=== instr_fetch_unit ===
Figure 1. Zoomed window (instr_fetch_unit).
Region (45, 45) to (75, 75) microns. Cells in gray, sequential cells in the stronger gray; small squares are vias.
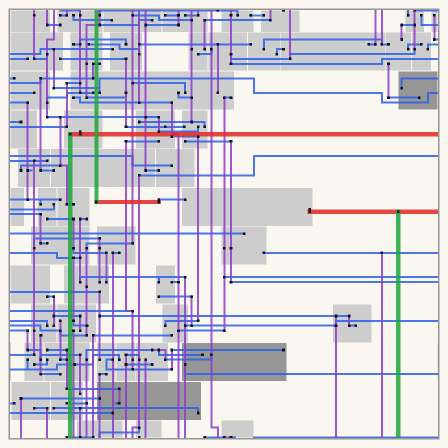

## src/rtl/instr_fetch_unit.sv

```systemverilog
// IF stage: owns the PC, fetches over req/ack, holds the word while IF/ID is frozen.
// Zero-wait ack presents in the request cycle; a redirect with a fetch in flight drops that stale word.
module instr_fetch_unit #(
  parameter logic [31:0] RESET_PC = 32'h0000_0000,
  parameter logic [31:0] PC_STEP  = 32'd4
) (
  input  logic        clk_i,
  input  logic        rst_i,
  input  logic        stall_i,
  input  logic        memStall_i,
  input  logic        branch_i,
  input  logic [31:0] branch_target_i,
  output logic        imem_req_o,
  output logic [31:0] imem_addr_o,
  input  logic        imem_ack_i,
  input  logic [31:0] imem_data_i,
  output logic [31:0] pc_o,
  output logic [31:0] instruction_o,
  output logic        valid_o
);

  typedef enum logic [1:0] {REQ, HOLD, DISCARD} state_t;

  state_t      state_q, state_d;
  logic [31:0] pc_q, pc_d;
  logic [31:0] old_q, old_d;
  logic [31:0] buf_q, buf_d;
  logic        advance, redirect, ack;

  assign advance  = !stall_i && !memStall_i;
  assign redirect = branch_i && advance;

  // Request is masked during reset so a late ack from before reset is ignored.
  assign imem_req_o  = !rst_i && ((state_q == REQ) || (state_q == DISCARD));
  assign imem_addr_o = (state_q == DISCARD) ? old_q : pc_q;
  assign ack         = imem_req_o && imem_ack_i;
  assign pc_o        = rst_i ? RESET_PC : pc_q;

  always_comb begin
    valid_o       = 1'b0;
    instruction_o = 32'h0;
    if (!rst_i) begin
      if ((state_q == REQ) && ack) begin
        valid_o       = 1'b1;
        instruction_o = imem_data_i;
      end else if (state_q == HOLD) begin
        valid_o       = 1'b1;
        instruction_o = buf_q;
      end
    end
  end

  always_comb begin
    state_d = state_q;
    pc_d    = pc_q;
    old_d   = old_q;
    buf_d   = buf_q;
    case (state_q)
      REQ: begin
        if (redirect && !ack) begin
          old_d   = pc_q;
          pc_d    = branch_target_i;
          state_d = DISCARD;
        end else if (redirect) begin
          pc_d = branch_target_i;
        end else if (ack && advance) begin
          pc_d = pc_q + PC_STEP;
        end else if (ack) begin
          buf_d   = imem_data_i;
          state_d = HOLD;
        end
      end
      HOLD: begin
        if (redirect) begin
          pc_d    = branch_target_i;
          state_d = REQ;
        end else if (advance) begin
          pc_d    = pc_q + PC_STEP;
          state_d = REQ;
        end
      end
      DISCARD: begin
        // The stale word is dropped; the latest redirect target is what gets fetched next.
        if (redirect) pc_d = branch_target_i;
        if (ack) state_d = REQ;
      end
      default: state_d = REQ;
    endcase
  end

  always_ff @(posedge clk_i) begin
    if (rst_i) begin
      state_q <= REQ;
      pc_q    <= RESET_PC;
      old_q   <= RESET_PC;
      buf_q   <= 32'h0;
    end else begin
      state_q <= state_d;
      pc_q    <= pc_d;
      old_q   <= old_d;
      buf_q   <= buf_d;
    end
  end

endmodule

```

## config.mk

```make
export PLATFORM = sky130hd
export DESIGN_NAME = instr_fetch_unit
export DESIGN_NICKNAME = d
export VERILOG_FILES = /design/src/rtl/instr_fetch_unit.sv
export SDC_FILE = /design/constraint.sdc
export NUM_CORES = 1
export LEC_CHECK = 0
export CAP_MARGIN = 10
export CORE_UTILIZATION = 40
export CTS_CLUSTER_SIZE = 28
export DETAILED_ROUTE_END_ITERATION = 10
export PLACE_DENSITY_LB_ADDON = 0.25
export SETUP_SLACK_MARGIN = 0.15
export SYNTH_ARGS = -nofsm -noshare
export SYNTH_HDL_FRONTEND = slang
export SYNTH_SLANG_ARGS = --single-unit
export TNS_END_PERCENT = 1
```

## constraint.sdc

```tcl
create_clock -name clk_i -period 3.9 [get_ports clk_i]
set_input_delay 1.17 -clock clk_i [delete_from_list [all_inputs] [get_ports clk_i]]
set_output_delay 1.17 -clock clk_i [all_outputs]
set_load 0.1 [all_outputs]
```

=== reg_disp_seq ===
<file path="src/rtl/reg_disp_pkg.sv">
// Shared types and sizing helpers for the register-display sequencer.
package reg_disp_pkg;

    typedef enum logic [2:0] {
        IDLE,
        ADDR,
        AGAP,
        SETUP,
        STROBE,
        HOLD
    } state_e;

    // Number of BUS_W-bit beats needed to carry a REG_W-bit register.
    function automatic int unsigned beats(input int unsigned reg_w, input int unsigned bus_w);
        return (reg_w + bus_w - 1) / bus_w;
    endfunction

    // Width of a counter running 0..n-1, never narrower than one bit.
    function automatic int unsigned cnt_w(input int unsigned n);
        return (n <= 2) ? 1 : $clog2(n);
    endfunction

endpackage

</file>
<file path="src/rtl/reg_disp_serializer.sv">
// Snapshot shift register: holds the MSB-padded register and presents the top BUS_W-bit slice.
module reg_disp_serializer
    import reg_disp_pkg::*;
#(
    parameter int unsigned REG_W = 16,
    parameter int unsigned BUS_W = 5
) (
    input  logic             clk,
    input  logic             rst,
    input  logic             load,
    input  logic             shift,
    input  logic [REG_W-1:0] din,
    output logic [BUS_W-1:0] slice
);

    localparam int unsigned PAD_W = beats(REG_W, BUS_W) * BUS_W;

    logic [PAD_W-1:0] sh_d, sh_q;

    always_comb begin
        sh_d = sh_q;
        if (load) begin
            sh_d = PAD_W'(din);
        end else if (shift) begin
            sh_d = sh_q << BUS_W;
        end
    end

    always_ff @(posedge clk) begin
        if (rst) begin
            sh_q <= '0;
        end else begin
            sh_q <= sh_d;
        end
    end

    assign slice = sh_q[PAD_W-1 -: BUS_W];

endmodule

</file>
<file path="src/rtl/reg_disp_seq.sv">
// Register-display sequencer: address phase on ALE, then MSB-first data beats on En.
// Optional auto-scan of the register bank when REG_DISP_SCAN_EN is defined.
module reg_disp_seq
    import reg_disp_pkg::*;
#(
    parameter int unsigned NREG       = 4,
    parameter int unsigned REG_W      = 16,
    parameter int unsigned BUS_W      = 5,
    parameter int unsigned STROBE_CYC = 2
) (
    input  logic                      clk,
    input  logic                      rst,
    input  logic                      pause,
    input  logic [$clog2(NREG)-1:0]   regSelect,
    input  logic [NREG*REG_W-1:0]     regFile,
`ifdef REG_DISP_SCAN_EN
    input  logic                      scanMode,
`endif
    output logic                      ALE,
    output logic                      En,
    output logic                      Rw,
    output logic [BUS_W-1:0]          dispReg,
    output logic                      busy,
    output logic                      frameDone
);

    localparam int unsigned IDX_W = $clog2(NREG);
    localparam int unsigned NBEAT = beats(REG_W, BUS_W);
    localparam int unsigned SC_W  = cnt_w(STROBE_CYC);
    localparam int unsigned BC_W  = cnt_w(NBEAT);
    localparam logic [SC_W-1:0] SC_LAST = SC_W'(STROBE_CYC - 1);
    localparam logic [BC_W-1:0] BC_LAST = BC_W'(NBEAT - 1);

    state_e           state_d, state_q;
    logic [SC_W-1:0]  sc_d, sc_q;
    logic [BC_W-1:0]  bc_d, bc_q;
    logic             ale_d, ale_q, en_d, en_q, rw_d, rw_q;
    logic             busy_d, busy_q, fd_d, fd_q;
    logic [BUS_W-1:0] disp_d, disp_q;

    logic             ser_load, ser_shift;
    logic [BUS_W-1:0] ser_slice;
    logic [IDX_W-1:0] sel_idx;
    logic [REG_W-1:0] sel_data;

`ifdef REG_DISP_SCAN_EN
    logic [IDX_W-1:0] scan_d, scan_q;
    logic             scan_frame_d, scan_frame_q;
    assign sel_idx = scanMode ? scan_q : regSelect;
`else
    assign sel_idx = regSelect;
`endif

    always_comb begin
        sel_data = '0;
        for (int i = 0; i < NREG; i++) begin
            if (IDX_W'(i) == sel_idx) sel_data = regFile[i*REG_W +: REG_W];
        end
    end

    reg_disp_serializer #(.REG_W(REG_W), .BUS_W(BUS_W)) u_ser (
        .clk   (clk),
        .rst   (rst),
        .load  (ser_load),
        .shift (ser_shift),
        .din   (sel_data),
        .slice (ser_slice)
    );

    // Next state and next registered outputs; pause holds everything but frameDone.
    always_comb begin
        state_d   = state_q;
        sc_d      = sc_q;
        bc_d      = bc_q;
        ale_d     = ale_q;
        en_d      = en_q;
        rw_d      = rw_q;
        busy_d    = busy_q;
        disp_d    = disp_q;
        fd_d      = 1'b0;
        ser_load  = 1'b0;
        ser_shift = 1'b0;
`ifdef REG_DISP_SCAN_EN
        scan_d       = scan_q;
        scan_frame_d = scan_frame_q;
`endif
        if (!pause) begin
            unique case (state_q)
                IDLE: begin
                    state_d  = ADDR;
                    sc_d     = '0;
                    bc_d     = '0;
                    ale_d    = 1'b1;
                    rw_d     = 1'b0;
                    busy_d   = 1'b1;
                    disp_d   = BUS_W'(sel_idx);
                    ser_load = 1'b1;
`ifdef REG_DISP_SCAN_EN
                    scan_frame_d = scanMode;
`endif
                end
                ADDR: begin
                    if (sc_q == SC_LAST) begin
                        state_d = AGAP;
                        ale_d   = 1'b0;
                    end else begin
                        sc_d = sc_q + SC_W'(1);
                    end
                end
                AGAP: begin
                    state_d   = SETUP;
                    disp_d    = ser_slice;
                    ser_shift = 1'b1;
                end
                SETUP: begin
                    state_d = STROBE;
                    sc_d    = '0;
                    en_d    = 1'b1;
                end
                STROBE: begin
                    if (sc_q == SC_LAST) begin
                        state_d = HOLD;
                        en_d    = 1'b0;
                    end else begin
                        sc_d = sc_q + SC_W'(1);
                    end
                end
                HOLD: begin
                    if (bc_q == BC_LAST) begin
                        state_d = IDLE;
                        rw_d    = 1'b1;
                        busy_d  = 1'b0;
                        disp_d  = '0;
                        fd_d    = 1'b1;
`ifdef REG_DISP_SCAN_EN
                        if (scan_frame_q) begin
                            scan_d = (scan_q == IDX_W'(NREG - 1)) ? '0 : scan_q + IDX_W'(1);
                        end
`endif
                    end else begin
                        state_d   = SETUP;
                        bc_d      = bc_q + BC_W'(1);
                        disp_d    = ser_slice;
                        ser_shift = 1'b1;
                    end
                end
                default: state_d = IDLE;
            endcase
        end
    end

    always_ff @(posedge clk) begin
        if (rst) begin
            state_q <= IDLE;
            sc_q    <= '0;
            bc_q    <= '0;
            ale_q   <= 1'b0;
            en_q    <= 1'b0;
            rw_q    <= 1'b1;
            busy_q  <= 1'b0;
            disp_q  <= '0;
            fd_q    <= 1'b0;
`ifdef REG_DISP_SCAN_EN
            scan_q       <= '0;
            scan_frame_q <= 1'b0;
`endif
        end else begin
            state_q <= state_d;
            sc_q    <= sc_d;
            bc_q    <= bc_d;
            ale_q   <= ale_d;
            en_q    <= en_d;
            rw_q    <= rw_d;
            busy_q  <= busy_d;
            disp_q  <= disp_d;
            fd_q    <= fd_d;
`ifdef REG_DISP_SCAN_EN
            scan_q       <= scan_d;
            scan_frame_q <= scan_frame_d;
`endif
        end
    end

    assign ALE       = ale_q;
    assign En        = en_q;
    assign Rw        = rw_q;
    assign busy      = busy_q;
    assign dispReg   = disp_q;
    assign frameDone = fd_q;

endmodule

</file>
<file path="config.mk">
export PLATFORM = sky130hd
export DESIGN_NAME = reg_disp_seq
export DESIGN_NICKNAME = d
export VERILOG_FILES = /design/src/rtl/reg_disp_pkg.sv /design/src/rtl/reg_disp_serializer.sv /design/src/rtl/reg_disp_seq.sv
export SDC_FILE = /design/constraint.sdc
export NUM_CORES = 1
export LEC_CHECK = 0
export CELL_PAD_IN_SITES_DETAIL_PLACEMENT = 1
export CELL_PAD_IN_SITES_GLOBAL_PLACEMENT = 1
export CORE_ASPECT_RATIO = 1.25
export CORE_MARGIN = 5
export CORE_UTILIZATION = 32
export DETAILED_ROUTE_END_ITERATION = 10
export HOLD_SLACK_MARGIN = 0.06
export MAX_ROUTING_LAYER = met4
export PLACE_DENSITY = 0.86
export SETUP_SLACK_MARGIN = 0.2
export SYNTH_ARGS = -nofsm -noshare
export SYNTH_HDL_FRONTEND = slang
export SYNTH_SLANG_ARGS = --single-unit
export TNS_END_PERCENT = 30
</file>
<file path="constraint.sdc">
create_clock -name clk -period 2.2 [get_ports clk]
set_input_delay 0.33 -clock clk [delete_from_list [all_inputs] [get_ports clk]]
set_output_delay 0.33 -clock clk [all_outputs]
set_load 0.05 [all_outputs]
</file>
=== pci_bus_arbiter ===
### config.mk
export PLATFORM = sky130hd
export DESIGN_NAME = pci_bus_arbiter
export DESIGN_NICKNAME = d
export VERILOG_FILES = /design/src/rtl/pci_bus_arbiter.sv
export SDC_FILE = /design/constraint.sdc
export NUM_CORES = 1
export LEC_CHECK = 0
export CAP_MARGIN = 10
export CELL_PAD_IN_SITES_DETAIL_PLACEMENT = 0
export CELL_PAD_IN_SITES_GLOBAL_PLACEMENT = 1
export CORE_MARGIN = 1.5
export CORE_UTILIZATION = 40
export CTS_BUF_LIST = sky130_fd_sc_hd__clkbuf_8
export DETAILED_ROUTE_END_ITERATION = 16
export MAX_ROUTING_LAYER = met4
export PLACE_DENSITY_LB_ADDON = 0.1
export SETUP_SLACK_MARGIN = 0.02
export SLEW_MARGIN = 20
export SYNTH_ARGS = -nofsm -noshare
export SYNTH_HDL_FRONTEND = slang
export SYNTH_SLANG_ARGS = --single-unit
### constraint.sdc
create_clock -name Clk -period 1.85 [get_ports Clk]
set_clock_uncertainty 0.05 [all_clocks]
set_input_delay 0.185 -clock Clk [delete_from_list [all_inputs] [get_ports Clk]]
set_output_delay 0.185 -clock Clk [all_outputs]
set_load 0.01 [all_outputs]
### src/rtl/pci_bus_arbiter.sv
// -----------------------------------------------------------------------------
// pci_bus_arbiter
//
// Central round-robin arbiter for a PCI bus shared by three masters (A, B, C).
// Each master requests with an active-low Req_x and is granted with an
// active-low GNT_x. FRAME and IRDY are monitored to learn when a granted master
// has started its transaction and when the bus returns to idle.
//
// Guarantees:
//   - at most one GNT is low at any time;
//   - a grant never passes directly from one master to another: there is
//     always at least one clock with every GNT high in between;
//   - a master that is granted but never asserts FRAME loses the grant after
//     GNT_TIMEOUT clocks, and the search pointer moves past it.
//
// Parameters:
//   GNT_TIMEOUT  clocks a granted master may idle before its grant is revoked
//                (must be >= 1)
//   PARK_DEV     device parked on when nothing is requested (0=A, 1=B, 2=C);
//                only meaningful when ARB_BUS_PARK_EN is defined
//
// Optional feature (compile-time macro ARB_BUS_PARK_EN):
//   defined   -> with no request pending, PARK_DEV is granted (bus parking).
//   undefined -> all GNT are high whenever no request is pending.
//
// Ports:
//   Clk        in   bus clock, rising edge active
//   Rst_n      in   asynchronous active-low reset
//   Req_A/B/C  in   requests, active low
//   Frame      in   PCI FRAME#, active low
//   IRDY       in   PCI IRDY#, active low
//   GNT_A/B/C  out  grants, active low, registered
//   Bus_Owner  out  0=none, 1=A, 2=B, 3=C: master of current/last transaction
//   Bus_Busy   out  registered (!Frame || !IRDY)
// -----------------------------------------------------------------------------
module pci_bus_arbiter #(
   parameter int GNT_TIMEOUT = 16,
   parameter int PARK_DEV    = 0
) (
   input  logic       Clk,
   input  logic       Rst_n,
   input  logic       Req_A,
   input  logic       Req_B,
   input  logic       Req_C,
   input  logic       Frame,
   input  logic       IRDY,
   output logic       GNT_A,
   output logic       GNT_B,
   output logic       GNT_C,
   output logic [1:0] Bus_Owner,
   output logic       Bus_Busy
);

   localparam int         CNT_W    = $clog2(GNT_TIMEOUT + 1);
   localparam logic [CNT_W-1:0] CNT_MAX  = CNT_W'(GNT_TIMEOUT);
   localparam logic [CNT_W-1:0] CNT_LAST = CNT_W'(GNT_TIMEOUT - 1);
   localparam logic [1:0] PARK_IDX = 2'(PARK_DEV);

   typedef enum logic [1:0] {
      ST_IDLE  = 2'd0,
      ST_GRANT = 2'd1,
      ST_BUSY  = 2'd2,
      ST_PARK  = 2'd3
   } state_t;

   // Device index d (0..2) advanced by k positions in the order A->B->C->A.
   function automatic logic [1:0] rot(input logic [1:0] base, input int k);
      int s;
      s = (int'(base) + k) % 3;
      return 2'(s);
   endfunction

   function automatic logic [2:0] onehot(input logic [1:0] idx);
      return 3'b001 << idx;
   endfunction

   // ---------------------------------------------------------------------
   // State
   // ---------------------------------------------------------------------
   state_t           state_reg;
   logic [2:0]       gnt_reg;     // active-high one-hot grant, bit0 = A
   logic [1:0]       dev_reg;     // index of the device holding gnt_reg
   logic [1:0]       ptr_reg;     // first device to consider in the search
   logic [CNT_W-1:0] cnt_reg;
   logic [1:0]       owner_reg;
   logic             busy_reg;

   // ---------------------------------------------------------------------
   // Request decode and round-robin winner
   // ---------------------------------------------------------------------
   logic [2:0] req_vec;
   logic [1:0] cand_idx [3];      // search order starting at ptr_reg
   logic       win_valid;
   logic [1:0] win_idx;
   logic       granted_req;
   logic       other_req;
   logic       frame_start;
   logic       bus_idle;

   assign req_vec = ~{Req_C, Req_B, Req_A};

   genvar gi;
   generate
      for (gi = 0; gi < 3; gi++) begin : g_cand
         assign cand_idx[gi] = rot(ptr_reg, gi);
      end
   endgenerate

   // Scan from lowest to highest priority so the last hit (closest to the
   // pointer) wins.
   always_comb begin
      win_valid = 1'b0;
      win_idx   = ptr_reg;
      for (int k = 2; k >= 0; k--) begin
         if (req_vec[cand_idx[k]]) begin
            win_valid = 1'b1;
            win_idx   = cand_idx[k];
         end
      end
   end

   assign granted_req = |(req_vec & onehot(dev_reg));
   assign other_req   = |(req_vec & ~onehot(dev_reg));
   // A transaction start is FRAME going low on a bus that was idle in the
   // previous clock; FRAME still low from someone else's transfer is not
   // taken as the granted master starting.
   assign frame_start = !Frame && !busy_reg;
   assign bus_idle    = Frame && IRDY;

   // ---------------------------------------------------------------------
   // Arbiter FSM
   // ---------------------------------------------------------------------
   always_ff @(posedge Clk or negedge Rst_n) begin
      if (!Rst_n) begin
         state_reg <= ST_IDLE;
         gnt_reg   <= 3'b000;
         dev_reg   <= PARK_IDX;
         ptr_reg   <= 2'd0;
         cnt_reg   <= '0;
         owner_reg <= 2'd0;
         busy_reg  <= 1'b0;
      end else begin
         busy_reg <= !Frame || !IRDY;

         case (state_reg)
            // All grants high here, so any grant issued from IDLE already
            // has its gap cycle behind it.
            ST_IDLE: begin
               cnt_reg <= '0;
               if (win_valid) begin
                  gnt_reg   <= onehot(win_idx);
                  dev_reg   <= win_idx;
                  state_reg <= ST_GRANT;
               end else begin
`ifdef ARB_BUS_PARK_EN
                  gnt_reg   <= onehot(PARK_IDX);
                  dev_reg   <= PARK_IDX;
                  state_reg <= ST_PARK;
`else
                  gnt_reg   <= 3'b000;
`endif
               end
            end

            // Precedence: transaction start, then request withdrawal,
            // then timeout.
            ST_GRANT: begin
               if (frame_start) begin
                  state_reg <= ST_BUSY;
                  owner_reg <= dev_reg + 2'd1;
                  ptr_reg   <= rot(dev_reg, 1);
                  cnt_reg   <= '0;
               end else if (!granted_req) begin
                  gnt_reg   <= 3'b000;
                  state_reg <= ST_IDLE;
                  cnt_reg   <= '0;
               end else if (cnt_reg >= CNT_LAST) begin
                  gnt_reg   <= 3'b000;
                  ptr_reg   <= rot(dev_reg, 1);
                  state_reg <= ST_IDLE;
                  cnt_reg   <= '0;
               end else if (cnt_reg < CNT_MAX) begin
                  cnt_reg   <= cnt_reg + 1'b1;
               end
            end

            // The owner keeps its grant (for back-to-back transfers) until
            // someone else asks; then it is removed and the new winner is
            // chosen once the bus has gone idle.
            ST_BUSY: begin
               cnt_reg <= '0;
               if (other_req) begin
                  gnt_reg <= 3'b000;
               end
               if (bus_idle) begin
                  gnt_reg   <= 3'b000;
                  state_reg <= ST_IDLE;
               end
            end

`ifdef ARB_BUS_PARK_EN
            // Parked: no timeout. The parked device can start directly or
            // turn the park grant into a normal grant without a gap; anyone
            // else forces a gap through IDLE.
            ST_PARK: begin
               cnt_reg <= '0;
               if (frame_start) begin
                  state_reg <= ST_BUSY;
                  owner_reg <= dev_reg + 2'd1;
                  ptr_reg   <= rot(dev_reg, 1);
               end else if (win_valid) begin
                  if (win_idx == dev_reg) begin
                     state_reg <= ST_GRANT;
                  end else begin
                     gnt_reg   <= 3'b000;
                     state_reg <= ST_IDLE;
                  end
               end
            end
`endif

            default: begin
               gnt_reg   <= 3'b000;
               cnt_reg   <= '0;
               state_reg <= ST_IDLE;
            end
         endcase
      end
   end

   // ---------------------------------------------------------------------
   // Outputs (all straight from registers)
   // ---------------------------------------------------------------------
   assign GNT_A     = ~gnt_reg[0];
   assign GNT_B     = ~gnt_reg[1];
   assign GNT_C     = ~gnt_reg[2];
   assign Bus_Owner = owner_reg;
   assign Bus_Busy  = busy_reg;

endmodule

=== seq_detect_prog ===
===== config.mk =====
export PLATFORM = sky130hd
export DESIGN_NAME = seq_detect_prog
export DESIGN_NICKNAME = d
export VERILOG_FILES = /design/src/rtl/seq_detect_prog.sv
export SDC_FILE = /design/constraint.sdc
export NUM_CORES = 1
export LEC_CHECK = 0
export CAP_MARGIN = 15
export CORE_MARGIN = 5
export CORE_UTILIZATION = 53
export CTS_CLUSTER_SIZE = 10
export DETAILED_ROUTE_END_ITERATION = 7
export PLACE_DENSITY = 0.82
export SLEW_MARGIN = 10
export SYNTH_ARGS = -nofsm -noshare
export SYNTH_HDL_FRONTEND = slang
export SYNTH_SLANG_ARGS = --single-unit

===== constraint.sdc =====
create_clock -name clk -period 3.6 [get_ports clk]
set_input_delay 0.36 -clock clk [delete_from_list [all_inputs] [get_ports clk]]
set_output_delay 0.36 -clock clk [all_outputs]
set_load 0.01 [all_outputs]

===== src/rtl/seq_detect_prog.sv =====
`default_nettype none
// ============================================================================
// Module   : seq_detect_prog
// Brief    : Programmable serial pattern detector with don't-care mask,
//            overlap mode and a saturating, clearable match counter.
// Revision : 1.0
// ============================================================================
module seq_detect_prog #(
  parameter int MAX_LEN = 16,
  parameter int CNT_W   = 8,
  parameter int LEN_W   = $clog2(MAX_LEN + 1)
) (
  input  logic               clk,
  input  logic               reset,
  input  logic               cfg_we_i,
  input  logic [MAX_LEN-1:0] cfg_pattern_i,
  input  logic [MAX_LEN-1:0] cfg_mask_i,
  input  logic [LEN_W-1:0]   cfg_len_i,
  input  logic               cfg_overlap_i,
  input  logic               valid_i,
  input  logic               x_i,
  input  logic               clear_i,
  output logic               detect_o,
  output logic [CNT_W-1:0]   match_cnt_o,
  output logic               cnt_sat_o
);

  localparam logic [LEN_W-1:0] c_max_len = LEN_W'(MAX_LEN);

  logic [MAX_LEN-1:0] r_pattern;
  logic [MAX_LEN-1:0] r_mask;
  logic [LEN_W-1:0]   r_len;
  logic               r_overlap;
  logic [MAX_LEN-1:0] r_hist;
  logic [LEN_W-1:0]   r_fill;
  logic               r_detect;
  logic [CNT_W-1:0]   r_cnt;

  logic [LEN_W-1:0]   w_cfg_len;
  logic [MAX_LEN-1:0] w_hist_next;
  logic [LEN_W-1:0]   w_fill_inc;
  logic [MAX_LEN-1:0] w_len_mask;
  logic               w_accept;
  logic               w_match;
  logic               w_cnt_sat;

  // Bits at or above the programmed length never take part in the compare.
  generate
    for (genvar i = 0; i < MAX_LEN; i++) begin : g_len_mask
      assign w_len_mask[i] = (r_len > LEN_W'(i));
    end
  endgenerate

  always_comb begin
    w_cfg_len   = (cfg_len_i > c_max_len) ? c_max_len : cfg_len_i;
    w_hist_next = {r_hist[MAX_LEN-2:0], x_i};
    w_fill_inc  = (r_fill == c_max_len) ? r_fill : r_fill + LEN_W'(1);
    w_accept    = valid_i && !cfg_we_i;
    w_match     = w_accept && (r_len != '0) && (w_fill_inc >= r_len) &&
                  (((w_hist_next ^ r_pattern) & r_mask & w_len_mask) == '0);
    w_cnt_sat   = &r_cnt;
  end

  always_ff @(posedge clk or posedge reset) begin
    if (reset) begin
      r_pattern <= '0;
      r_mask    <= '0;
      r_len     <= '0;
      r_overlap <= 1'b0;
      r_hist    <= '0;
      r_fill    <= '0;
      r_detect  <= 1'b0;
    end else if (cfg_we_i) begin
      // Reconfiguration restarts detection; a bit offered this cycle is dropped.
      r_pattern <= cfg_pattern_i;
      r_mask    <= cfg_mask_i;
      r_len     <= w_cfg_len;
      r_overlap <= cfg_overlap_i;
      r_hist    <= '0;
      r_fill    <= '0;
      r_detect  <= 1'b0;
    end else if (valid_i) begin
      r_hist    <= w_hist_next;
      r_fill    <= (w_match && !r_overlap) ? '0 : w_fill_inc;
      r_detect  <= w_match;
    end else begin
      r_detect  <= 1'b0;
    end
  end

  always_ff @(posedge clk or posedge reset) begin
    if (reset) begin
      r_cnt <= '0;
    end else if (clear_i) begin
      r_cnt <= '0;
    end else if (w_match && !w_cnt_sat) begin
      r_cnt <= r_cnt + CNT_W'(1);
    end
  end

  assign detect_o    = r_detect;
  assign match_cnt_o = r_cnt;
  assign cnt_sat_o   = w_cnt_sat;

endmodule
`default_nettype wire


=== dmem_arbiter ===
### src/rtl/dmem_arbiter.sv
// dmem_arbiter: two-port arbiter sharing a single-port data memory between core LSU (p0) and debug/DMA (p1).
// Build option: define DMEM_ARB_FIXED_PRIO_EN to make p0 always win ties (p1 may starve); default is round-robin.
module dmem_arbiter #(
    parameter int ADDR_W = 32,
    parameter int DEPTH  = 256
) (
    input  logic              clk,
    input  logic              rst,
    input  logic              p0_req,
    input  logic [1:0]        p0_we,
    input  logic [2:0]        p0_re,
    input  logic [ADDR_W-1:0] p0_addr,
    input  logic [31:0]       p0_wdata,
    output logic              p0_gnt,
    output logic              p0_rvalid,
    output logic [31:0]       p0_rdata,
    output logic              p0_err,
    input  logic              p1_req,
    input  logic [1:0]        p1_we,
    input  logic [2:0]        p1_re,
    input  logic [ADDR_W-1:0] p1_addr,
    input  logic [31:0]       p1_wdata,
    output logic              p1_gnt,
    output logic              p1_rvalid,
    output logic [31:0]       p1_rdata,
    output logic              p1_err,
    output logic [ADDR_W-1:0] mem_a,
    output logic [1:0]        mem_we,
    output logic [2:0]        mem_re,
    output logic [31:0]       mem_wd,
    input  logic [31:0]       mem_rd
);
    localparam logic [1:0] IDLE = 2'd0;
    localparam logic [1:0] ACC  = 2'd1;
    localparam logic [1:0] RESP = 2'd2;

    logic [1:0]        state;
    logic              owner;
    logic [1:0]        we_q;
    logic [2:0]        re_q;
    logic [ADDR_W-1:0] addr_q;
    logic [31:0]       wdata_q;
    logic              sel;
    logic              take;
    logic              in_range;
    logic [31:0]       load_data;
`ifndef DMEM_ARB_FIXED_PRIO_EN
    logic              rr_last;
`endif

    // Arbitration: pick p1 only when it alone requests or it is p1's turn; never grant while in ACC or in reset.
    always_comb begin
`ifdef DMEM_ARB_FIXED_PRIO_EN
        sel = p1_req && !p0_req;
`else
        sel = p1_req && (!p0_req || !rr_last);
`endif
        take      = rst && (state != ACC) && (p0_req || p1_req);
        in_range  = addr_q < ADDR_W'(DEPTH);
        load_data = (we_q == 2'b00 && in_range) ? mem_rd : 32'h0;
    end

    assign p0_gnt    = take && !sel;
    assign p1_gnt    = take && sel;
    assign p0_rvalid = (state == RESP) && !owner;
    assign p1_rvalid = (state == RESP) && owner;
    assign mem_a     = addr_q;
    assign mem_re    = re_q;
    assign mem_wd    = wdata_q;
    assign mem_we    = (state == ACC && in_range) ? we_q : 2'b00;

    // Sequencer: latch the winning request on grant and step IDLE -> ACC -> RESP -> (ACC | IDLE).
    always_ff @(posedge clk or negedge rst) begin
        if (!rst) begin
            state   <= IDLE;
            owner   <= 1'b0;
            we_q    <= 2'b00;
            re_q    <= 3'b000;
            addr_q  <= '0;
            wdata_q <= 32'h0;
`ifndef DMEM_ARB_FIXED_PRIO_EN
            rr_last <= 1'b1;
`endif
        end else begin
            if (take) begin
                owner   <= sel;
                we_q    <= sel ? p1_we    : p0_we;
                re_q    <= sel ? p1_re    : p0_re;
                addr_q  <= sel ? p1_addr  : p0_addr;
                wdata_q <= sel ? p1_wdata : p0_wdata;
`ifndef DMEM_ARB_FIXED_PRIO_EN
                rr_last <= sel;
`endif
            end
            state <= (state == ACC) ? RESP : (take ? ACC : IDLE);
        end
    end

    // Response capture: at the end of ACC store the load result and range error into the owner's output regs.
    always_ff @(posedge clk or negedge rst) begin
        if (!rst) begin
            p0_rdata <= 32'h0;
            p0_err   <= 1'b0;
            p1_rdata <= 32'h0;
            p1_err   <= 1'b0;
        end else if (state == ACC) begin
            if (owner) begin
                p1_rdata <= load_data;
                p1_err   <= !in_range;
            end else begin
                p0_rdata <= load_data;
                p0_err   <= !in_range;
            end
        end
    end
endmodule

### config.mk
export PLATFORM = sky130hd
export DESIGN_NAME = dmem_arbiter
export DESIGN_NICKNAME = d
export VERILOG_FILES = /design/src/rtl/dmem_arbiter.sv
export SDC_FILE = /design/constraint.sdc
export NUM_CORES = 1
export LEC_CHECK = 0
export CAP_MARGIN = 20
export CELL_PAD_IN_SITES_DETAIL_PLACEMENT = 1
export CELL_PAD_IN_SITES_GLOBAL_PLACEMENT = 1
export CORE_MARGIN = 4
export CORE_UTILIZATION = 28
export CTS_CLUSTER_DIAMETER = 40
export DETAILED_ROUTE_END_ITERATION = 7
export PLACE_DENSITY_LB_ADDON = 0.1
export SETUP_SLACK_MARGIN = 0.1
export SYNTH_ARGS = -nofsm -noshare
export SYNTH_HDL_FRONTEND = slang
export SYNTH_SLANG_ARGS = --single-unit
### constraint.sdc
create_clock -name clk -period 1.63 [get_ports clk]
set_clock_uncertainty 0.1 [all_clocks]
set_input_delay 0.326 -clock clk [delete_from_list [all_inputs] [get_ports clk]]
set_output_delay 0.326 -clock clk [all_outputs]
set_load 0.02 [all_outputs]

==> gallery <==
Zoomed window.
Plate I
Region (30, 30) to (60, 60) microns. Cells in gray, sequential cells in the stronger gray; small squares are vias.
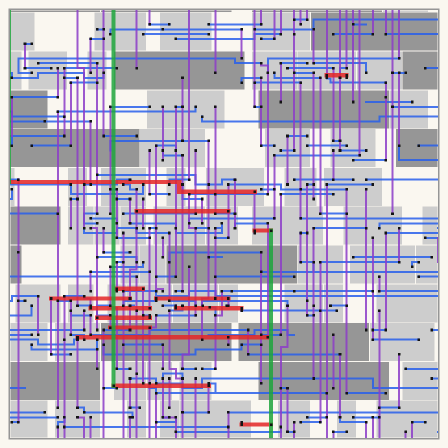
Plate II
Region (26, 35) to (56, 65) microns. Cells in gray, sequential cells in the stronger gray; small squares are vias.
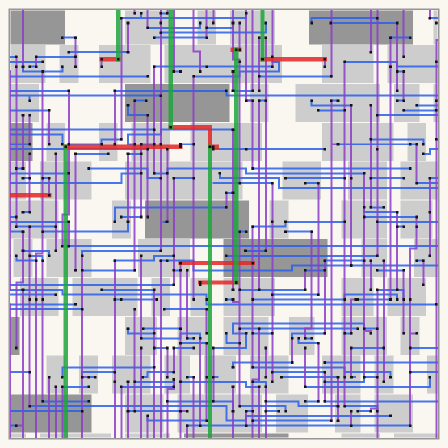
Plate III
Region (65, 65) to (95, 95) microns. Cells in gray, sequential cells in the stronger gray; small squares are vias.
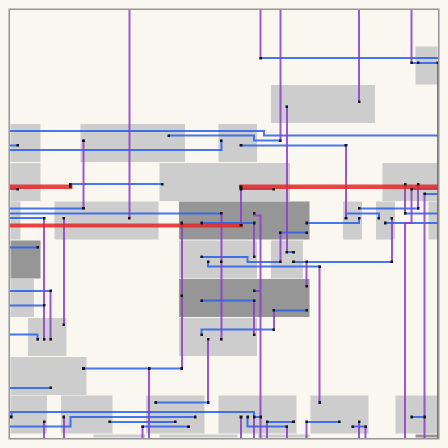
Plate IV
Region (13, 13) to (43, 43) microns. Cells in gray, sequential cells in the stronger gray; small squares are vias.
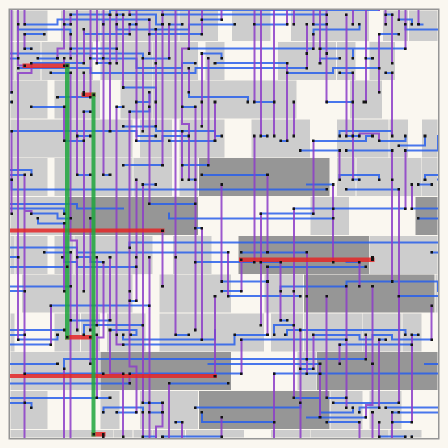
- Plate II = reg_disp_seq
- Plate I = seq_detect_prog
- Plate IV = pci_bus_arbiter
- Plate III = dmem_arbiter

Figure 2. Wiring heat map (seq_detect_prog).
(3 px per micron) The die is cut into 18 by 18 equal tiles; dark purple is low, yellow is high, scaled to the fullest tile. Values are wire area over tile area, all layers added.
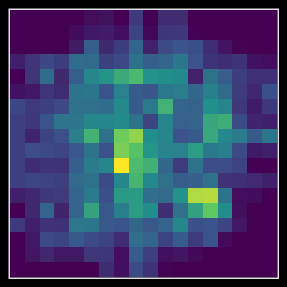
8.6% of the tiles are over half the peak. The densest ninth of the die: center. 20% of the tiles are nearly empty. The mean over all tiles is 0.14. The fullest tile reaches 0.60.
via count: 2515
global-route usage over all layers: 19.56%

==> job_summary.md, seq_detect_prog <==
## PnR job results

| Metric | Value |
|---|---|
| Dominant power group | `registers` |
| Core ar. | `about 6000 sq um` |
| Leak Pwr | `1.774 nW` |
| Total stage count of the critical path | `13` |
| Setup Buffers After CTS | `0` |
| Ys cells | `just under 300` |
| RSZ-0062 raised after global routing | `no` |
| Synth Flop Type | `dfrtp_1` |
| Crit. Startpoint | `r_fill[0]` |
| GR met3 Demand/Resource | `under 10%` |
| Combinational share of power | `about 15%` |
| Cell Rows | `28` |
| Count leader, synth | `dfrtp_1` |
| Die W | `between 80 and 90 microns` |
| WL met2 | `between 3000 and 4000 microns` |
| Die area | `about 7900 sq um` |
| Final Cell Area | `4088 sq um` |
| Synthesized flop and latch total | `67` |
| Crit path launch type | `flop` |
| Worst-margin pin slew | `0.6646 ns` |
| Yosys Chip Area | `3319 sq um` |
| Slew Limit Fails | `0` |
| Post-DP Area | `~3900 sq um` |
| Syn-to-layout area delta | `23.14%` |
| Final setup viols | `0` |
| Clk pwr | `564 uW` |
| Min Tclk post-route | `approximately 3.0 ns` |
| Register-to-register path setup slack | `between 0.5 and 0.6 ns` |
| Hold Vio Cnt, Final | `0` |
| Worst r2r path cells | `13` |
| Critical Path End | `match_cnt_o[4]` |
| Fin Hold WS | `0.2917 ns` |
| Worst R2R Start | `r_fill[0]` |
| Reg clk slew, reported paths | `0.08 ns` |
| Seq share, synth | `50.51%` |
| Setup TNS | `0 ns` |
| WP buf/inv | `2` |
| Synth top cells by count | `dfrtp_1 (67), mux2_2 (33), nor2_1 (22), nand2_1 (21)` |
| Status | `finished, final reports clean` |
| Net Switching | `approximately 450 uW` |
| Combinational Power | `between 200 and 250 uW` |
| Compound-Gate Fraction of Synth Area | `between 10 and 15%` |
| Slew margin rel. | `between 50% and 60%` |
seq_detect_prog: cell usage in the layout (no fill, tap or decap), drive strengths merged, types with 5 or more instances in the layout:
master          n
dfrtp          67
clkdlybuf4s50  52
mux2           33
nor2           22
nand2          21
xor2           15
mux2i          15
o21ai          12
inv            12
nand3          11
a21oi          11
clkbuf         10
ha              8
a32oi           7
buf             6
o22ai           5
xnor2           5
seq_detect_prog: cell type report:
type	instances	area [sq um]
flip-flops and latches	67	1677
well taps	75	93.84
multi-input cells	205	1535
clock buffers	10	137.6
inverters	11	41.29
fillers	477	1903
clock inverters	6	40.04
repair buffers	58	563.0
Figure 3. Wiring heat map (reg_disp_seq).
(3 px per micron) The die is cut into 16 by 20 equal tiles; dark purple is low, yellow is high, scaled to the fullest tile. Values are wire area over tile area, all layers added.
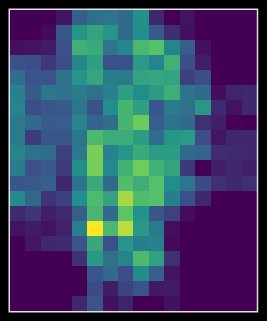
The mean over all tiles is 0.13. The emptiest ninth of the die: lower right. 26% of the tiles are nearly empty. 19% of the tiles are over half the peak.
routed wire length: 6495 microns
global-route usage over all layers: 16.66%
via count: 2060

Figure 4. Routed metal, one color a layer (reg_disp_seq).
(4 px per micron) Only two layers are drawn.
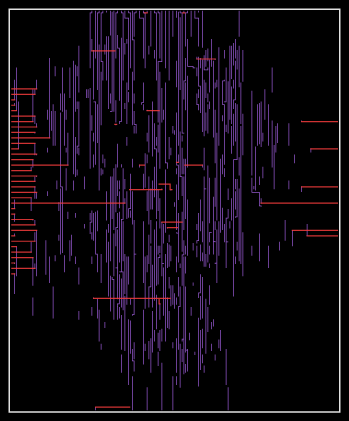
Key: met2 = purple [wire length 3430 microns]; met3 = red [wire length 317 microns]
routed len/inst: 16.65 microns

==> job_summary.md, reg_disp_seq <==
## PnR job results

| Metric | Value |
|---|---|
| Status | `finished, final reports clean` |
| MaxCap Viol Count | `0` |
| Reg clk slew, reported paths | `roughly 0.080 ns` |
| Synthesized flop and latch total | `36` |
| Setup TNS | `0 ns` |
| Detailed Route Iter0 Violations | `129` |
| DP Wirelength | `around 5000 microns` |
| CTS tree | `built` |
| Post-placement setup slack | `0.2681 ns` |
| Post-synth area hogs | `dfxtp_1 (35%), mux4_2 (17%), nand2_1 (5.2%), a311oi_1 (4.2%), a21oi_1 (4.1%)` |
| Worst reg2reg path endpoint | `u_ser.sh_q[7]` |
| Largest net degree at the start of global routing | `37` |
| CP max stage cell | `a21oi_4` |
| Insertion Delay late pin | `slightly below 0.3 ns` |
| Async S/R FF share, synth | `0%` |
| Pwr dens | `between 500 and 600 nW/um^2` |
| Clk pwr | `652 uW` |
| Post-layout util | `approximately half` |
| CTS Buffer Depth | `2` |
| Crit. Startpoint | `bc_q[0]` |
| Worst-path cell chain | `ha_1 > nand4bb_2 > a21oi_4 > nor2_1 > a311oi_1` |
| Wire length on met1 | `around 2500 microns` |
| Critical Path End | `u_ser.sh_q[7]` |
| Min Tclk post-route | `roughly 1.8 ns` |
| Part of the power in registers | `about two fifths` |
| CP Max Fanout | `16` |
| Vias in the first global route | `about 2200` |
| Via density | `between 5 and 6` |
| Io pins | `a little under 80` |
| H-tree depth | `2` |
| Yosys Chip Area | `~2100 sq um` |
| Fp_density | `32.42%` |
| Total stage count of the critical path | `5` |
| Final setup viols | `0` |
| Combinational Power | `about 400 uW` |
| Fin Hold WS | `around 0.47 ns` |
| Mapped Cells | `222` |
| Syn Nets | `~290` |
| Xor/xnor share | `less than 1%` |
-- reg_disp_seq: state kept, by name, indices dropped and copies added (netlist names) --
| name | count |
|---|---|
| sc_q | 1 |
| En | 1 |
| ALE | 1 |
| busy | 1 |
| Rw | 1 |
| u_ser.sh_q | 20 |
| bc_q | 2 |
| frameDone | 1 |
| dispReg | 5 |
| state_q | 3 |
-- reg_disp_seq: layout make-up --
type	count	area, sq um
Clock buffer	7	96.34
Clock inverter	1	30.03
Fill cell	747	3278
Inverter	2	7.507
Multi-Input combinational cell	163	1261
Sequential cell	36	720.7
Tap cell	87	108.9
Timing Repair Buffer	94	938.4
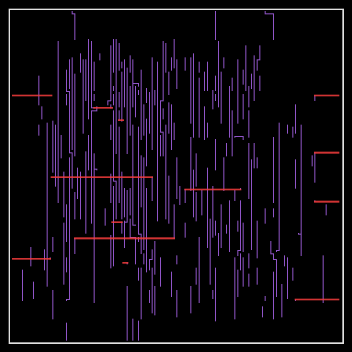
Figure 5: pci_bus_arbiter, routed metal, one color a layer.
(6 px per micron) Only two layers are drawn.
Key: met2 = purple [wire length 1390 microns]; met3 = red [wire length 80.0 microns]
global-route usage over all layers: 18.85%
routed wire length: 2816 microns

Figure 6. Selected gate families (pci_bus_arbiter).
(6 px per micron)
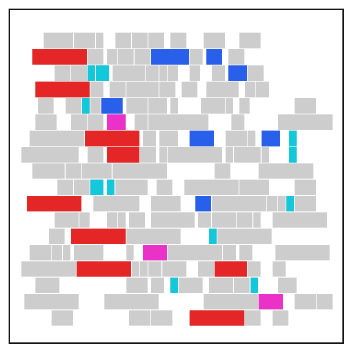
Key: AND-OR and OR-AND gates = blue [cells 7]; inverters = cyan [cells 11, most used inv_1, where all over the die]; adder and majority cells = red [cells 9, most used ha_4]; AND and OR gates = magenta [cells 3]
multi-input combinational area share: 46.85%
dominant logic cell type in the layout: buf_4
final cell count without fillers: 189

==> job_summary.md, pci_bus_arbiter <==
## PnR job results

| Metric | Value |
|---|---|
| Yosys warning total | `0` |
| Worst reg2reg path endpoint | `ptr_reg[1]` |
| Setup Buffers After CTS | `6` |
| Net Switching | `approximately 1.1 mW` |
| Final Cell Area | `about 1700 sq um` |
| CP top delay family | `AND-OR/OR-AND gates` |
| CTS Buffer Depth | `2` |
| Clock share of power | `around 10%` |
| Cell area after synthesis | `roughly 1100 sq um` |
| Final worst slack | `-0.06286 ns` |
| Post-DP Area | `between 1000 and 1500 sq um` |
| Fin Hold WS | `0.2000 ns` |
| Gr ovfl total | `0` |
| Critical path arrival | `roughly 2.0 ns` |
| Final setup viols | `4` |
| Synth Flop Type | `dfrtp_1` |
| Register-to-register path setup slack | `-0.06 ns` |
| Initial antenna violation count | `0` |
| Vias in the first global route | `between 900 and 1000` |
| Non-clock buffer share | `21.27%` |
| Critical Path End Type | `flop` |
| Post-synth area hogs | `dfrtp_1 (39%), ha_1 (10%), mux2_2 (4.1%), nand2b_1 (4.0%), inv_1 (3.8%)` |
| Synthesized flop and latch total | `17` |
| Post-layout util | `68.63%` |
| Drt pass-1 iters | `4` |
| Failing checks | `setup timing` |
| Die W | `roughly 55 microns` |
| Synth top cells by count | `dfrtp_1 (17), inv_1 (11), nor2_1 (11), ha_1 (9), nand2_1 (9)` |
| Compound-Gate Fraction of Synth Area | `about a fifth` |
| Status | `finished, violations left` |
| DP Wirelength | `1863 microns` |
| Top non-seq family | `AND-OR/OR-AND gates` |
==> pci_bus_arbiter: power groups by stage <==
stage                     Sequential, mW  Combinational [mW]  Clock [mW]
after floorplan                    0.582               0.878           0
after global placement             0.589                1.38           0
after detailed placement           0.589                1.41           0
after CTS                          0.584                1.60       0.289
after global routing               0.609                2.06       0.306
final                              0.593                1.90       0.278
==> pci_bus_arbiter: layer usage <==
layer,share of wire (%),GRT usage [%],vias up
met4,2.0,4.530,0
met2,49,28.23,15
met5,0,-,-
met1,46,25.41,489
met3,2.8,5.152,6
li1,-,-,484
Figure 7. Selected gate families (instr_fetch_unit).
(3 px per micron)
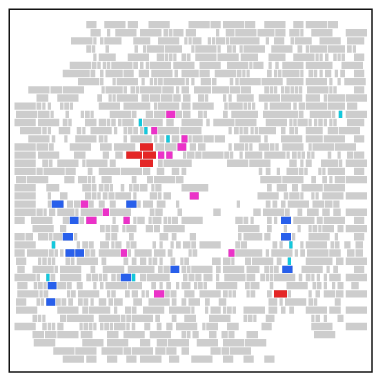
Key: inverters = cyan [cells 9, most used inv_1]; adder and majority cells = red [cells 5, most used ha_1]; AND and OR gates = magenta [cells 14, most used and3_1, where center]; AND-OR and OR-AND gates = blue [cells 13, most used a32o_1]
multi-input combinational area share: 40.92%
final cell count without fillers: 1114
dominant logic cell type in the layout: nand2_1

## Picture notes: Figure 1
Key: met4 = green; met2 = purple; met3 = red; met1 = blue
49 logic cells have their middle in the window. Netlist names of flops here include pc_q (2). Sequential cells in the window: 2. Most frequent: buf_4 (9), nand2_1 (8).

==> job_summary.md, instr_fetch_unit <==
## PnR job results

| Metric | Value |
|---|---|
| Antenna cell count | `1` |
| Syn-to-layout area delta | `60.39%` |
| Crit path launch type | `primary input` |
| Register-to-register path setup slack | `between 1 and 1.5 ns` |
| Status | `finished, final reports clean` |
| Seq share, synth | `around a third` |
| Clock sinks | `a little under 100` |
| Net Switching | `about 1.2 mW` |
| Post-layout util | `66.92%` |
| CP Max Fanout | `26` |
| Top Metal Used | `met4` |
| Post-synth area hogs | `dfxtp_1 (35%), nand2_1 (16%), a21oi_1 (10%), mux2_2 (5.8%), nor2b_1 (3.2%)` |
| PortBufs | `167` |
| Via density | `5.475` |
| Setup Buffers After CTS | `7` |
| Xor/xnor share | `less than 1%` |
| Die Y | `between 100 and 150 microns` |
| Total stage count of the critical path | `8` |
| Top cell category | `combinational gates` |
| Worst Path Required | `2.73 ns` |
| Leak Pwr | `between 3 and 4 nW` |
| Adder Area Share | `under 10%` |
| Cell area after synthesis | `roughly 5600 sq um` |
| Hold Vio Cnt, Final | `0` |
| Met3 Wirelength | `roughly 1200 microns` |
| Worst-margin pin slew | `slightly below 0.8 ns` |
| Multiplexer share | `5.996%` |
| Cell chosen for the clock root | `clkbuf_16` |
| WL met2 | `roughly 8700 microns` |
| Yosys Chip Area | `between 5000 and 6000 sq um` |
| Ys cells | `a little under 800` |
| Worst r2r path cells | `8` |
| Slew Limit Fails | `0` |
| Routed Antenna Nets | `0` |
| Post-synth EDFFs | `0` |
| Crit. Startpoint | `imem_ack_i` |
| Clock share of power | `a little over a quarter` |
| Post-placement setup slack | `between 0.04 and 0.05 ns` |
| Comb area | `~3700 sq um` |
| Simple Share, Synth | `around 30%` |
| Clock buf count | `14` |
| Tightest Hold Check Type | `flop to flop` |
| Gr ovfl total | `0` |
| CP top delay family | `buffers and inverters` |
| Net switching fraction of the power | `38.67%` |
| Final Cell Area | `roughly 9000 sq um` |
| WP buf/inv | `4` |
| Async S/R FF share, synth | `0%` |
| Critical Path End | `instruction_o[25]` |
| Clk pwr | `about 870 uW` |
| Pwr dens | `354.3 nW/um^2` |
| Dpl cells | `1088` |
| Final setup viols | `0` |
| Synth Flop Type | `dfxtp_1` |
instr_fetch_unit: worst min-delay path by stage:
| stage | from | to | depth (start not counted) |
|---|---|---|---|
| after floorplan | old_q[0] | old_q[0] | 2 |
| after global placement | old_q[17] | old_q[17] | 2 |
| after detailed placement | old_q[9] | old_q[9] | 2 |
| after CTS | old_q[9] | old_q[9] | 2 |
| after global routing | buf_q[13] | buf_q[13] | 2 |
| final | old_q[9] | old_q[9] | 2 |
instr_fetch_unit: registers in the layout, summed over array words and instances, names as in the netlist:
signal,flops
state_q,2
pc_q,32
old_q,32
buf_q,32
Figure 8. Selected gate families (dmem_arbiter).
(2 px per micron)
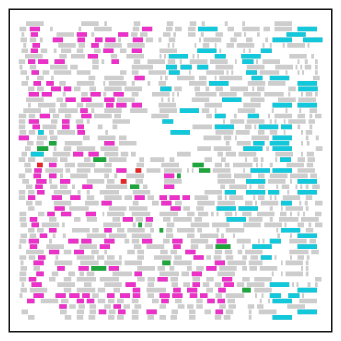
Key: multiplexers = magenta [cells 140, most used mux2_4]; NOR gates = green [cells 13, most used nor3_4]; AND and OR gates = red [cells 3]; inverting AOI/OAI gates = cyan [cells 66, most used o41ai_4]
final cell count without fillers: 1229
multi-input combinational area share: 31.22%
dominant logic cell type in the layout: clkdlybuf4s50_1

Figure 9. Routed metal, one color a layer (dmem_arbiter).
(2 px per micron) Only two layers are drawn.
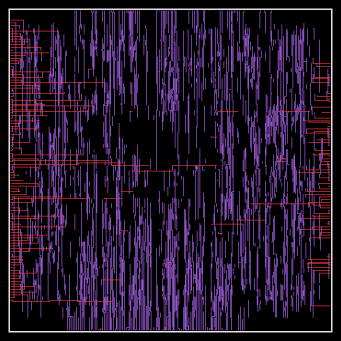
Key: met2 = purple [wire length 15000 microns]; met3 = red [wire length 1800 microns]
routed wire length: 28170 microns
global-route usage over all layers: 21.50%

==> job_summary.md, dmem_arbiter <==
## PnR job results

| Metric | Value |
|---|---|
| Worst Path Required | `around 1.2 ns` |
| Seq/total area | `a little over a quarter` |
| Wire length on met1 | `10980 microns` |
| Net switching fraction of the power | `between 30% and 40%` |
| Dominant power group | `combinational logic` |
| CP top delay family | `simple AND/OR/NAND/NOR gates` |
| Number of logic gates | `about 330` |
| Routed len/inst | `roughly 23 microns` |
| Cell Rows | `55` |
| Post-DP Area | `around 11000 sq um` |
| Die W | `~160 microns` |
| First-pass GRT wire length | `roughly 43000 microns` |
| Non-clock buffer share | `34.10%` |
| Most frequent cells in the layout | `clkdlybuf4s50_1 (170), dfrtp_1 (126), nand2_1 (98)` |
| Ys cells | `between 500 and 600` |
| Met3 Wirelength | `around 1800 microns` |
| Failing checks | `setup timing` |
| WL met2 | `around 15000 microns` |
| Status | `finished, violations left` |
| Post-CTS sizing | `around 650` |
| DP Wirelength | `around 17000 microns` |
| Non-Clock Buffer Count | `418` |
| Reg clk slew, reported paths | `approximately 0.06 ns` |
| Largest net degree at the start of global routing | `around 70` |
| Drt pass-1 iters | `4` |
| Post-layout util | `a little under three fifths` |
| Register area | `around 3500 sq um` |
| CP Max Fanout | `3` |
| Hold Vio Cnt, Final | `0` |
| Final worst slack | `-0.6226 ns` |
| Vias in the first global route | `slightly below 7000` |
| CTS tree | `built` |
| Xor/xnor share | `0%` |
| Routability Congestion | `~0.74` |
| Slew Limit Fails | `0` |
| Flop count | `139` |
| Final setup viols | `144` |
| Yosys Chip Area | `about 6500 sq um` |
[dmem_arbiter: worst max path at each step]
stage,start,to
floorplan,mem_a[19],mem_we[0]
global placement,p0_req,p1_gnt
detailed placement,p0_req,p1_gnt
CTS,mem_a[23],mem_we[0]
global route,mem_a[20],mem_we[0]
finish,mem_a[20],mem_we[1]
[dmem_arbiter: layer usage]
metal	GRT usage [%]	vias up
li1	-	2674
met3	5.902	24
met5	0	-
met2	38.51	204
met1	25.71	3051
met4	4.928	0

=== apb_master_bridge ===
Figure 10. Wiring heat map (apb_master_bridge).
(4 px per micron) The die is cut into 12 by 12 equal tiles; dark purple is low, yellow is high, scaled to the fullest tile. Values are wire area over tile area, all layers added.
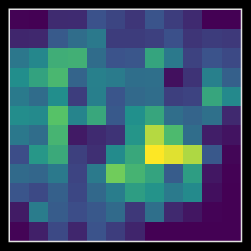

**src/rtl/apb_master_bridge.sv**
```systemverilog
// APB initiator: turns a valid/ready command port into APB SETUP/ACCESS transfers
// and returns one response per command, with read data or a timeout error.
module apb_master_bridge #(
  parameter int unsigned ADDR_W  = 8,
  parameter int unsigned DATA_W  = 8,
  parameter int unsigned TIMEOUT = 16,
  parameter int unsigned CNT_W   = 5
) (
  input  logic              pclk,
  input  logic              presetn,
  input  logic              cmd_valid,
  output logic              cmd_ready,
  input  logic              cmd_write,
  input  logic [ADDR_W-1:0] cmd_addr,
  input  logic [DATA_W-1:0] cmd_wdata,
  output logic              rsp_valid,
  output logic [DATA_W-1:0] rsp_rdata,
  output logic              rsp_err,
  output logic              busy,
  output logic              psel,
  output logic              penable,
  output logic              pwrite,
  output logic [ADDR_W-1:0] paddr,
  output logic [DATA_W-1:0] pwdata,
  input  logic [DATA_W-1:0] prdata,
  input  logic              pready
);

  typedef enum logic [1:0] {
    IDLE   = 2'd0,
    SETUP  = 2'd1,
    ACCESS = 2'd2
  } state_t;

  localparam bit               TO_EN    = (TIMEOUT != 0);
  localparam logic [CNT_W-1:0] CNT_LAST = TO_EN ? CNT_W'(TIMEOUT - 32'd1) : '0;
  localparam logic [CNT_W-1:0] CNT_MAX  = '1;

  state_t           state;
  logic [CNT_W-1:0] wait_cnt;
  logic             timeout_hit_c;

  // Abort point: the last permitted ACCESS cycle still saw pready low.
  assign timeout_hit_c = TO_EN && (wait_cnt == CNT_LAST);

  always_ff @(posedge pclk) begin
    if (!presetn) begin
      state     <= IDLE;
      wait_cnt  <= '0;
      cmd_ready <= 1'b0;
      rsp_valid <= 1'b0;
      rsp_rdata <= '0;
      rsp_err   <= 1'b0;
      busy      <= 1'b0;
      psel      <= 1'b0;
      penable   <= 1'b0;
      pwrite    <= 1'b0;
      paddr     <= '0;
      pwdata    <= '0;
    end else begin
      rsp_valid <= 1'b0;
      case (state)
        IDLE: begin
          cmd_ready <= 1'b1;
          if (cmd_valid && cmd_ready) begin
            pwrite    <= cmd_write;
            paddr     <= cmd_addr;
            pwdata    <= cmd_wdata;
            psel      <= 1'b1;
            penable   <= 1'b0;
            cmd_ready <= 1'b0;
            busy      <= 1'b1;
            state     <= SETUP;
          end
        end

        SETUP: begin
          penable  <= 1'b1;
          wait_cnt <= '0;
          state    <= ACCESS;
        end

        ACCESS: begin
          // pready on the final allowed cycle wins over the timeout.
          if (pready) begin
            rsp_rdata <= pwrite ? '0 : prdata;
            rsp_err   <= 1'b0;
            rsp_valid <= 1'b1;
            psel      <= 1'b0;
            penable   <= 1'b0;
            busy      <= 1'b0;
            cmd_ready <= 1'b1;
            state     <= IDLE;
          end else if (timeout_hit_c) begin
            rsp_rdata <= '0;
            rsp_err   <= 1'b1;
            rsp_valid <= 1'b1;
            psel      <= 1'b0;
            penable   <= 1'b0;
            busy      <= 1'b0;
            cmd_ready <= 1'b1;
            state     <= IDLE;
          end else if (wait_cnt != CNT_MAX) begin
            wait_cnt <= wait_cnt + CNT_W'(1);
          end
        end

        default: begin
          psel    <= 1'b0;
          penable <= 1'b0;
          busy    <= 1'b0;
          state   <= IDLE;
        end
      endcase
    end
  end

endmodule
```
**config.mk**
```make
export PLATFORM = sky130hd
export DESIGN_NAME = apb_master_bridge
export DESIGN_NICKNAME = d
export VERILOG_FILES = /design/src/rtl/apb_master_bridge.sv
export SDC_FILE = /design/constraint.sdc
export NUM_CORES = 1
export LEC_CHECK = 0
export CAP_MARGIN = 20
export CORE_MARGIN = 2
export CORE_UTILIZATION = 45
export CTS_BUF_LIST = sky130_fd_sc_hd__clkbuf_8
export DETAILED_ROUTE_END_ITERATION = 7
export GPL_ROUTABILITY_DRIVEN = 0
export PLACE_DENSITY_LB_ADDON = 0.1
export SETUP_SLACK_MARGIN = 0.3
export SKIP_LAST_GASP = 1
export SLEW_MARGIN = 20
export SYNTH_ARGS = -nofsm -noshare
export SYNTH_HDL_FRONTEND = slang
export SYNTH_SLANG_ARGS = --single-unit
```
**constraint.sdc**
```tcl
create_clock -name pclk -period 3.68 [get_ports pclk]
set_input_delay 1.104 -clock pclk [delete_from_list [all_inputs] [get_ports pclk]]
set_output_delay 1.104 -clock pclk [all_outputs]
set_load 0.1 [all_outputs]
```
=== phy_rx_sp ===
[src/rtl/phy_rx_sp.sv]
// Serial-to-parallel receiver: comma (BC) hunt, BC_LOCK-comma lock, lane-tagged byte strobes.
// Optional per-lane output registers when PHY_RX_LANE_DEMUX_EN is defined.
module phy_rx_sp #(
  parameter logic [7:0]  BC      = 8'hBC,
  parameter int unsigned BC_LOCK = 4
) (
  input  logic       clk_32f,
  input  logic       reset,
  input  logic       data_in,
  output logic [7:0] data_sp,
  output logic       valid_sp,
  output logic [1:0] lane_sp,
  output logic       active
`ifdef PHY_RX_LANE_DEMUX_EN
  ,
  output logic [7:0] out0,
  output logic [7:0] out1,
  output logic [7:0] out2,
  output logic [7:0] out3,
  output logic       validout0,
  output logic       validout1,
  output logic       validout2,
  output logic       validout3
`endif
);

  typedef enum logic [1:0] {HUNT, ALIGN, ACTIVE} state_e;

  localparam logic [3:0] LOCK_CNT = 4'(BC_LOCK);

  state_e     state_q, state_d;
  logic [7:0] sr_q, sr_d;
  logic [2:0] bit_cnt_q, bit_cnt_d;
  logic [3:0] bc_cnt_q, bc_cnt_d;
  logic [1:0] lane_cnt_q, lane_cnt_d;
  logic [7:0] data_q, data_d;
  logic       valid_q, valid_d;
  logic [1:0] lane_q, lane_d;

  logic [7:0] nsr;
  logic       byte_done;
  logic       is_bc;
  logic [3:0] bc_cnt_inc;

`ifdef PHY_RX_LANE_DEMUX_EN
  logic [7:0] out_q [4];
  logic [7:0] out_d [4];
  logic [3:0] vout_q, vout_d;
`endif

  assign nsr        = {sr_q[6:0], data_in};
  assign byte_done  = (bit_cnt_q == 3'd7);
  assign is_bc      = (nsr == BC);
  assign bc_cnt_inc = bc_cnt_q + 4'd1;

  always_comb begin
    state_d    = state_q;
    sr_d       = nsr;
    bit_cnt_d  = bit_cnt_q + 3'd1;
    bc_cnt_d   = bc_cnt_q;
    lane_cnt_d = lane_cnt_q;
    data_d     = data_q;
    lane_d     = lane_q;
    valid_d    = 1'b0;
`ifdef PHY_RX_LANE_DEMUX_EN
    out_d      = out_q;
    vout_d     = vout_q;
`endif
    case (state_q)
      HUNT: begin
        if (is_bc) begin
          bit_cnt_d = '0;
          bc_cnt_d  = 4'd1;
          state_d   = ALIGN;
        end
      end
      ALIGN: begin
        if (byte_done) begin
          if (is_bc) begin
            if (bc_cnt_inc == LOCK_CNT) begin
              state_d    = ACTIVE;
              lane_cnt_d = '0;
              bc_cnt_d   = '0;
            end else begin
              bc_cnt_d = bc_cnt_inc;
            end
          end else begin
            // Misaligned byte: back to hunting; this edge is not rechecked as a hunt match.
            state_d  = HUNT;
            bc_cnt_d = '0;
          end
        end
      end
      ACTIVE: begin
        if (byte_done) begin
          lane_cnt_d = lane_cnt_q + 2'd1;
          if (!is_bc) begin
            data_d  = nsr;
            lane_d  = lane_cnt_q;
            valid_d = 1'b1;
          end
`ifdef PHY_RX_LANE_DEMUX_EN
          vout_d[lane_cnt_q] = !is_bc;
          if (!is_bc) out_d[lane_cnt_q] = nsr;
`endif
        end
      end
      default: state_d = HUNT;
    endcase
  end

  always_ff @(posedge clk_32f or negedge reset) begin
    if (!reset) begin
      state_q    <= HUNT;
      sr_q       <= '0;
      bit_cnt_q  <= '0;
      bc_cnt_q   <= '0;
      lane_cnt_q <= '0;
      data_q     <= '0;
      valid_q    <= 1'b0;
      lane_q     <= '0;
`ifdef PHY_RX_LANE_DEMUX_EN
      for (int unsigned i = 0; i < 4; i++) out_q[i] <= '0;
      vout_q     <= '0;
`endif
    end else begin
      state_q    <= state_d;
      sr_q       <= sr_d;
      bit_cnt_q  <= bit_cnt_d;
      bc_cnt_q   <= bc_cnt_d;
      lane_cnt_q <= lane_cnt_d;
      data_q     <= data_d;
      valid_q    <= valid_d;
      lane_q     <= lane_d;
`ifdef PHY_RX_LANE_DEMUX_EN
      out_q      <= out_d;
      vout_q     <= vout_d;
`endif
    end
  end

  assign data_sp  = data_q;
  assign valid_sp = valid_q;
  assign lane_sp  = lane_q;
  assign active   = (state_q == ACTIVE);

`ifdef PHY_RX_LANE_DEMUX_EN
  assign out0      = out_q[0];
  assign out1      = out_q[1];
  assign out2      = out_q[2];
  assign out3      = out_q[3];
  assign validout0 = vout_q[0];
  assign validout1 = vout_q[1];
  assign validout2 = vout_q[2];
  assign validout3 = vout_q[3];
`endif

endmodule

[config.mk]
export PLATFORM = sky130hd
export DESIGN_NAME = phy_rx_sp
export DESIGN_NICKNAME = d
export VERILOG_FILES = /design/src/rtl/phy_rx_sp.sv
export SDC_FILE = /design/constraint.sdc
export NUM_CORES = 1
export LEC_CHECK = 0
export CAP_MARGIN = 15
export CORE_MARGIN = 3
export CORE_UTILIZATION = 30
export DETAILED_ROUTE_END_ITERATION = 10
export MAX_ROUTING_LAYER = met4
export PLACE_DENSITY = 0.46
export REMOVE_ABC_BUFFERS = 1
export SYNTH_ARGS = -nofsm -noshare
export SYNTH_HDL_FRONTEND = slang
export SYNTH_SLANG_ARGS = --single-unit
[constraint.sdc]
create_clock -name clk_32f -period 1.6 [get_ports clk_32f]
set_input_delay 0.32 -clock clk_32f [delete_from_list [all_inputs] [get_ports clk_32f]]
set_output_delay 0.32 -clock clk_32f [all_outputs]
set_load 0.03 [all_outputs]
Figure 11. Routed metal, one color a layer (phy_rx_sp).
(6 px per micron) Only two layers are drawn.
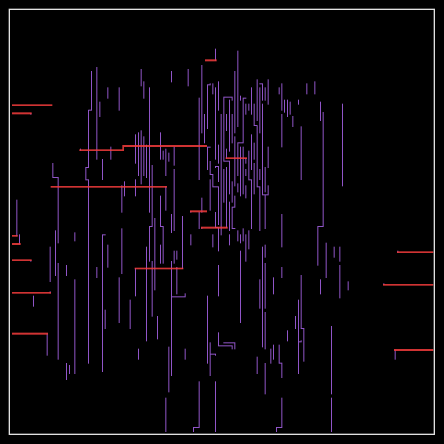
Key: met2 = purple [wire length 1100 microns]; met3 = red [wire length 106 microns]
routed len/inst: 14.07 microns
via count: 888
global-route usage over all layers: 11.88%
routed wire length: 2603 microns

Figure 12. Wiring heat map (phy_rx_sp).
(4 px per micron) The die is cut into 14 by 14 equal tiles; dark purple is low, yellow is high, scaled to the fullest tile. Values are wire area over tile area, all layers added.
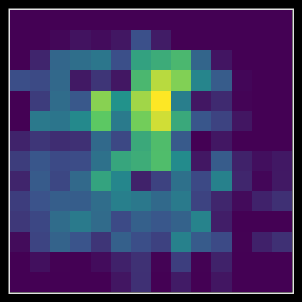
The densest ninth of the die: center. The mean over all tiles is 0.082. 10% of the tiles are over half the peak. 33% of the tiles are nearly empty. The emptiest ninth of the die: upper right.

==> job_summary.md, phy_rx_sp <==
## PnR job results

| Metric | Value |
|---|---|
| Seq share, synth | `between 50% and 60%` |
| Worst-margin pin slew | `between 0.3 and 0.4 ns` |
| Clock Skews | `roughly 0.0079 ns` |
| Post-DP Area | `about 1500 sq um` |
| Status | `finished, final reports clean` |
| Reg clk slew, reported paths | `about 0.070 ns` |
| Final Cell Area | `1702 sq um` |
| Die W | `70.61 microns` |
| Global Route met1 Usage | `17.65%` |
| Via density | `approximately 4.8` |
| Gr ovfl total | `0` |
| Hold Vio Cnt, Final | `0` |
| Total Power | `1.597 mW` |
| ClkCell Share | `5.662%` |
| Routability Congestion | `around 0.79` |
| Final setup viols | `0` |
| HP Start | `data_in` |
| Register-to-register path setup slack | `around 0.061 ns` |
| Tap Cells | `48` |
| Leak Pwr | `a little over 0.8 nW` |
| Total stage count of the critical path | `4` |
| Post-synth EDFFs | `0` |
| OpenROAD warning count | `28` |
| Hold Path Sink | `sr_q[0]` |
| Antenna cell count | `0` |
| Worst-path cell chain | `and4b_2 > nand2_2 > or4_1 > o32ai_1` |
| Final cell count without fillers | `roughly 190` |
| Dominant power group | `registers` |
| Worst reg2reg path endpoint | `bc_cnt_q[2]` |
| Vias in the first global route | `between 800 and 900` |
| Compound-Gate Fraction of Synth Area | `13.19%` |
| Register area | `725.7 sq um` |
-- phy_rx_sp: state kept, by name, indices dropped and copies added, names as in the netlist --
signal / cells
data_sp: 8
sr_q: 7
bc_cnt_q: 4
bit_cnt_q: 3
lane_cnt_q: 2
lane_sp: 2
state_q: 2
valid_sp: 1
-- phy_rx_sp: through the flow --
stage,hold WS [ns],TNS (ns)
floorplan,0.02441,-3.057
global placement,0.3713,-6.199
detailed placement,0.3726,-6.759
CTS,0.3851,-0.03467
global route,0.2049,-0.05323
finish,0.1927,0
Figure 13. Placed standard cells (apb_master_bridge).
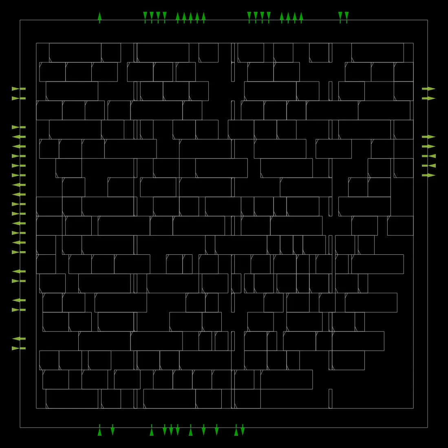
Core ar.: 2758 sq um
post-layout util: 69.65%

Figure 14. Zoomed window (apb_master_bridge).
Region (14, 14) to (44, 44) microns. Cells in gray, sequential cells in the stronger gray; small squares are vias.
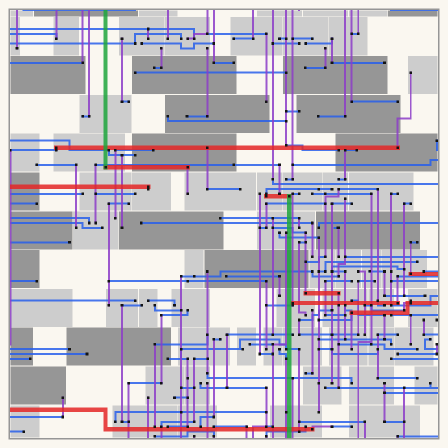
Key: met1 = blue; met3 = red; met2 = purple; met4 = green
Sequential cells in the window: 13. Most frequent: dfxtp_1 (13). Netlist names of flops here include pwdata (4), rsp_rdata (2), wait_cnt (2). 60 logic cells have their middle in the window.

Notes on Figure 10 above:
The mean over all tiles is 0.14. 10% of the tiles are nearly empty. The densest ninth of the die: center. The fullest tile reaches 0.46. The emptiest ninth of the die: lower right.
routed len/inst: 13.96 microns
global-route usage over all layers: 17.58%
routed wire length: 2889 microns

==> job_summary.md, apb_master_bridge <==
## PnR job results

| Metric | Value |
|---|---|
| Status | `finished, final reports clean` |
| Antenna cell count | `0` |
| Gr ovfl total | `0` |
| Final cell count without fillers | `between 200 and 250` |
| Cell variety after synth | `37` |
| Worst-margin pin slew | `0.8604 ns` |
| Final worst slack | `a little over 1 ns` |
| Tap Cells | `31` |
| RSZ-0062 raised after global routing | `no` |
| CP top delay family | `simple AND/OR/NAND/NOR gates` |
| Post-CTS Hold Fix Bufs | `0` |
| Critical path arrival | `roughly 2.9 ns` |
| Part of the power in registers | `between 40% and 50%` |
| Clock sinks | `36` |
| Yosys Chip Area | `around 1300 sq um` |
| Synthesized flop and latch total | `36` |
| Post-CTS sizing | `0` |
| Seq pwr | `414 uW` |
| Fin Hold WS | `around 0.48 ns` |
| Post-placement setup slack | `~0.76 ns` |
| Synth Flop Type | `dfxtp_1` |
| Setup Buffers After CTS | `0` |
| Seq/total area | `37.52%` |
| FILL cells | `between 200 and 250` |
| Io pins | `~60` |
| Largest net degree at the start of global routing | `19` |
| H-tree depth | `2` |
| Mapped Avg Cell Area | `11.37 sq um` |
| Async S/R FF share, synth | `0%` |
| Flop count | `36` |
| Via count | `around 1100` |
| Crit path launch type | `primary input` |
| OpenROAD warning count | `27` |
| Simple Share, Synth | `11.68%` |
==> apb_master_bridge: cells in the final DEF, fill, tap and decap left out, drive strengths merged, types with 3 or more instances in the layout <==
cell / netlist / routed
inv: 3 / 4
a21oi: 5 / 5
nand3: 3 / 3
a22o: 25 / 25
buf: 4 / 32
dfxtp: 36 / 36
o21a: 3 / 3
clkdlybuf4s50: 0 / 28
clkbuf: 2 / 6
ha: 3 / 3
==> apb_master_bridge: layer usage <==
metal  track usage, %  wire, microns  vias up
met3            9.152            234        4
met4            5.980             29        0
met2            28.90           1408       44
met1            19.57           1217      521
met5                0              0        -
li1                 -              -      554

==> screenshots <==
Selected gate families.
(6 px per micron)
picture 1
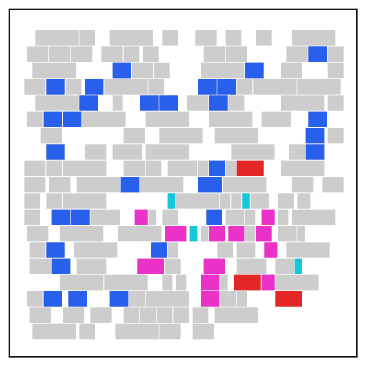
picture 2
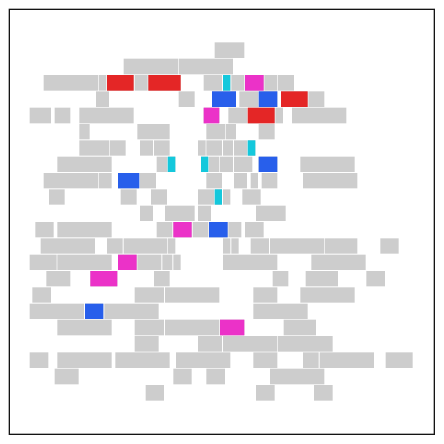
- picture 1 = apb_master_bridge
- picture 2 = phy_rx_sp
Of these, largest die: picture 2

Key to picture 2:
Key: AND-OR and OR-AND gates = blue [cells 6]; AND and OR gates = magenta [cells 6, most used and3b_1]; adder and majority cells = red [cells 4, most used ha_1, where top center]; inverters = cyan [cells 5, most used inv_1]


=== instr_stream_driver ===
Figure 15. Wiring heat map (instr_stream_driver).
(1 px per micron) The die is cut into 27 by 27 equal tiles; dark purple is low, yellow is high, scaled to the fullest tile. Values are wire area over tile area, all layers added.
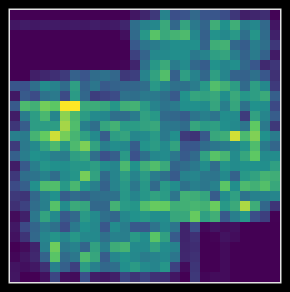

===== src/rtl/instr_stream_driver.sv =====
// Instruction sequencer: loads a program buffer, issues words to the core in
// run, single-step or loop mode, and captures core store traffic in a trace FIFO.
module instr_stream_driver #(
   parameter int IW          = 32,
   parameter int DEPTH       = 16,
   parameter int AW          = 8,
   parameter int DW          = 32,
   parameter int GAP         = 1,
   parameter int TRACE_DEPTH = 8
) (
   input  logic                     clk,
   input  logic                     rst,
   input  logic                     load_valid,
   input  logic [IW-1:0]            load_data,
   input  logic                     load_clear,
   input  logic [1:0]               mode,
   input  logic                     start,
   input  logic                     step,
   input  logic                     abort,
   output logic [IW-1:0]            instruction,
   output logic                     issue_valid,
   output logic [$clog2(DEPTH)-1:0] pc_out,
   output logic                     busy,
   output logic                     done,
   output logic                     load_err,
   input  logic                     proc_wr,
   input  logic [AW-1:0]            proc_addr,
   input  logic [DW-1:0]            proc_wdata,
   input  logic                     trace_rd,
   output logic [AW+DW-1:0]         trace_data,
   output logic                     trace_empty,
   output logic                     trace_full,
   output logic                     trace_ovf
);

   localparam int PW  = $clog2(DEPTH);
   localparam int LW  = PW + 1;
   localparam int GW  = (GAP > 0) ? $clog2(GAP + 1) : 1;
   localparam int TPW = $clog2(TRACE_DEPTH);
   localparam logic [GW-1:0] GAP_LAST = GW'((GAP > 0) ? GAP - 1 : 0);

   typedef enum logic [2:0] {IDLE, ISSUE, GAP_WAIT, WAIT_STEP, DONE} state_t;

   state_t        state;
   logic [IW-1:0] buffer [DEPTH];
   logic [LW-1:0] prog_len;
   logic [PW-1:0] pc;
   logic [1:0]    run_mode;
   logic [GW-1:0] gap_cnt;

   logic   start_ok, load_we, last;
   state_t succ_state;
   logic [PW-1:0] succ_pc;

   assign start_ok = start && ((state == IDLE && prog_len != '0) || (state == DONE && !abort));
   assign load_we  = !rst && state == IDLE && !start_ok && !load_clear && load_valid
                     && prog_len != LW'(DEPTH);
   assign last     = ({1'b0, pc} == prog_len - LW'(1));

   // Where the sequencer goes once the current word (and its gap) is finished.
   always_comb begin
      succ_state = DONE;
      succ_pc    = pc;
      if (!last) begin
         succ_pc    = pc + PW'(1);
         succ_state = (run_mode == 2'b01) ? WAIT_STEP : ISSUE;
      end else if (run_mode == 2'b10) begin
         succ_pc    = '0;
         succ_state = ISSUE;
      end
   end

   always_ff @(posedge clk) begin
      if (load_we) buffer[prog_len[PW-1:0]] <= load_data;
   end

   always_ff @(posedge clk) begin
      if (rst) begin
         state       <= IDLE;
         instruction <= '0;
         issue_valid <= 1'b0;
         pc_out      <= '0;
         busy        <= 1'b0;
         done        <= 1'b0;
         load_err    <= 1'b0;
         prog_len    <= '0;
         pc          <= '0;
         run_mode    <= 2'b00;
         gap_cnt     <= '0;
      end else begin
         instruction <= '0;
         issue_valid <= 1'b0;
         if (state != IDLE && abort) begin
            state <= IDLE;
            busy  <= 1'b0;
            done  <= 1'b0;
         end else if (start_ok) begin
            // Reserved mode 11 behaves as run-once.
            state    <= ISSUE;
            pc       <= '0;
            run_mode <= (mode == 2'b11) ? 2'b00 : mode;
            busy     <= 1'b1;
            done     <= 1'b0;
         end else begin
            case (state)
               IDLE: begin
                  if (load_clear) prog_len <= '0;
                  else if (load_valid) begin
                     if (prog_len == LW'(DEPTH)) load_err <= 1'b1;
                     else prog_len <= prog_len + LW'(1);
                  end
               end
               ISSUE: begin
                  instruction <= buffer[pc];
                  issue_valid <= 1'b1;
                  pc_out      <= pc;
                  if (GAP > 0) begin
                     state   <= GAP_WAIT;
                     gap_cnt <= GAP_LAST;
                  end else begin
                     state <= succ_state;
                     pc    <= succ_pc;
                     busy  <= (succ_state != DONE);
                     done  <= (succ_state == DONE);
                  end
               end
               GAP_WAIT: begin
                  if (gap_cnt == '0) begin
                     state <= succ_state;
                     pc    <= succ_pc;
                     busy  <= (succ_state != DONE);
                     done  <= (succ_state == DONE);
                  end else begin
                     gap_cnt <= gap_cnt - GW'(1);
                  end
               end
               WAIT_STEP: if (step) state <= ISSUE;
               default: ;
            endcase
         end
      end
   end

   // Trace FIFO with an extra pointer bit to tell full from empty.
   logic [AW+DW-1:0] tmem [TRACE_DEPTH];
   logic [TPW:0]     wp, rp;
   logic             pop, push;

   assign trace_empty = (wp == rp);
   assign trace_full  = (wp[TPW] != rp[TPW]) && (wp[TPW-1:0] == rp[TPW-1:0]);
   assign trace_data  = tmem[rp[TPW-1:0]];
   assign pop         = trace_rd && !trace_empty;
   assign push        = proc_wr && (!trace_full || pop);

   always_ff @(posedge clk) begin
      if (push) tmem[wp[TPW-1:0]] <= {proc_addr, proc_wdata};
   end

   always_ff @(posedge clk) begin
      if (rst || start_ok) begin
         wp        <= '0;
         rp        <= '0;
         trace_ovf <= 1'b0;
      end else begin
         if (push) wp <= wp + (TPW+1)'(1);
         if (pop)  rp <= rp + (TPW+1)'(1);
         if (proc_wr && !push) trace_ovf <= 1'b1;
      end
   end

endmodule


===== config.mk =====
export PLATFORM = sky130hd
export DESIGN_NAME = instr_stream_driver
export DESIGN_NICKNAME = d
export VERILOG_FILES = /design/src/rtl/instr_stream_driver.sv
export SDC_FILE = /design/constraint.sdc
export NUM_CORES = 1
export LEC_CHECK = 0
export CORE_AREA = 4 4 266 268
export DETAILED_ROUTE_END_ITERATION = 10
export DIE_AREA = 0 0 270 272
export HOLD_SLACK_MARGIN = 0.03
export PLACE_DENSITY = 0.69
export SETUP_SLACK_MARGIN = 0.4
export SLEW_MARGIN = 20
export SYNTH_ARGS = -nofsm -noshare
export SYNTH_HDL_FRONTEND = slang
export SYNTH_SLANG_ARGS = --single-unit

===== constraint.sdc =====
create_clock -name clk -period 5.2 [get_ports clk]
set_input_delay 1.04 -clock clk [delete_from_list [all_inputs] [get_ports clk]]
set_output_delay 1.04 -clock clk [all_outputs]
set_load 0.05 [all_outputs]

=== piso_reader_flat ===
## src/rtl/piso_reader_if.sv

```systemverilog
// Handshake/data bundle for piso_reader: parallel word in, serial bit stream out.
interface piso_reader_if #(
   parameter int WIDTH = 8
);
   logic [WIDTH-1:0] in;
   logic             load;
   logic             stall;
   logic             ready;
   logic             sout;
   logic             sout_valid;
   logic             done;

   modport master (
      output in, load, stall,
      input  ready, sout, sout_valid, done
   );

   modport slave (
      input  in, load, stall,
      output ready, sout, sout_valid, done
   );
endinterface

```

## src/rtl/piso_reader.sv

```systemverilog
// Parallel-in serial-out reader: captures a WIDTH-bit word on load and
// shifts it out one bit per unstalled cycle, then pulses done for one cycle.
module piso_reader #(
   parameter int WIDTH     = 8,
   parameter bit MSB_FIRST = 1'b0
) (
   input  logic          clk,
   input  logic          clear,
   piso_reader_if.slave  bus
);
   localparam int CNT_W = $clog2(WIDTH);
   localparam logic [CNT_W-1:0] LAST_CNT = CNT_W'(WIDTH - 1);

   typedef enum logic [1:0] {
      S_IDLE,
      S_SHIFT,
      S_DONE
   } state_e;

   state_e           state_q, state_d;
   logic [WIDTH-1:0] shreg_q, shreg_d;
   logic [CNT_W-1:0] cnt_q,   cnt_d;

   logic ready, sout, sout_valid, done;

   // NOTE: non-blocking assignments here so every register samples the
   // pre-edge value of its neighbours, independent of statement order.
   always_ff @(posedge clk or posedge clear) begin
      if (clear) begin
         state_q <= S_IDLE;
         shreg_q <= '0;
         cnt_q   <= '0;
      end else begin
         state_q <= state_d;
         shreg_q <= shreg_d;
         cnt_q   <= cnt_d;
      end
   end

   // NOTE: every signal driven below gets a default first, so no path can
   // leave one unassigned and infer a latch.
   always_comb begin
      state_d    = state_q;
      shreg_d    = shreg_q;
      cnt_d      = cnt_q;
      ready      = 1'b0;
      sout       = 1'b0;
      sout_valid = 1'b0;
      done       = 1'b0;

      unique case (state_q)
         S_IDLE: begin
            ready = 1'b1;
            if (bus.load) begin
               shreg_d = bus.in;
               cnt_d   = '0;
               state_d = S_SHIFT;
            end
         end

         S_SHIFT: begin
            sout = MSB_FIRST ? shreg_q[WIDTH-1] : shreg_q[0];
            // A stalled cycle keeps everything, so sout repeats the same bit.
            if (!bus.stall) begin
               sout_valid = 1'b1;
               shreg_d    = MSB_FIRST ? {shreg_q[WIDTH-2:0], 1'b0}
                                      : {1'b0, shreg_q[WIDTH-1:1]};
               if (cnt_q == LAST_CNT) begin
                  cnt_d   = '0;
                  state_d = S_DONE;
               end else begin
                  cnt_d = cnt_q + 1'b1;
               end
            end
         end

         S_DONE: begin
            done    = 1'b1;
            state_d = S_IDLE;
         end

         default: state_d = S_IDLE;
      endcase
   end

   assign bus.ready      = ready;
   assign bus.sout       = sout;
   assign bus.sout_valid = sout_valid;
   assign bus.done       = done;
endmodule

```

## src/flat_wrapper.sv

```systemverilog
// flat-port wrapper written by rule: the top's interface ports become plain ports
module piso_reader_flat 
#(
   parameter int WIDTH     = 8,
   parameter bit MSB_FIRST = 1'b0
)
  (clk, clear, bus_in, bus_load, bus_stall, bus_ready, bus_sout, bus_sout_valid, bus_done);
  piso_reader_if #(.WIDTH(WIDTH)) bus_i ();
  input  logic clk;
  input  logic clear;
  input wire logic [$bits(bus_i.in)-1:0] bus_in;
  input wire logic [$bits(bus_i.load)-1:0] bus_load;
  input wire logic [$bits(bus_i.stall)-1:0] bus_stall;
  output wire logic [$bits(bus_i.ready)-1:0] bus_ready;
  output wire logic [$bits(bus_i.sout)-1:0] bus_sout;
  output wire logic [$bits(bus_i.sout_valid)-1:0] bus_sout_valid;
  output wire logic [$bits(bus_i.done)-1:0] bus_done;
  assign bus_i.in = bus_in;
  assign bus_i.load = bus_load;
  assign bus_i.stall = bus_stall;
  assign bus_ready = bus_i.ready;
  assign bus_sout = bus_i.sout;
  assign bus_sout_valid = bus_i.sout_valid;
  assign bus_done = bus_i.done;
  piso_reader #(.WIDTH(WIDTH), .MSB_FIRST(MSB_FIRST)) u_core (.clk(clk), .clear(clear), .bus(bus_i));
endmodule
```

## config.mk

```make
export PLATFORM = sky130hd
export DESIGN_NAME = piso_reader_flat
export DESIGN_NICKNAME = d
export VERILOG_FILES = /design/src/rtl/piso_reader_if.sv /design/src/rtl/piso_reader.sv /design/src/flat_wrapper.sv
export SDC_FILE = /design/constraint.sdc
export NUM_CORES = 1
export LEC_CHECK = 0
export ABC_AREA = 1
export CAP_MARGIN = 40
export CORE_MARGIN = 2
export CORE_UTILIZATION = 30
export DETAILED_ROUTE_END_ITERATION = 10
export HOLD_SLACK_MARGIN = 0.02
export SYNTH_ARGS = -nofsm -noshare
export SYNTH_HDL_FRONTEND = slang
export SYNTH_SLANG_ARGS = --single-unit
```

## constraint.sdc

```tcl
create_clock -name clk -period 2.55 [get_ports clk]
set_input_delay 0.255 -clock clk [delete_from_list [all_inputs] [get_ports clk]]
set_output_delay 0.255 -clock clk [all_outputs]
set_load 0.02 [all_outputs]
```

=== axis_register_slice ===
$ cat src/rtl/axis_register_slice.sv
// AXI4-Stream register slice: a two-entry skid buffer that registers TVALID, TREADY and
// the full payload so that neither the forward nor the backward path is combinational.
module axis_register_slice #(
    parameter int byte_width  = 4,
    parameter int id_width    = 1,
    parameter int dest_width  = 1,
    parameter int user_width  = 1,
    parameter int count_width = 32
) (
    input  logic                     clk,
    input  logic                     resetn,
    input  logic                     s_tvalid,
    output logic                     s_tready,
    input  logic [8*byte_width-1:0]  s_tdata,
    input  logic [byte_width-1:0]    s_tstrb,
    input  logic [byte_width-1:0]    s_tkeep,
    input  logic                     s_tlast,
    input  logic [id_width-1:0]      s_tid,
    input  logic [dest_width-1:0]    s_tdest,
    input  logic [user_width-1:0]    s_tuser,
    output logic                     m_tvalid,
    input  logic                     m_tready,
    output logic [8*byte_width-1:0]  m_tdata,
    output logic [byte_width-1:0]    m_tstrb,
    output logic [byte_width-1:0]    m_tkeep,
    output logic                     m_tlast,
    output logic [id_width-1:0]      m_tid,
    output logic [dest_width-1:0]    m_tdest,
    output logic [user_width-1:0]    m_tuser,
    output logic [1:0]               occupancy,
    output logic [count_width-1:0]   pkt_count
);

    localparam int data_width   = 8 * byte_width;
    localparam int bundle_width = data_width + 2 * byte_width + 1 + id_width + dest_width + user_width;
    localparam logic [count_width-1:0] count_one = {{(count_width-1){1'b0}}, 1'b1};

    typedef enum logic [1:0] {
        ST_EMPTY = 2'd0,
        ST_BUSY  = 2'd1,
        ST_FULL  = 2'd2
    } state_t;

    state_t                   state_r;
    logic                     m_tvalid_r;
    logic                     s_tready_r;
    logic [1:0]               occupancy_r;
    logic [count_width-1:0]   pkt_count_r;
    logic [bundle_width-1:0]  main_r;
    logic [bundle_width-1:0]  skid_r;

    logic [bundle_width-1:0]  s_bundle_s;
    logic                     s_hs_s;
    logic                     m_hs_s;
    logic                     load_main_s;
    logic                     main_from_skid_s;
    logic                     load_skid_s;

    assign s_bundle_s = {s_tdata, s_tstrb, s_tkeep, s_tlast, s_tid, s_tdest, s_tuser};
    assign {m_tdata, m_tstrb, m_tkeep, m_tlast, m_tid, m_tdest, m_tuser} = main_r;

    assign m_tvalid  = m_tvalid_r;
    assign s_tready  = s_tready_r;
    assign occupancy = occupancy_r;
    assign pkt_count = pkt_count_r;

    // Handshakes use only registered ready/valid, so no input reaches an output combinationally.
    assign s_hs_s = s_tvalid & s_tready_r;
    assign m_hs_s = m_tvalid_r & m_tready;

    // Payload steering: which register captures which source on this edge.
    always_comb begin
        load_main_s      = 1'b0;
        main_from_skid_s = 1'b0;
        load_skid_s      = 1'b0;
        case (state_r)
            ST_EMPTY: begin
                if (s_hs_s) begin
                    load_main_s = 1'b1;
                end else begin
                    load_main_s = 1'b0;
                end
            end
            ST_BUSY: begin
                if (s_hs_s && m_hs_s) begin
                    load_main_s = 1'b1;
                end else if (s_hs_s) begin
                    load_skid_s = 1'b1;
                end else begin
                    load_main_s = 1'b0;
                end
            end
            ST_FULL: begin
                if (m_hs_s) begin
                    main_from_skid_s = 1'b1;
                end else begin
                    main_from_skid_s = 1'b0;
                end
            end
            default: begin
                load_main_s      = 1'b0;
                main_from_skid_s = 1'b0;
                load_skid_s      = 1'b0;
            end
        endcase
    end

    // Control FSM with registered valid, ready, occupancy and packet counter.
    always_ff @(posedge clk) begin
        if (!resetn) begin
            state_r     <= ST_EMPTY;
            m_tvalid_r  <= 1'b0;
            s_tready_r  <= 1'b0;
            occupancy_r <= 2'd0;
            pkt_count_r <= {count_width{1'b0}};
        end else begin
            if (m_hs_s && m_tlast) begin
                pkt_count_r <= pkt_count_r + count_one;
            end else begin
                pkt_count_r <= pkt_count_r;
            end

            case (state_r)
                ST_EMPTY: begin
                    if (s_hs_s) begin
                        state_r     <= ST_BUSY;
                        m_tvalid_r  <= 1'b1;
                        s_tready_r  <= 1'b1;
                        occupancy_r <= 2'd1;
                    end else begin
                        state_r     <= ST_EMPTY;
                        m_tvalid_r  <= 1'b0;
                        s_tready_r  <= 1'b1;
                        occupancy_r <= 2'd0;
                    end
                end
                ST_BUSY: begin
                    if (s_hs_s && !m_hs_s) begin
                        state_r     <= ST_FULL;
                        m_tvalid_r  <= 1'b1;
                        s_tready_r  <= 1'b0;
                        occupancy_r <= 2'd2;
                    end else if (!s_hs_s && m_hs_s) begin
                        state_r     <= ST_EMPTY;
                        m_tvalid_r  <= 1'b0;
                        s_tready_r  <= 1'b1;
                        occupancy_r <= 2'd0;
                    end else begin
                        state_r     <= ST_BUSY;
                        m_tvalid_r  <= 1'b1;
                        s_tready_r  <= 1'b1;
                        occupancy_r <= 2'd1;
                    end
                end
                ST_FULL: begin
                    if (m_hs_s) begin
                        state_r     <= ST_BUSY;
                        m_tvalid_r  <= 1'b1;
                        s_tready_r  <= 1'b1;
                        occupancy_r <= 2'd1;
                    end else begin
                        state_r     <= ST_FULL;
                        m_tvalid_r  <= 1'b1;
                        s_tready_r  <= 1'b0;
                        occupancy_r <= 2'd2;
                    end
                end
                default: begin
                    // Unreachable encoding: fall back to a clean empty slice.
                    state_r     <= ST_EMPTY;
                    m_tvalid_r  <= 1'b0;
                    s_tready_r  <= 1'b1;
                    occupancy_r <= 2'd0;
                end
            endcase
        end
    end

    // Payload registers carry no reset; their contents are ignored while m_tvalid is low.
    always_ff @(posedge clk) begin
        if (load_main_s) begin
            main_r <= s_bundle_s;
        end else if (main_from_skid_s) begin
            main_r <= skid_r;
        end else begin
            main_r <= main_r;
        end

        if (load_skid_s) begin
            skid_r <= s_bundle_s;
        end else begin
            skid_r <= skid_r;
        end
    end

endmodule

$ cat config.mk
export PLATFORM = sky130hd
export DESIGN_NAME = axis_register_slice
export DESIGN_NICKNAME = d
export VERILOG_FILES = /design/src/rtl/axis_register_slice.sv
export SDC_FILE = /design/constraint.sdc
export NUM_CORES = 1
export LEC_CHECK = 0
export ABC_CLOCK_PERIOD_IN_PS = 4900
export CAP_MARGIN = 20
export CORE_AREA = 2 2 107 109
export CTS_BUF_LIST = sky130_fd_sc_hd__clkbuf_4 sky130_fd_sc_hd__clkbuf_8
export CTS_CLUSTER_SIZE = 8
export DETAILED_ROUTE_END_ITERATION = 8
export DIE_AREA = 0 0 109 111
export PLACE_DENSITY = 0.78
export RECOVER_POWER = 100
export REMOVE_ABC_BUFFERS = 1
export SLEW_MARGIN = 20
export SYNTH_ARGS = -nofsm -noshare
export SYNTH_HDL_FRONTEND = slang
export SYNTH_SLANG_ARGS = --single-unit
$ cat constraint.sdc
create_clock -name clk -period 4.9 [get_ports clk]
set_input_delay 0.98 -clock clk [delete_from_list [all_inputs] [get_ports clk]]
set_output_delay 0.98 -clock clk [all_outputs]
set_load 0.03 [all_outputs]

## Gallery

Zoomed window.
image #1
Region (12, 12) to (42, 42) microns. Cells in gray, sequential cells in the stronger gray; small squares are vias.
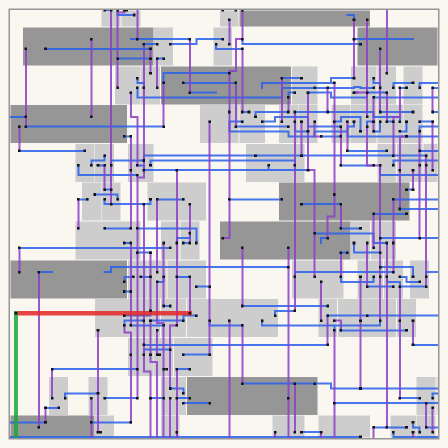
image #2
Region (40, 40) to (70, 70) microns. Cells in gray, sequential cells in the stronger gray; small squares are vias.
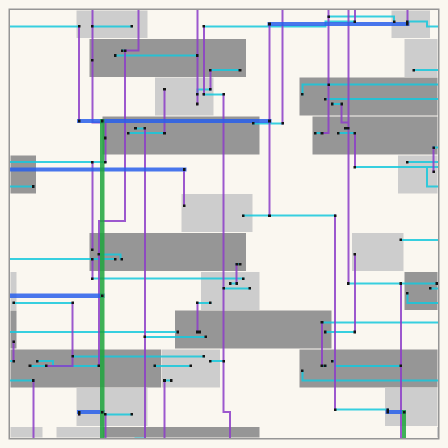
image #3
Region (120, 121) to (150, 151) microns. Cells in gray, sequential cells in the stronger gray; small squares are vias.
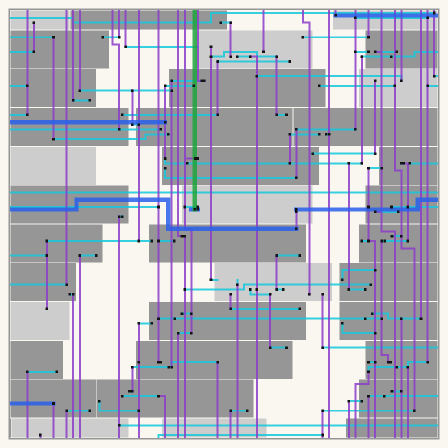
| from | picture |
|---|---|
| axis_register_slice | image #2 |
| piso_reader_flat | image #1 |
| instr_stream_driver | image #3 |

Key to image #3:
Key: met4 = green; met1 = cyan; met2 = purple; met3 = blue
28 logic cells have their middle in the window. Most frequent: edfxtp_1 (20), mux4_2 (4), clkbuf_16 (2). Netlist names of flops here include buffer (20). Sequential cells in the window: 20.

Figure 16. Placed standard cells (piso_reader_flat).
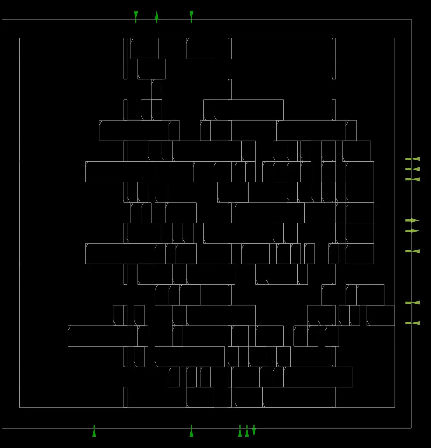
Cell Rows: 18
Seq/total area: 35.18%
final cell count without fillers: 141
post-layout util: 38.01%

==> job_summary.md, piso_reader_flat <==
## PnR job results

| Metric | Value |
|---|---|
| Status | `finished, final reports clean` |
| Net switching fraction of the power | `between 40% and 50%` |
| Share of cells above drive strength 1 | `just under 10%` |
| CP Max Fanout | `14` |
| Simple Share, Synth | `a little over two fifths` |
| Via density | `4.574` |
| ClkCell Share | `2.842%` |
| Fin crit share | `between 80% and 90%` |
| Clock sinks | `13` |
| Multi-input combinational area share | `between 30% and 40%` |
| Clk pwr | `122 uW` |
| Routability Congestion | `~0.75` |
| Clock Skews | `between 0.004 and 0.005 ns` |
| CP max stage cell | `dfrtp_1` |
| Multiplexer share | `0%` |
| Tightest Hold Check Type | `primary input to asynchronous set/reset pin` |
| Critical path arrival | `1.87 ns` |
| Via count | `about 650` |
| WS Path Type | `flop to output port` |
| Hold Vio Cnt, Final | `0` |
| Seq share, synth | `between 40% and 50%` |
| Worst Path Required | `roughly 2.3 ns` |
| Gr ovfl total | `0` |
| Top Metal Used | `met4` |
| GR met3 Demand/Resource | `1.667%` |
| Non-Clock Buffer Count | `15` |
| Yosys Chip Area | `755.7 sq um` |
| Register area | `325.3 sq um` |
| Clock buf count | `4` |
| Combinational Power | `430 uW` |
| Routed len/inst | `10.37 microns` |
## piso_reader_flat: worst paths after layout
check,start,end,slack [ns]
min in group clk,u_core.shreg_q[7],u_core.shreg_q[7],0.52
min,clear,u_core.cnt_q[0],0.32
max reg2reg,u_core.state_q[0],u_core.shreg_q[5],1.16
min reg2reg,u_core.shreg_q[7],u_core.shreg_q[7],0.52
max in group asynchronous,clear,u_core.shreg_q[5],1.89
max,u_core.state_q[0],bus_sout_valid,0.43
## piso_reader_flat: worst register-to-register path: cells and delay by family, from the launching register on
| family | cells | cell delay (ns) |
|---|---|---|
| flops | 1 | 0.65 |
| simple gates | 5 | 0.65 |
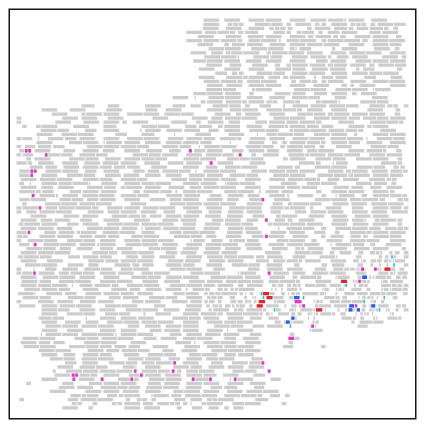
Figure 17: instr_stream_driver, selected gate families.
(1.5 px per micron)
Key: AND and OR gates = magenta [cells 40, most used and3_1]; AND-OR and OR-AND gates = blue [cells 8, most used o31a_1, where lower right]; inverters = cyan [cells 11, most used inv_1]; adder and majority cells = red [cells 7, most used ha_1]
final cell count without fillers: 2661
multi-input combinational area share: 18.56%
dominant logic cell type in the layout: edfxtp_1

Notes on Figure 15 above:
14% of the tiles are nearly empty. The mean over all tiles is 0.15. 28% of the tiles are over half the peak.
via count: 15568
global-route usage over all layers: 18.80%
routed len/inst: 25.70 microns

==> job_summary.md, instr_stream_driver <==
## PnR job results

| Metric | Value |
|---|---|
| Post-DP Area | `36950 sq um` |
| Synthesized flop and latch total | `approximately 900` |
| Fin Hold WS | `approximately 0.47 ns` |
| Fin crit share | `approximately 84%` |
| Slew margin rel. | `42.27%` |
| Post-layout util | `about three fifths` |
| Combinational share of power | `roughly 8%` |
| Insertion Delay late pin | `around 0.64 ns` |
| Count leader, synth | `edfxtp_1` |
| Routed wire length | `68380 microns` |
| Post-synth EDFFs | `832` |
| Number of remaining DRC errors | `0` |
| Compound-Gate Fraction of Synth Area | `less than 1%` |
| Die Y | `between 200 and 300 microns` |
| Non-Clock Buffer Count | `around 200` |
| Tap Cells | `approximately 900` |
| Seq pwr | `between 8 and 9 mW` |
| CP peak stage delay | `just under 0.8 ns` |
| Cell area after synthesis | `about 34000 sq um` |
| Post-placement setup slack | `about 1.2 ns` |
| Mapped Avg Cell Area | `22.99 sq um` |
| Largest net degree at the start of global routing | `roughly 83` |
| Internal power | `around 12 mW` |
| ClkCell Share | `7.480%` |
| Cell chosen for the clock root | `clkbuf_16` |
| Reg clk slew, reported paths | `0.06 ns` |
| Yosys Chip Area | `about 34000 sq um` |
| Synth top cells by count | `edfxtp_1 (832), mux4_2 (240), dfxtp_1 (66), nor2_1 (49)` |
| Leak Pwr | `about 12 nW` |
| Status | `finished, final reports clean` |
| CP max stage cell | `dfxtp_4` |
| Top non-seq family | `multiplexers` |
| Register area | `26320 sq um` |
| Crit path launch type | `flop` |
| Clock sinks | `898` |
| Fp_density | `about half` |
| H-tree depth | `3` |
| Die W | `about 270 microns` |
| DP Wirelength | `a little under 40000 microns` |
| Non-clock buffer share | `5.169%` |
| Achievable Freq | `between 0.2 and 0.25 GHz` |
| Cell Rows | `between 90 and 100` |
| Nets@finish | `1789` |
| Core ar. | `about 68000 sq um` |
| Detailed Route Iter0 Violations | `between 1000 and 1500` |
| Wire length on met1 | `~30000 microns` |
| Synth Flop Type | `edfxtp_1` |
| Via density | `~6` |
| Drt pass-1 iters | `5` |
| CP Max Fanout | `32` |
| Dpl cells | `2489` |
| Slew Limit Fails | `0` |
| Cell variety after synth | `roughly 53` |
[instr_stream_driver: cell families (layout without fill, tap and decap cells)]
family | after synthesis | in the layout
and+or+nand+nor | 147 | 147
muxes | 286 | 286
AOI/OAI and AO/OA | 36 | 36
buffers and inverters | 87 | 385
other | 0 | 3
adders and majority gates | 7 | 7
xor gates and xnor gates | 17 | 17
DFF | 898 | 898
[instr_stream_driver: final timing paths]
kind | end | slack (ns) | cells after the start
max reg2reg | buffer[5][11] | 1.51 | 8
min | done | 0.47 | 2
max | trace_data[21] | 0.82 | 4
min reg2reg | done | 0.47 | 2
Figure 18. Placed standard cells (axis_register_slice).
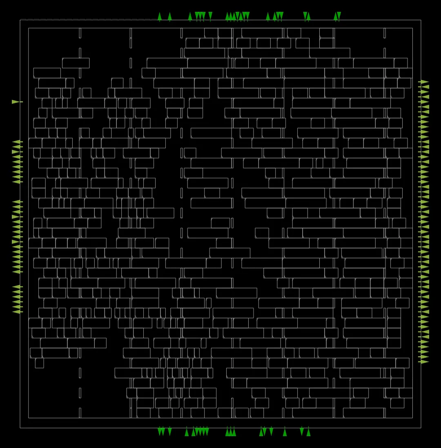
Tap Cells: 143
Seq/total area: 49.64%
Core ar.: 11080 sq um

==> job_summary.md, axis_register_slice <==
## PnR job results

| Metric | Value |
|---|---|
| Leak Pwr | `2.452 nW` |
| Internal power | `between 1.5 and 2 mW` |
| Clk pwr | `approximately 800 uW` |
| Clock share of power | `between 30% and 40%` |
| MaxCap Viol Count | `1` |
| Yosys warning total | `0` |
| Top cell category | `registers` |
| Net switching fraction of the power | `between 20 and 25%` |
| Synthesized flop and latch total | `roughly 120` |
| Cell Rows | `39` |
| Slew Limit Fails | `15` |
| Setup Buffers After CTS | `0` |
| CTS tree | `built` |
| Status | `finished, violations left` |
| Initial antenna violation count | `2` |
| Clock Skews | `0.01043 ns` |
| Failing checks | `capacitance limit, slew limit` |
| Post-synth top area cell | `edfxtp_1` |
| Nets@finish | `529` |
| Logic inverters | `7` |
| Met2 Usage GRT | `a little over a quarter` |
| Combinational Power | `215 uW` |
| Net Switching | `531.8 uW` |
| Xor/xnor share | `~5.0%` |
| Worst-case vdd ir drop | `around 160 uV` |
| Yosys Chip Area | `around 5000 sq um` |
| CP max stage cell | `o21ai_0` |
| Mapped Avg Cell Area | `about 15 sq um` |
| Mapped Cells | `between 300 and 400` |
| Compound-Gate Fraction of Synth Area | `between 1.5 and 2%` |
| Routed wire length | `between 10000 and 15000 microns` |
| Clock sinks | `124` |
| Reg clk slew, reported paths | `roughly 0.070 ns` |
| Syn-to-layout area delta | `36.81%` |
| PortBufs | `between 100 and 150` |
| Dpl cells | `598` |
[axis_register_slice: path summary, 6_finish.rpt]
kind | end | start | slack, ns | cells past startpoint
setup / recovery | main_r[26] | m_tready | 1.11 | 4
hold / removal | pkt_count[31] | pkt_count[31] | 0.48 | 2
setup reg to reg | main_r[26] | occupancy[1] | 1.63 | 5
hold reg to reg | pkt_count[31] | pkt_count[31] | 0.48 | 2
[axis_register_slice: through the flow]
stage               power, mW  setup TNS [ns]
global placement        1.423               0
global route            2.283               0
detailed placement      1.428               0
CTS                     2.238               0
finish                  2.196               0
floorplan               1.315          -3.310

=== mux_arbiter ===
**src/rtl/mux_arb_pkg.sv**
```systemverilog
// Shared definitions for the two-source round-robin mux arbiter.
// State encoding is fixed so debug probes and checkers can decode dbg_state.
package mux_arb_pkg;

    localparam int DEFAULT_WIDTH = 16;

    typedef enum logic [1:0] {
        ST_IDLE    = 2'd0,
        ST_GRANT_A = 2'd1,
        ST_GRANT_B = 2'd2
    } arb_state_e;

endpackage

```
**src/rtl/mux_bank.sv**
```systemverilog
// WIDTH-wide bank of 2:1 bit muxes sharing one select line.
// sel=0 passes in_a, sel=1 passes in_b; purely combinational.
module mux_bank #(
    parameter int WIDTH = 16
) (
    input  logic             sel,
    input  logic [WIDTH-1:0] in_a,
    input  logic [WIDTH-1:0] in_b,
    output logic [WIDTH-1:0] out_data
);

    // One 2:1 mux per data bit, all steered by the same select.
    for (genvar i = 0; i < WIDTH; i++) begin : g_bit
        assign out_data[i] = sel ? in_b[i] : in_a[i];
    end

endmodule

```
**src/rtl/mux_arbiter.sv**
```systemverilog
// Two-requester round-robin arbiter in front of a shared WIDTH-bit 2:1 mux.
//
// Handshake: a source's data moves on a cycle where its Valid and its Ready
// are both high; the output moves when OutValid and OutReady are both high.
// A source's Ready is only ever raised while it holds the grant, so the two
// source Readys are mutually exclusive and each mirrors the output handshake.
//
// Optional build macro MUX_ARB_STATS_EN adds saturating per-source transfer
// counters (ACount/BCount, CNT_WIDTH bits). Without it those ports do not exist.
//
// dbg_state / dbg_pri expose the FSM state and the round-robin priority flag.
module mux_arbiter
    import mux_arb_pkg::*;
#(
    parameter int WIDTH = DEFAULT_WIDTH
`ifdef MUX_ARB_STATS_EN
    ,
    parameter int CNT_WIDTH = 16
`endif
) (
    input  logic                 Clk,
    input  logic                 Rst_n,
    input  logic                 AValid,
    input  logic [WIDTH-1:0]     AData,
    output logic                 AReady,
    input  logic                 BValid,
    input  logic [WIDTH-1:0]     BData,
    output logic                 BReady,
    output logic                 OutValid,
    output logic [WIDTH-1:0]     OutData,
    input  logic                 OutReady,
    output logic                 Select,
    output logic [1:0]           dbg_state,
    output logic                 dbg_pri
`ifdef MUX_ARB_STATS_EN
    ,
    output logic [CNT_WIDTH-1:0] ACount,
    output logic [CNT_WIDTH-1:0] BCount
`endif
);

    arb_state_e state_q, state_d;
    logic       pri_q, pri_d;
    logic       select_q, select_d;
    logic       grant_a, grant_b;
    logic       hs;

    // Grant decode, handshake signals and next-state / priority selection.
    always_comb begin
        grant_a  = (state_q == ST_GRANT_A);
        grant_b  = (state_q == ST_GRANT_B);
        OutValid = (grant_a & AValid) | (grant_b & BValid);
        AReady   = grant_a & AValid & OutReady;
        BReady   = grant_b & BValid & OutReady;
        hs       = OutValid & OutReady;
        state_d  = state_q;
        pri_d    = pri_q;
        case (state_q)
            ST_IDLE: begin
                if (AValid && BValid) begin
                    state_d = pri_q ? ST_GRANT_B : ST_GRANT_A;
                end else if (AValid) begin
                    state_d = ST_GRANT_A;
                end else if (BValid) begin
                    state_d = ST_GRANT_B;
                end
            end
            ST_GRANT_A: begin
                if (hs) begin
                    pri_d   = 1'b1;
                    state_d = BValid ? ST_GRANT_B : ST_IDLE;
                end else if (!AValid) begin
                    // Source withdrew before being accepted: release the mux.
                    state_d = ST_IDLE;
                end
            end
            ST_GRANT_B: begin
                if (hs) begin
                    pri_d   = 1'b0;
                    state_d = AValid ? ST_GRANT_A : ST_IDLE;
                end else if (!BValid) begin
                    state_d = ST_IDLE;
                end
            end
            default: begin
                state_d = ST_IDLE;
            end
        endcase
        // Select is registered alongside the state so it never sees input glitches.
        select_d = (state_d == ST_GRANT_B);
    end

    // FSM, priority flag and registered mux select.
    always_ff @(posedge Clk) begin
        if (!Rst_n) begin
            state_q  <= ST_IDLE;
            pri_q    <= 1'b0;
            select_q <= 1'b0;
        end else begin
            state_q  <= state_d;
            pri_q    <= pri_d;
            select_q <= select_d;
        end
    end

    assign Select    = select_q;
    assign dbg_state = state_q;
    assign dbg_pri   = pri_q;

    mux_bank #(
        .WIDTH (WIDTH)
    ) u_mux_bank (
        .sel      (select_q),
        .in_a     (AData),
        .in_b     (BData),
        .out_data (OutData)
    );

`ifdef MUX_ARB_STATS_EN
    localparam logic [CNT_WIDTH-1:0] CNT_ONE = {{(CNT_WIDTH-1){1'b0}}, 1'b1};

    logic [CNT_WIDTH-1:0] acnt_q, acnt_d;
    logic [CNT_WIDTH-1:0] bcnt_q, bcnt_d;

    // Saturating transfer counters, stepped on each source's handshake.
    always_comb begin
        acnt_d = acnt_q;
        bcnt_d = bcnt_q;
        if (AReady && (acnt_q != {CNT_WIDTH{1'b1}})) begin
            acnt_d = acnt_q + CNT_ONE;
        end
        if (BReady && (bcnt_q != {CNT_WIDTH{1'b1}})) begin
            bcnt_d = bcnt_q + CNT_ONE;
        end
    end

    // Counter registers, cleared by reset.
    always_ff @(posedge Clk) begin
        if (!Rst_n) begin
            acnt_q <= '0;
            bcnt_q <= '0;
        end else begin
            acnt_q <= acnt_d;
            bcnt_q <= bcnt_d;
        end
    end

    assign ACount = acnt_q;
    assign BCount = bcnt_q;
`endif

endmodule

```
**config.mk**
```make
export PLATFORM = sky130hd
export DESIGN_NAME = mux_arbiter
export DESIGN_NICKNAME = d
export VERILOG_FILES = /design/src/rtl/mux_arb_pkg.sv /design/src/rtl/mux_bank.sv /design/src/rtl/mux_arbiter.sv
export SDC_FILE = /design/constraint.sdc
export NUM_CORES = 1
export LEC_CHECK = 0
export ABC_AREA = 1
export CAP_MARGIN = 10
export CELL_PAD_IN_SITES_DETAIL_PLACEMENT = 1
export CELL_PAD_IN_SITES_GLOBAL_PLACEMENT = 1
export CORE_MARGIN = 5
export CORE_UTILIZATION = 16
export CTS_BUF_LIST = sky130_fd_sc_hd__clkbuf_8
export CTS_CLUSTER_DIAMETER = 200
export DETAILED_ROUTE_END_ITERATION = 7
export GPL_ROUTABILITY_DRIVEN = 0
export PLACE_DENSITY = 0.81
export SYNTH_ARGS = -nofsm -noshare
export SYNTH_HDL_FRONTEND = slang
export SYNTH_HIERARCHICAL = 1
export SYNTH_SLANG_ARGS = --single-unit
```
**constraint.sdc**
```tcl
create_clock -name Clk -period 1.3 [get_ports Clk]
set_clock_uncertainty 0.1 [all_clocks]
set_input_delay 0.26 -clock Clk [delete_from_list [all_inputs] [get_ports Clk]]
set_output_delay 0.26 -clock Clk [all_outputs]
set_load 0.01 [all_outputs]
```
=== morse_key_frontend ===
$ cat src/rtl/morse_key_frontend.sv
// Morse key front end: synchronizer, debouncer, press/gap classifier and a one-deep symbol buffer.
// Define MORSE_WORD_GAP_EN to enable word-end (code 11) detection; otherwise GAP ends at letter end.
module morse_key_frontend #(
  parameter int DEBOUNCE_CYC   = 1250000,
  parameter int DOT_MIN_CYC    = 6250000,
  parameter int DASH_MIN_CYC   = 37500000,
  parameter int LETTER_GAP_CYC = 37500000,
  parameter int WORD_GAP_CYC   = 87500000,
  parameter int CNT_W          = 27
) (
  input  logic       clk,
  input  logic       rst_n,
  input  logic       key_raw,
  output logic       key_db,
  output logic       sym_valid,
  output logic [1:0] sym_code,
  input  logic       sym_ready,
  output logic       overrun
);

  typedef enum logic [1:0] {IDLE, PRESS, GAP} state_t;

  localparam logic [CNT_W-1:0] DEB_LAST   = CNT_W'(DEBOUNCE_CYC - 1);
  localparam logic [CNT_W-1:0] DOT_MIN    = CNT_W'(DOT_MIN_CYC);
  localparam logic [CNT_W-1:0] DASH_MIN   = CNT_W'(DASH_MIN_CYC);
  localparam logic [CNT_W-1:0] LETTER_GAP = CNT_W'(LETTER_GAP_CYC);
  localparam logic [CNT_W-1:0] WORD_GAP   = CNT_W'(WORD_GAP_CYC);
  localparam logic [CNT_W-1:0] CNT_ONE    = CNT_W'(1);

  localparam logic [1:0] CODE_DOT    = 2'b00;
  localparam logic [1:0] CODE_DASH   = 2'b01;
  localparam logic [1:0] CODE_LETTER = 2'b10;
`ifdef MORSE_WORD_GAP_EN
  localparam logic [1:0] CODE_WORD   = 2'b11;
`endif

  logic             sync1, sync2;
  logic [CNT_W-1:0] db_cnt;

  state_t           state, state_n;
  logic [CNT_W-1:0] press_cnt, press_n;
  logic [CNT_W-1:0] gap_cnt, gap_n, gap_inc;
  logic             letter_open, open_n;
  logic             load;
  logic [1:0]       load_code;

  always_ff @(posedge clk) begin
    if (!rst_n) begin
      sync1  <= 1'b0;
      sync2  <= 1'b0;
      db_cnt <= '0;
      key_db <= 1'b0;
    end else begin
      sync1 <= key_raw;
      sync2 <= sync1;
      if (sync2 == key_db) begin
        db_cnt <= '0;
      end else if (db_cnt == DEB_LAST) begin
        db_cnt <= '0;
        key_db <= sync2;
      end else begin
        db_cnt <= db_cnt + CNT_ONE;
      end
    end
  end

  always_ff @(posedge clk) begin
    if (!rst_n) begin
      state       <= IDLE;
      press_cnt   <= '0;
      gap_cnt     <= '0;
      letter_open <= 1'b0;
    end else begin
      state       <= state_n;
      press_cnt   <= press_n;
      gap_cnt     <= gap_n;
      letter_open <= open_n;
    end
  end

  // The gap counter saturates at the word gap so it can never wrap during a long silence.
  always_comb begin
    state_n   = state;
    press_n   = press_cnt;
    gap_n     = gap_cnt;
    open_n    = letter_open;
    load      = 1'b0;
    load_code = CODE_DOT;
    gap_inc   = (gap_cnt == WORD_GAP) ? gap_cnt : gap_cnt + CNT_ONE;
    case (state)
      IDLE: begin
        if (key_db) begin
          state_n = PRESS;
          press_n = CNT_ONE;
        end
      end
      PRESS: begin
        if (key_db) begin
          if (press_cnt != DASH_MIN) press_n = press_cnt + CNT_ONE;
        end else begin
          press_n = '0;
          gap_n   = '0;
          if (press_cnt < DOT_MIN) begin
            state_n = letter_open ? GAP : IDLE;
          end else begin
            load      = 1'b1;
            load_code = (press_cnt < DASH_MIN) ? CODE_DOT : CODE_DASH;
            open_n    = 1'b1;
            state_n   = GAP;
          end
        end
      end
      GAP: begin
        if (key_db) begin
          state_n = PRESS;
          press_n = CNT_ONE;
        end else begin
          gap_n = gap_inc;
          if (gap_inc == LETTER_GAP && letter_open) begin
            load      = 1'b1;
            load_code = CODE_LETTER;
            open_n    = 1'b0;
`ifndef MORSE_WORD_GAP_EN
            state_n   = IDLE;
            gap_n     = '0;
`endif
          end
`ifdef MORSE_WORD_GAP_EN
          if (gap_inc == WORD_GAP) begin
            load      = 1'b1;
            load_code = CODE_WORD;
            state_n   = IDLE;
            gap_n     = '0;
          end
`endif
        end
      end
      default: state_n = IDLE;
    endcase
  end

  // One pending symbol; a load while the previous one is still unaccepted overwrites it and flags overrun.
  always_ff @(posedge clk) begin
    if (!rst_n) begin
      sym_valid <= 1'b0;
      sym_code  <= 2'b00;
      overrun   <= 1'b0;
    end else if (load) begin
      if (sym_valid && !sym_ready) overrun <= 1'b1;
      sym_valid <= 1'b1;
      sym_code  <= load_code;
    end else if (sym_valid && sym_ready) begin
      sym_valid <= 1'b0;
    end
  end

endmodule
$ cat config.mk
export PLATFORM = sky130hd
export DESIGN_NAME = morse_key_frontend
export DESIGN_NICKNAME = d
export VERILOG_FILES = /design/src/rtl/morse_key_frontend.sv
export SDC_FILE = /design/constraint.sdc
export NUM_CORES = 1
export LEC_CHECK = 0
export CORE_MARGIN = 2
export CORE_UTILIZATION = 33
export CTS_CLUSTER_SIZE = 25
export DETAILED_ROUTE_END_ITERATION = 8
export GPL_TIMING_DRIVEN = 0
export HOLD_SLACK_MARGIN = 0.03
export PLACE_DENSITY = 0.51
export SLEW_MARGIN = 20
export SYNTH_ARGS = -nofsm -noshare
export SYNTH_HDL_FRONTEND = slang
export SYNTH_SLANG_ARGS = --single-unit
$ cat constraint.sdc
create_clock -name clk -period 8.95 [get_ports clk]
set_clock_uncertainty 0.05 [all_clocks]
set_input_delay 0.895 -clock clk [delete_from_list [all_inputs] [get_ports clk]]
set_output_delay 0.895 -clock clk [all_outputs]
set_load 0.02 [all_outputs]
Figure 19. Selected gate families (morse_key_frontend).
(3 px per micron)
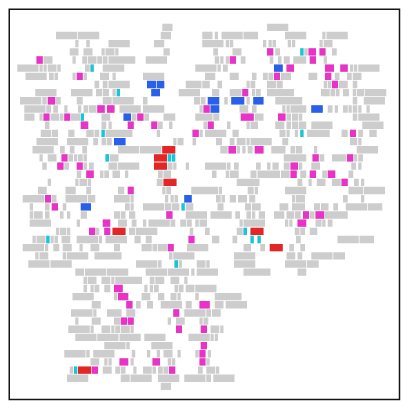
Key: AND-OR and OR-AND gates = blue [cells 13, most used o31a_1]; inverters = cyan [cells 16, most used inv_1]; adder and majority cells = red [cells 8, most used ha_1]; AND and OR gates = magenta [cells 70, most used and3_1, where all over the die]
final cell count without fillers: 877
multi-input combinational area share: 52.99%
dominant logic cell type in the layout: dfxtp_1

==> job_summary.md, morse_key_frontend <==
## PnR job results

| Metric | Value |
|---|---|
| Ys cells | `roughly 640` |
| Non-Clock Buffer Count | `around 40` |
| Met2 Usage GRT | `between 20% and 30%` |
| Register-to-register path setup slack | `around 5.6 ns` |
| Synth top area share | `a little over a third` |
| CP peak stage delay | `0.60 ns` |
| Mapped Avg Cell Area | `a little over 8 sq um` |
| Min Tclk post-route | `~3.3 ns` |
| HP Start | `sync1` |
| WP buf/inv | `0` |
| Post-synth area hogs | `dfxtp_1 (35%), nand2_1 (6.1%), xor2_1 (4.9%), nor2_1 (4.8%), nand3_1 (3.6%)` |
| Setup TNS | `0 ns` |
| Share of cells above drive strength 1 | `just under 10%` |
| Fin Hold WS | `0.3886 ns` |
| Count leader, synth | `dfxtp_1` |
| CP top delay family | `AND-OR/OR-AND gates` |
| Status | `finished, final reports clean` |
| Comb area | `3090 sq um` |
| Die W | `approximately 130 microns` |
| First-pass GRT wire length | `21390 microns` |
| Post-placement setup slack | `between 5 and 6 ns` |
| WHS Path Cells | `1` |
| ClkCell Share | `4.913%` |
==> morse_key_frontend: registers in the layout, indices dropped and copies added (netlist names) <==
register     count
overrun          1
gap_cnt         27
sync2            1
db_cnt          27
press_cnt       27
sym_code         2
letter_open      1
sync1            1
sym_valid        1
state            2
key_db           1
==> morse_key_frontend: where the power goes <==
part	switching (mW)	internal (mW)
clock	0.172	0.199
combinational	0.00816	0.00360
sequential	0.000278	0.405
total	0.180	0.608
Figure 20. Wiring heat map (mux_arbiter).
(4 px per micron) The die is cut into 14 by 14 equal tiles; dark purple is low, yellow is high, scaled to the fullest tile. Values are wire area over tile area, all layers added.
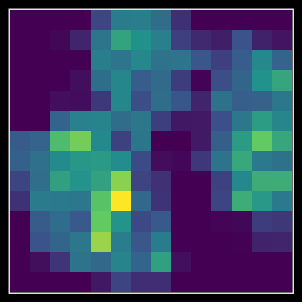
29% of the tiles are nearly empty. The emptiest ninth of the die: upper left. The fullest tile reaches 0.38.
routed wire length: 2942 microns
via count: 933
global-route usage over all layers: 11.37%
routed len/inst: 12.85 microns

Figure 21. Zoomed window (mux_arbiter).
Region (20, 20) to (50, 50) microns. Cells in gray, sequential cells in the stronger gray; small squares are vias.
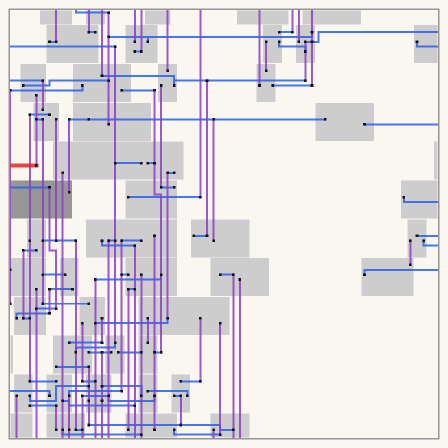
Key: met3 = red; met2 = purple; met1 = blue
Most frequent: nand2_1 (10), nand3_1 (4), clkdlybuf4s50_1 (4). Sequential cells in the window: 1. 37 logic cells have their middle in the window. Netlist names of flops here include Select (1).

==> job_summary.md, mux_arbiter <==
## PnR job results

| Metric | Value |
|---|---|
| Cell chosen for the clock root | `clkbuf_8` |
| CP Max Fanout | `3` |
| Routed Antenna Nets | `0` |
| HP Start | `OutReady` |
| CTS Buffer Depth | `2` |
| Post-placement setup slack | `-0.6109 ns` |
| WS Path Type | `flop to output port` |
| PortBufs | `slightly below 60` |
| Hold Vio Cnt, Final | `0` |
| Register area | `about 91 sq um` |
| Status | `finished, violations left` |
| Post-DP Area | `around 1300 sq um` |
| Clk pwr | `around 270 uW` |
| Setup TNS | `-1.172 ns` |
| Pwr dens | `667.9 nW/um^2` |
| Nets@finish | `224` |
| Reg clk slew, reported paths | `around 0.030 ns` |
| Gr ovfl total | `0` |
| Syn-to-layout area delta | `150.9%` |
| CTS tree | `built` |
| Non-Clock Buffer Count | `about 78` |
| Post-CTS sizing | `118` |
| Final worst slack | `-0.1243 ns` |
| Critical path arrival | `between 1 and 1.5 ns` |
| Clock share of power | `between 20 and 30%` |
| Clock buf count | `3` |
| CP top delay family | `flip-flops` |
| Vias in the first global route | `around 940` |
| Post-layout util | `around two fifths` |
| Met2 Usage GRT | `roughly 22%` |
| Worst-path cell chain | `inv_4 > ha_4 > nand2_4 > nor2_4 > buf_6` |
| Simple Share, Synth | `between 60% and 70%` |
| Insertion Delay late pin | `about 0.22 ns` |
| RSZ-0062 raised after global routing | `yes` |
| Final setup viols | `24` |
| Number of logic gates | `between 80 and 90` |
| Yosys warning total | `6` |
| Dominant logic cell type in the layout | `nand2_1` |
| Adder Area Share | `8.511%` |
| WL met2 | `~1600 microns` |
| Failing checks | `setup timing` |
| GR met3 Demand/Resource | `about 2.8%` |
| Cell area after synthesis | `around 590 sq um` |
[mux_arbiter: synthesized netlist by cell type (all sizes together)]
| cell type | number | area [sq um] |
|---|---|---|
| a21oi | 1 | 5.000 |
| buf | 3 | 42.54 |
| dfxtp | 4 | 80.08 |
| ha | 4 | 50.05 |
| inv | 11 | 46.30 |
| nand2 | 62 | 257.7 |
| nand3 | 9 | 62.56 |
| nand3b | 1 | 7.510 |
| nor2 | 7 | 28.78 |
| o21bai | 1 | 7.510 |
[mux_arbiter: tightest hold or removal path, delay by kind of cell]
family          cells  cell delay, ns
buf+inv             2            0.27
simple gates        2            0.15
compound gates      1            0.05

## Gallery

Routed metal, one color a layer.
shot_01.png
(6 px per micron) Only two layers are drawn.
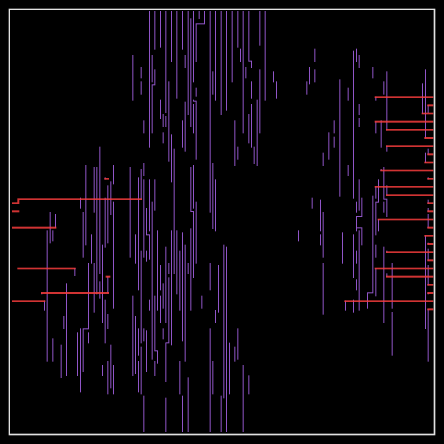
shot_02.png
(3 px per micron) Only two layers are drawn.
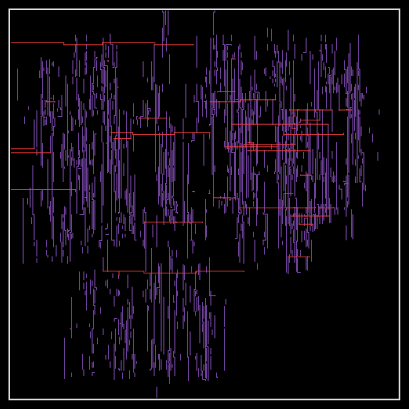
morse_key_frontend is shot_02.png.
mux_arbiter is shot_01.png.



## Gallery

Selected gate families.
(a)
(6 px per micron)
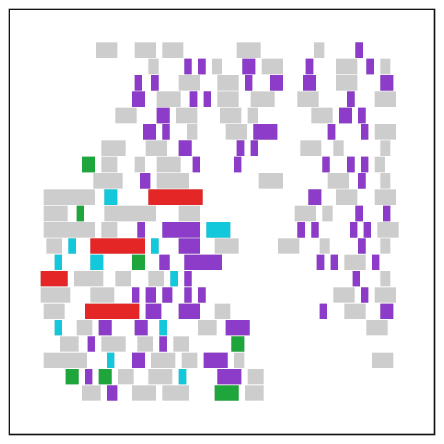
(b)
(4 px per micron)
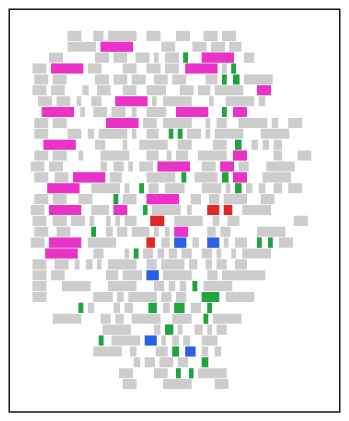
(c)
(6 px per micron)
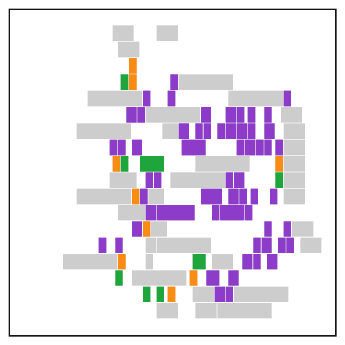
(d)
(3 px per micron)
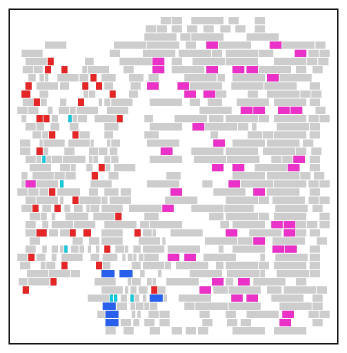
(e)
(4 px per micron)
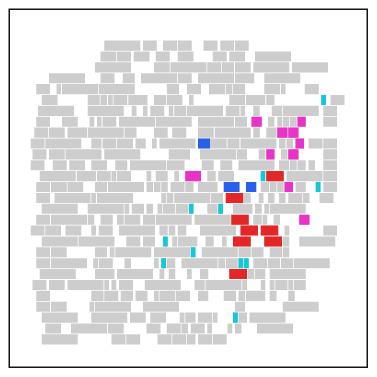
| from | picture |
|---|---|
| piso_reader_flat | (c) |
| reg_disp_seq | (b) |
| seq_detect_prog | (e) |
| axis_register_slice | (d) |
| mux_arbiter | (a) |

Key to (b):
Key: AND and OR gates = red [cells 4, where center]; multiplexers = magenta [cells 23, most used mux4_2]; AND-OR and OR-AND gates = blue [cells 5]; NOR gates = green [cells 31, most used nor2_1]


==> screenshots <==
Placed standard cells.
panel A
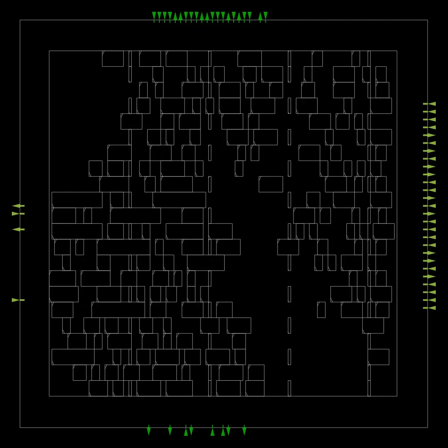
panel B
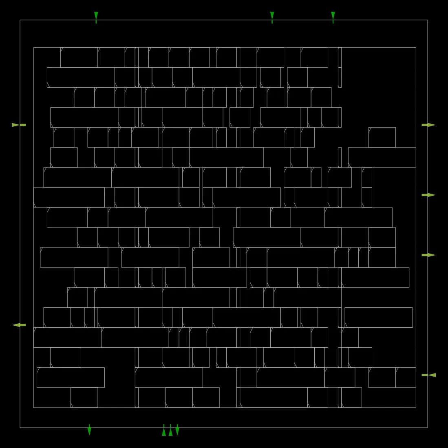
panel C
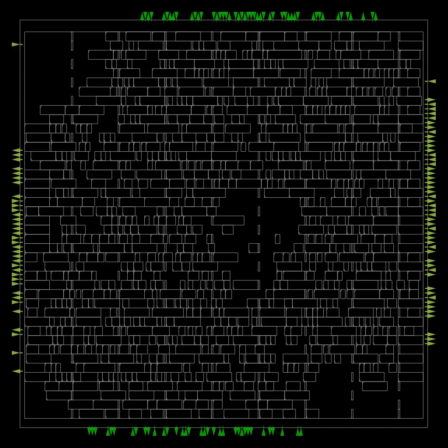
panel D
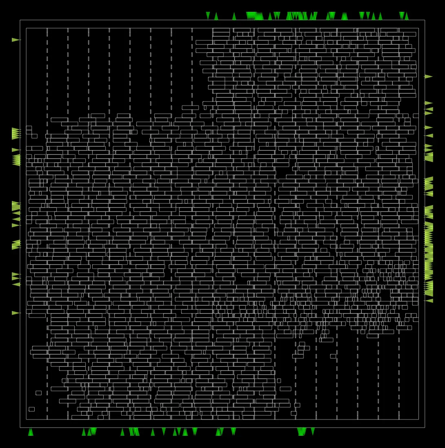
panel E
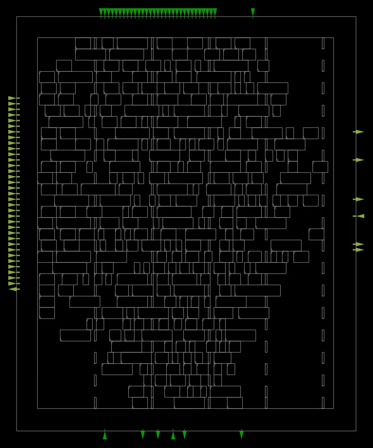
panel F
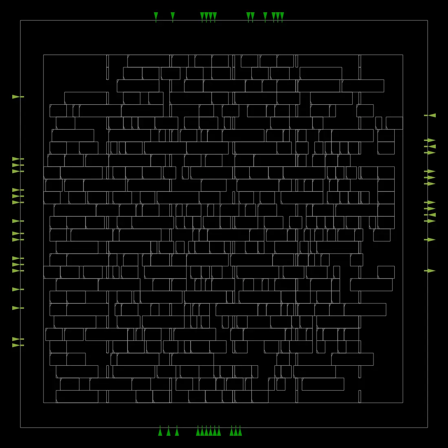
panel B: pci_bus_arbiter
panel E: reg_disp_seq
panel A: mux_arbiter
panel D: instr_stream_driver
panel F: seq_detect_prog
panel C: instr_fetch_unit
Of these, fewest cells: panel B
Of these, most cells: panel D

Power and IR drop assume default switching activity.
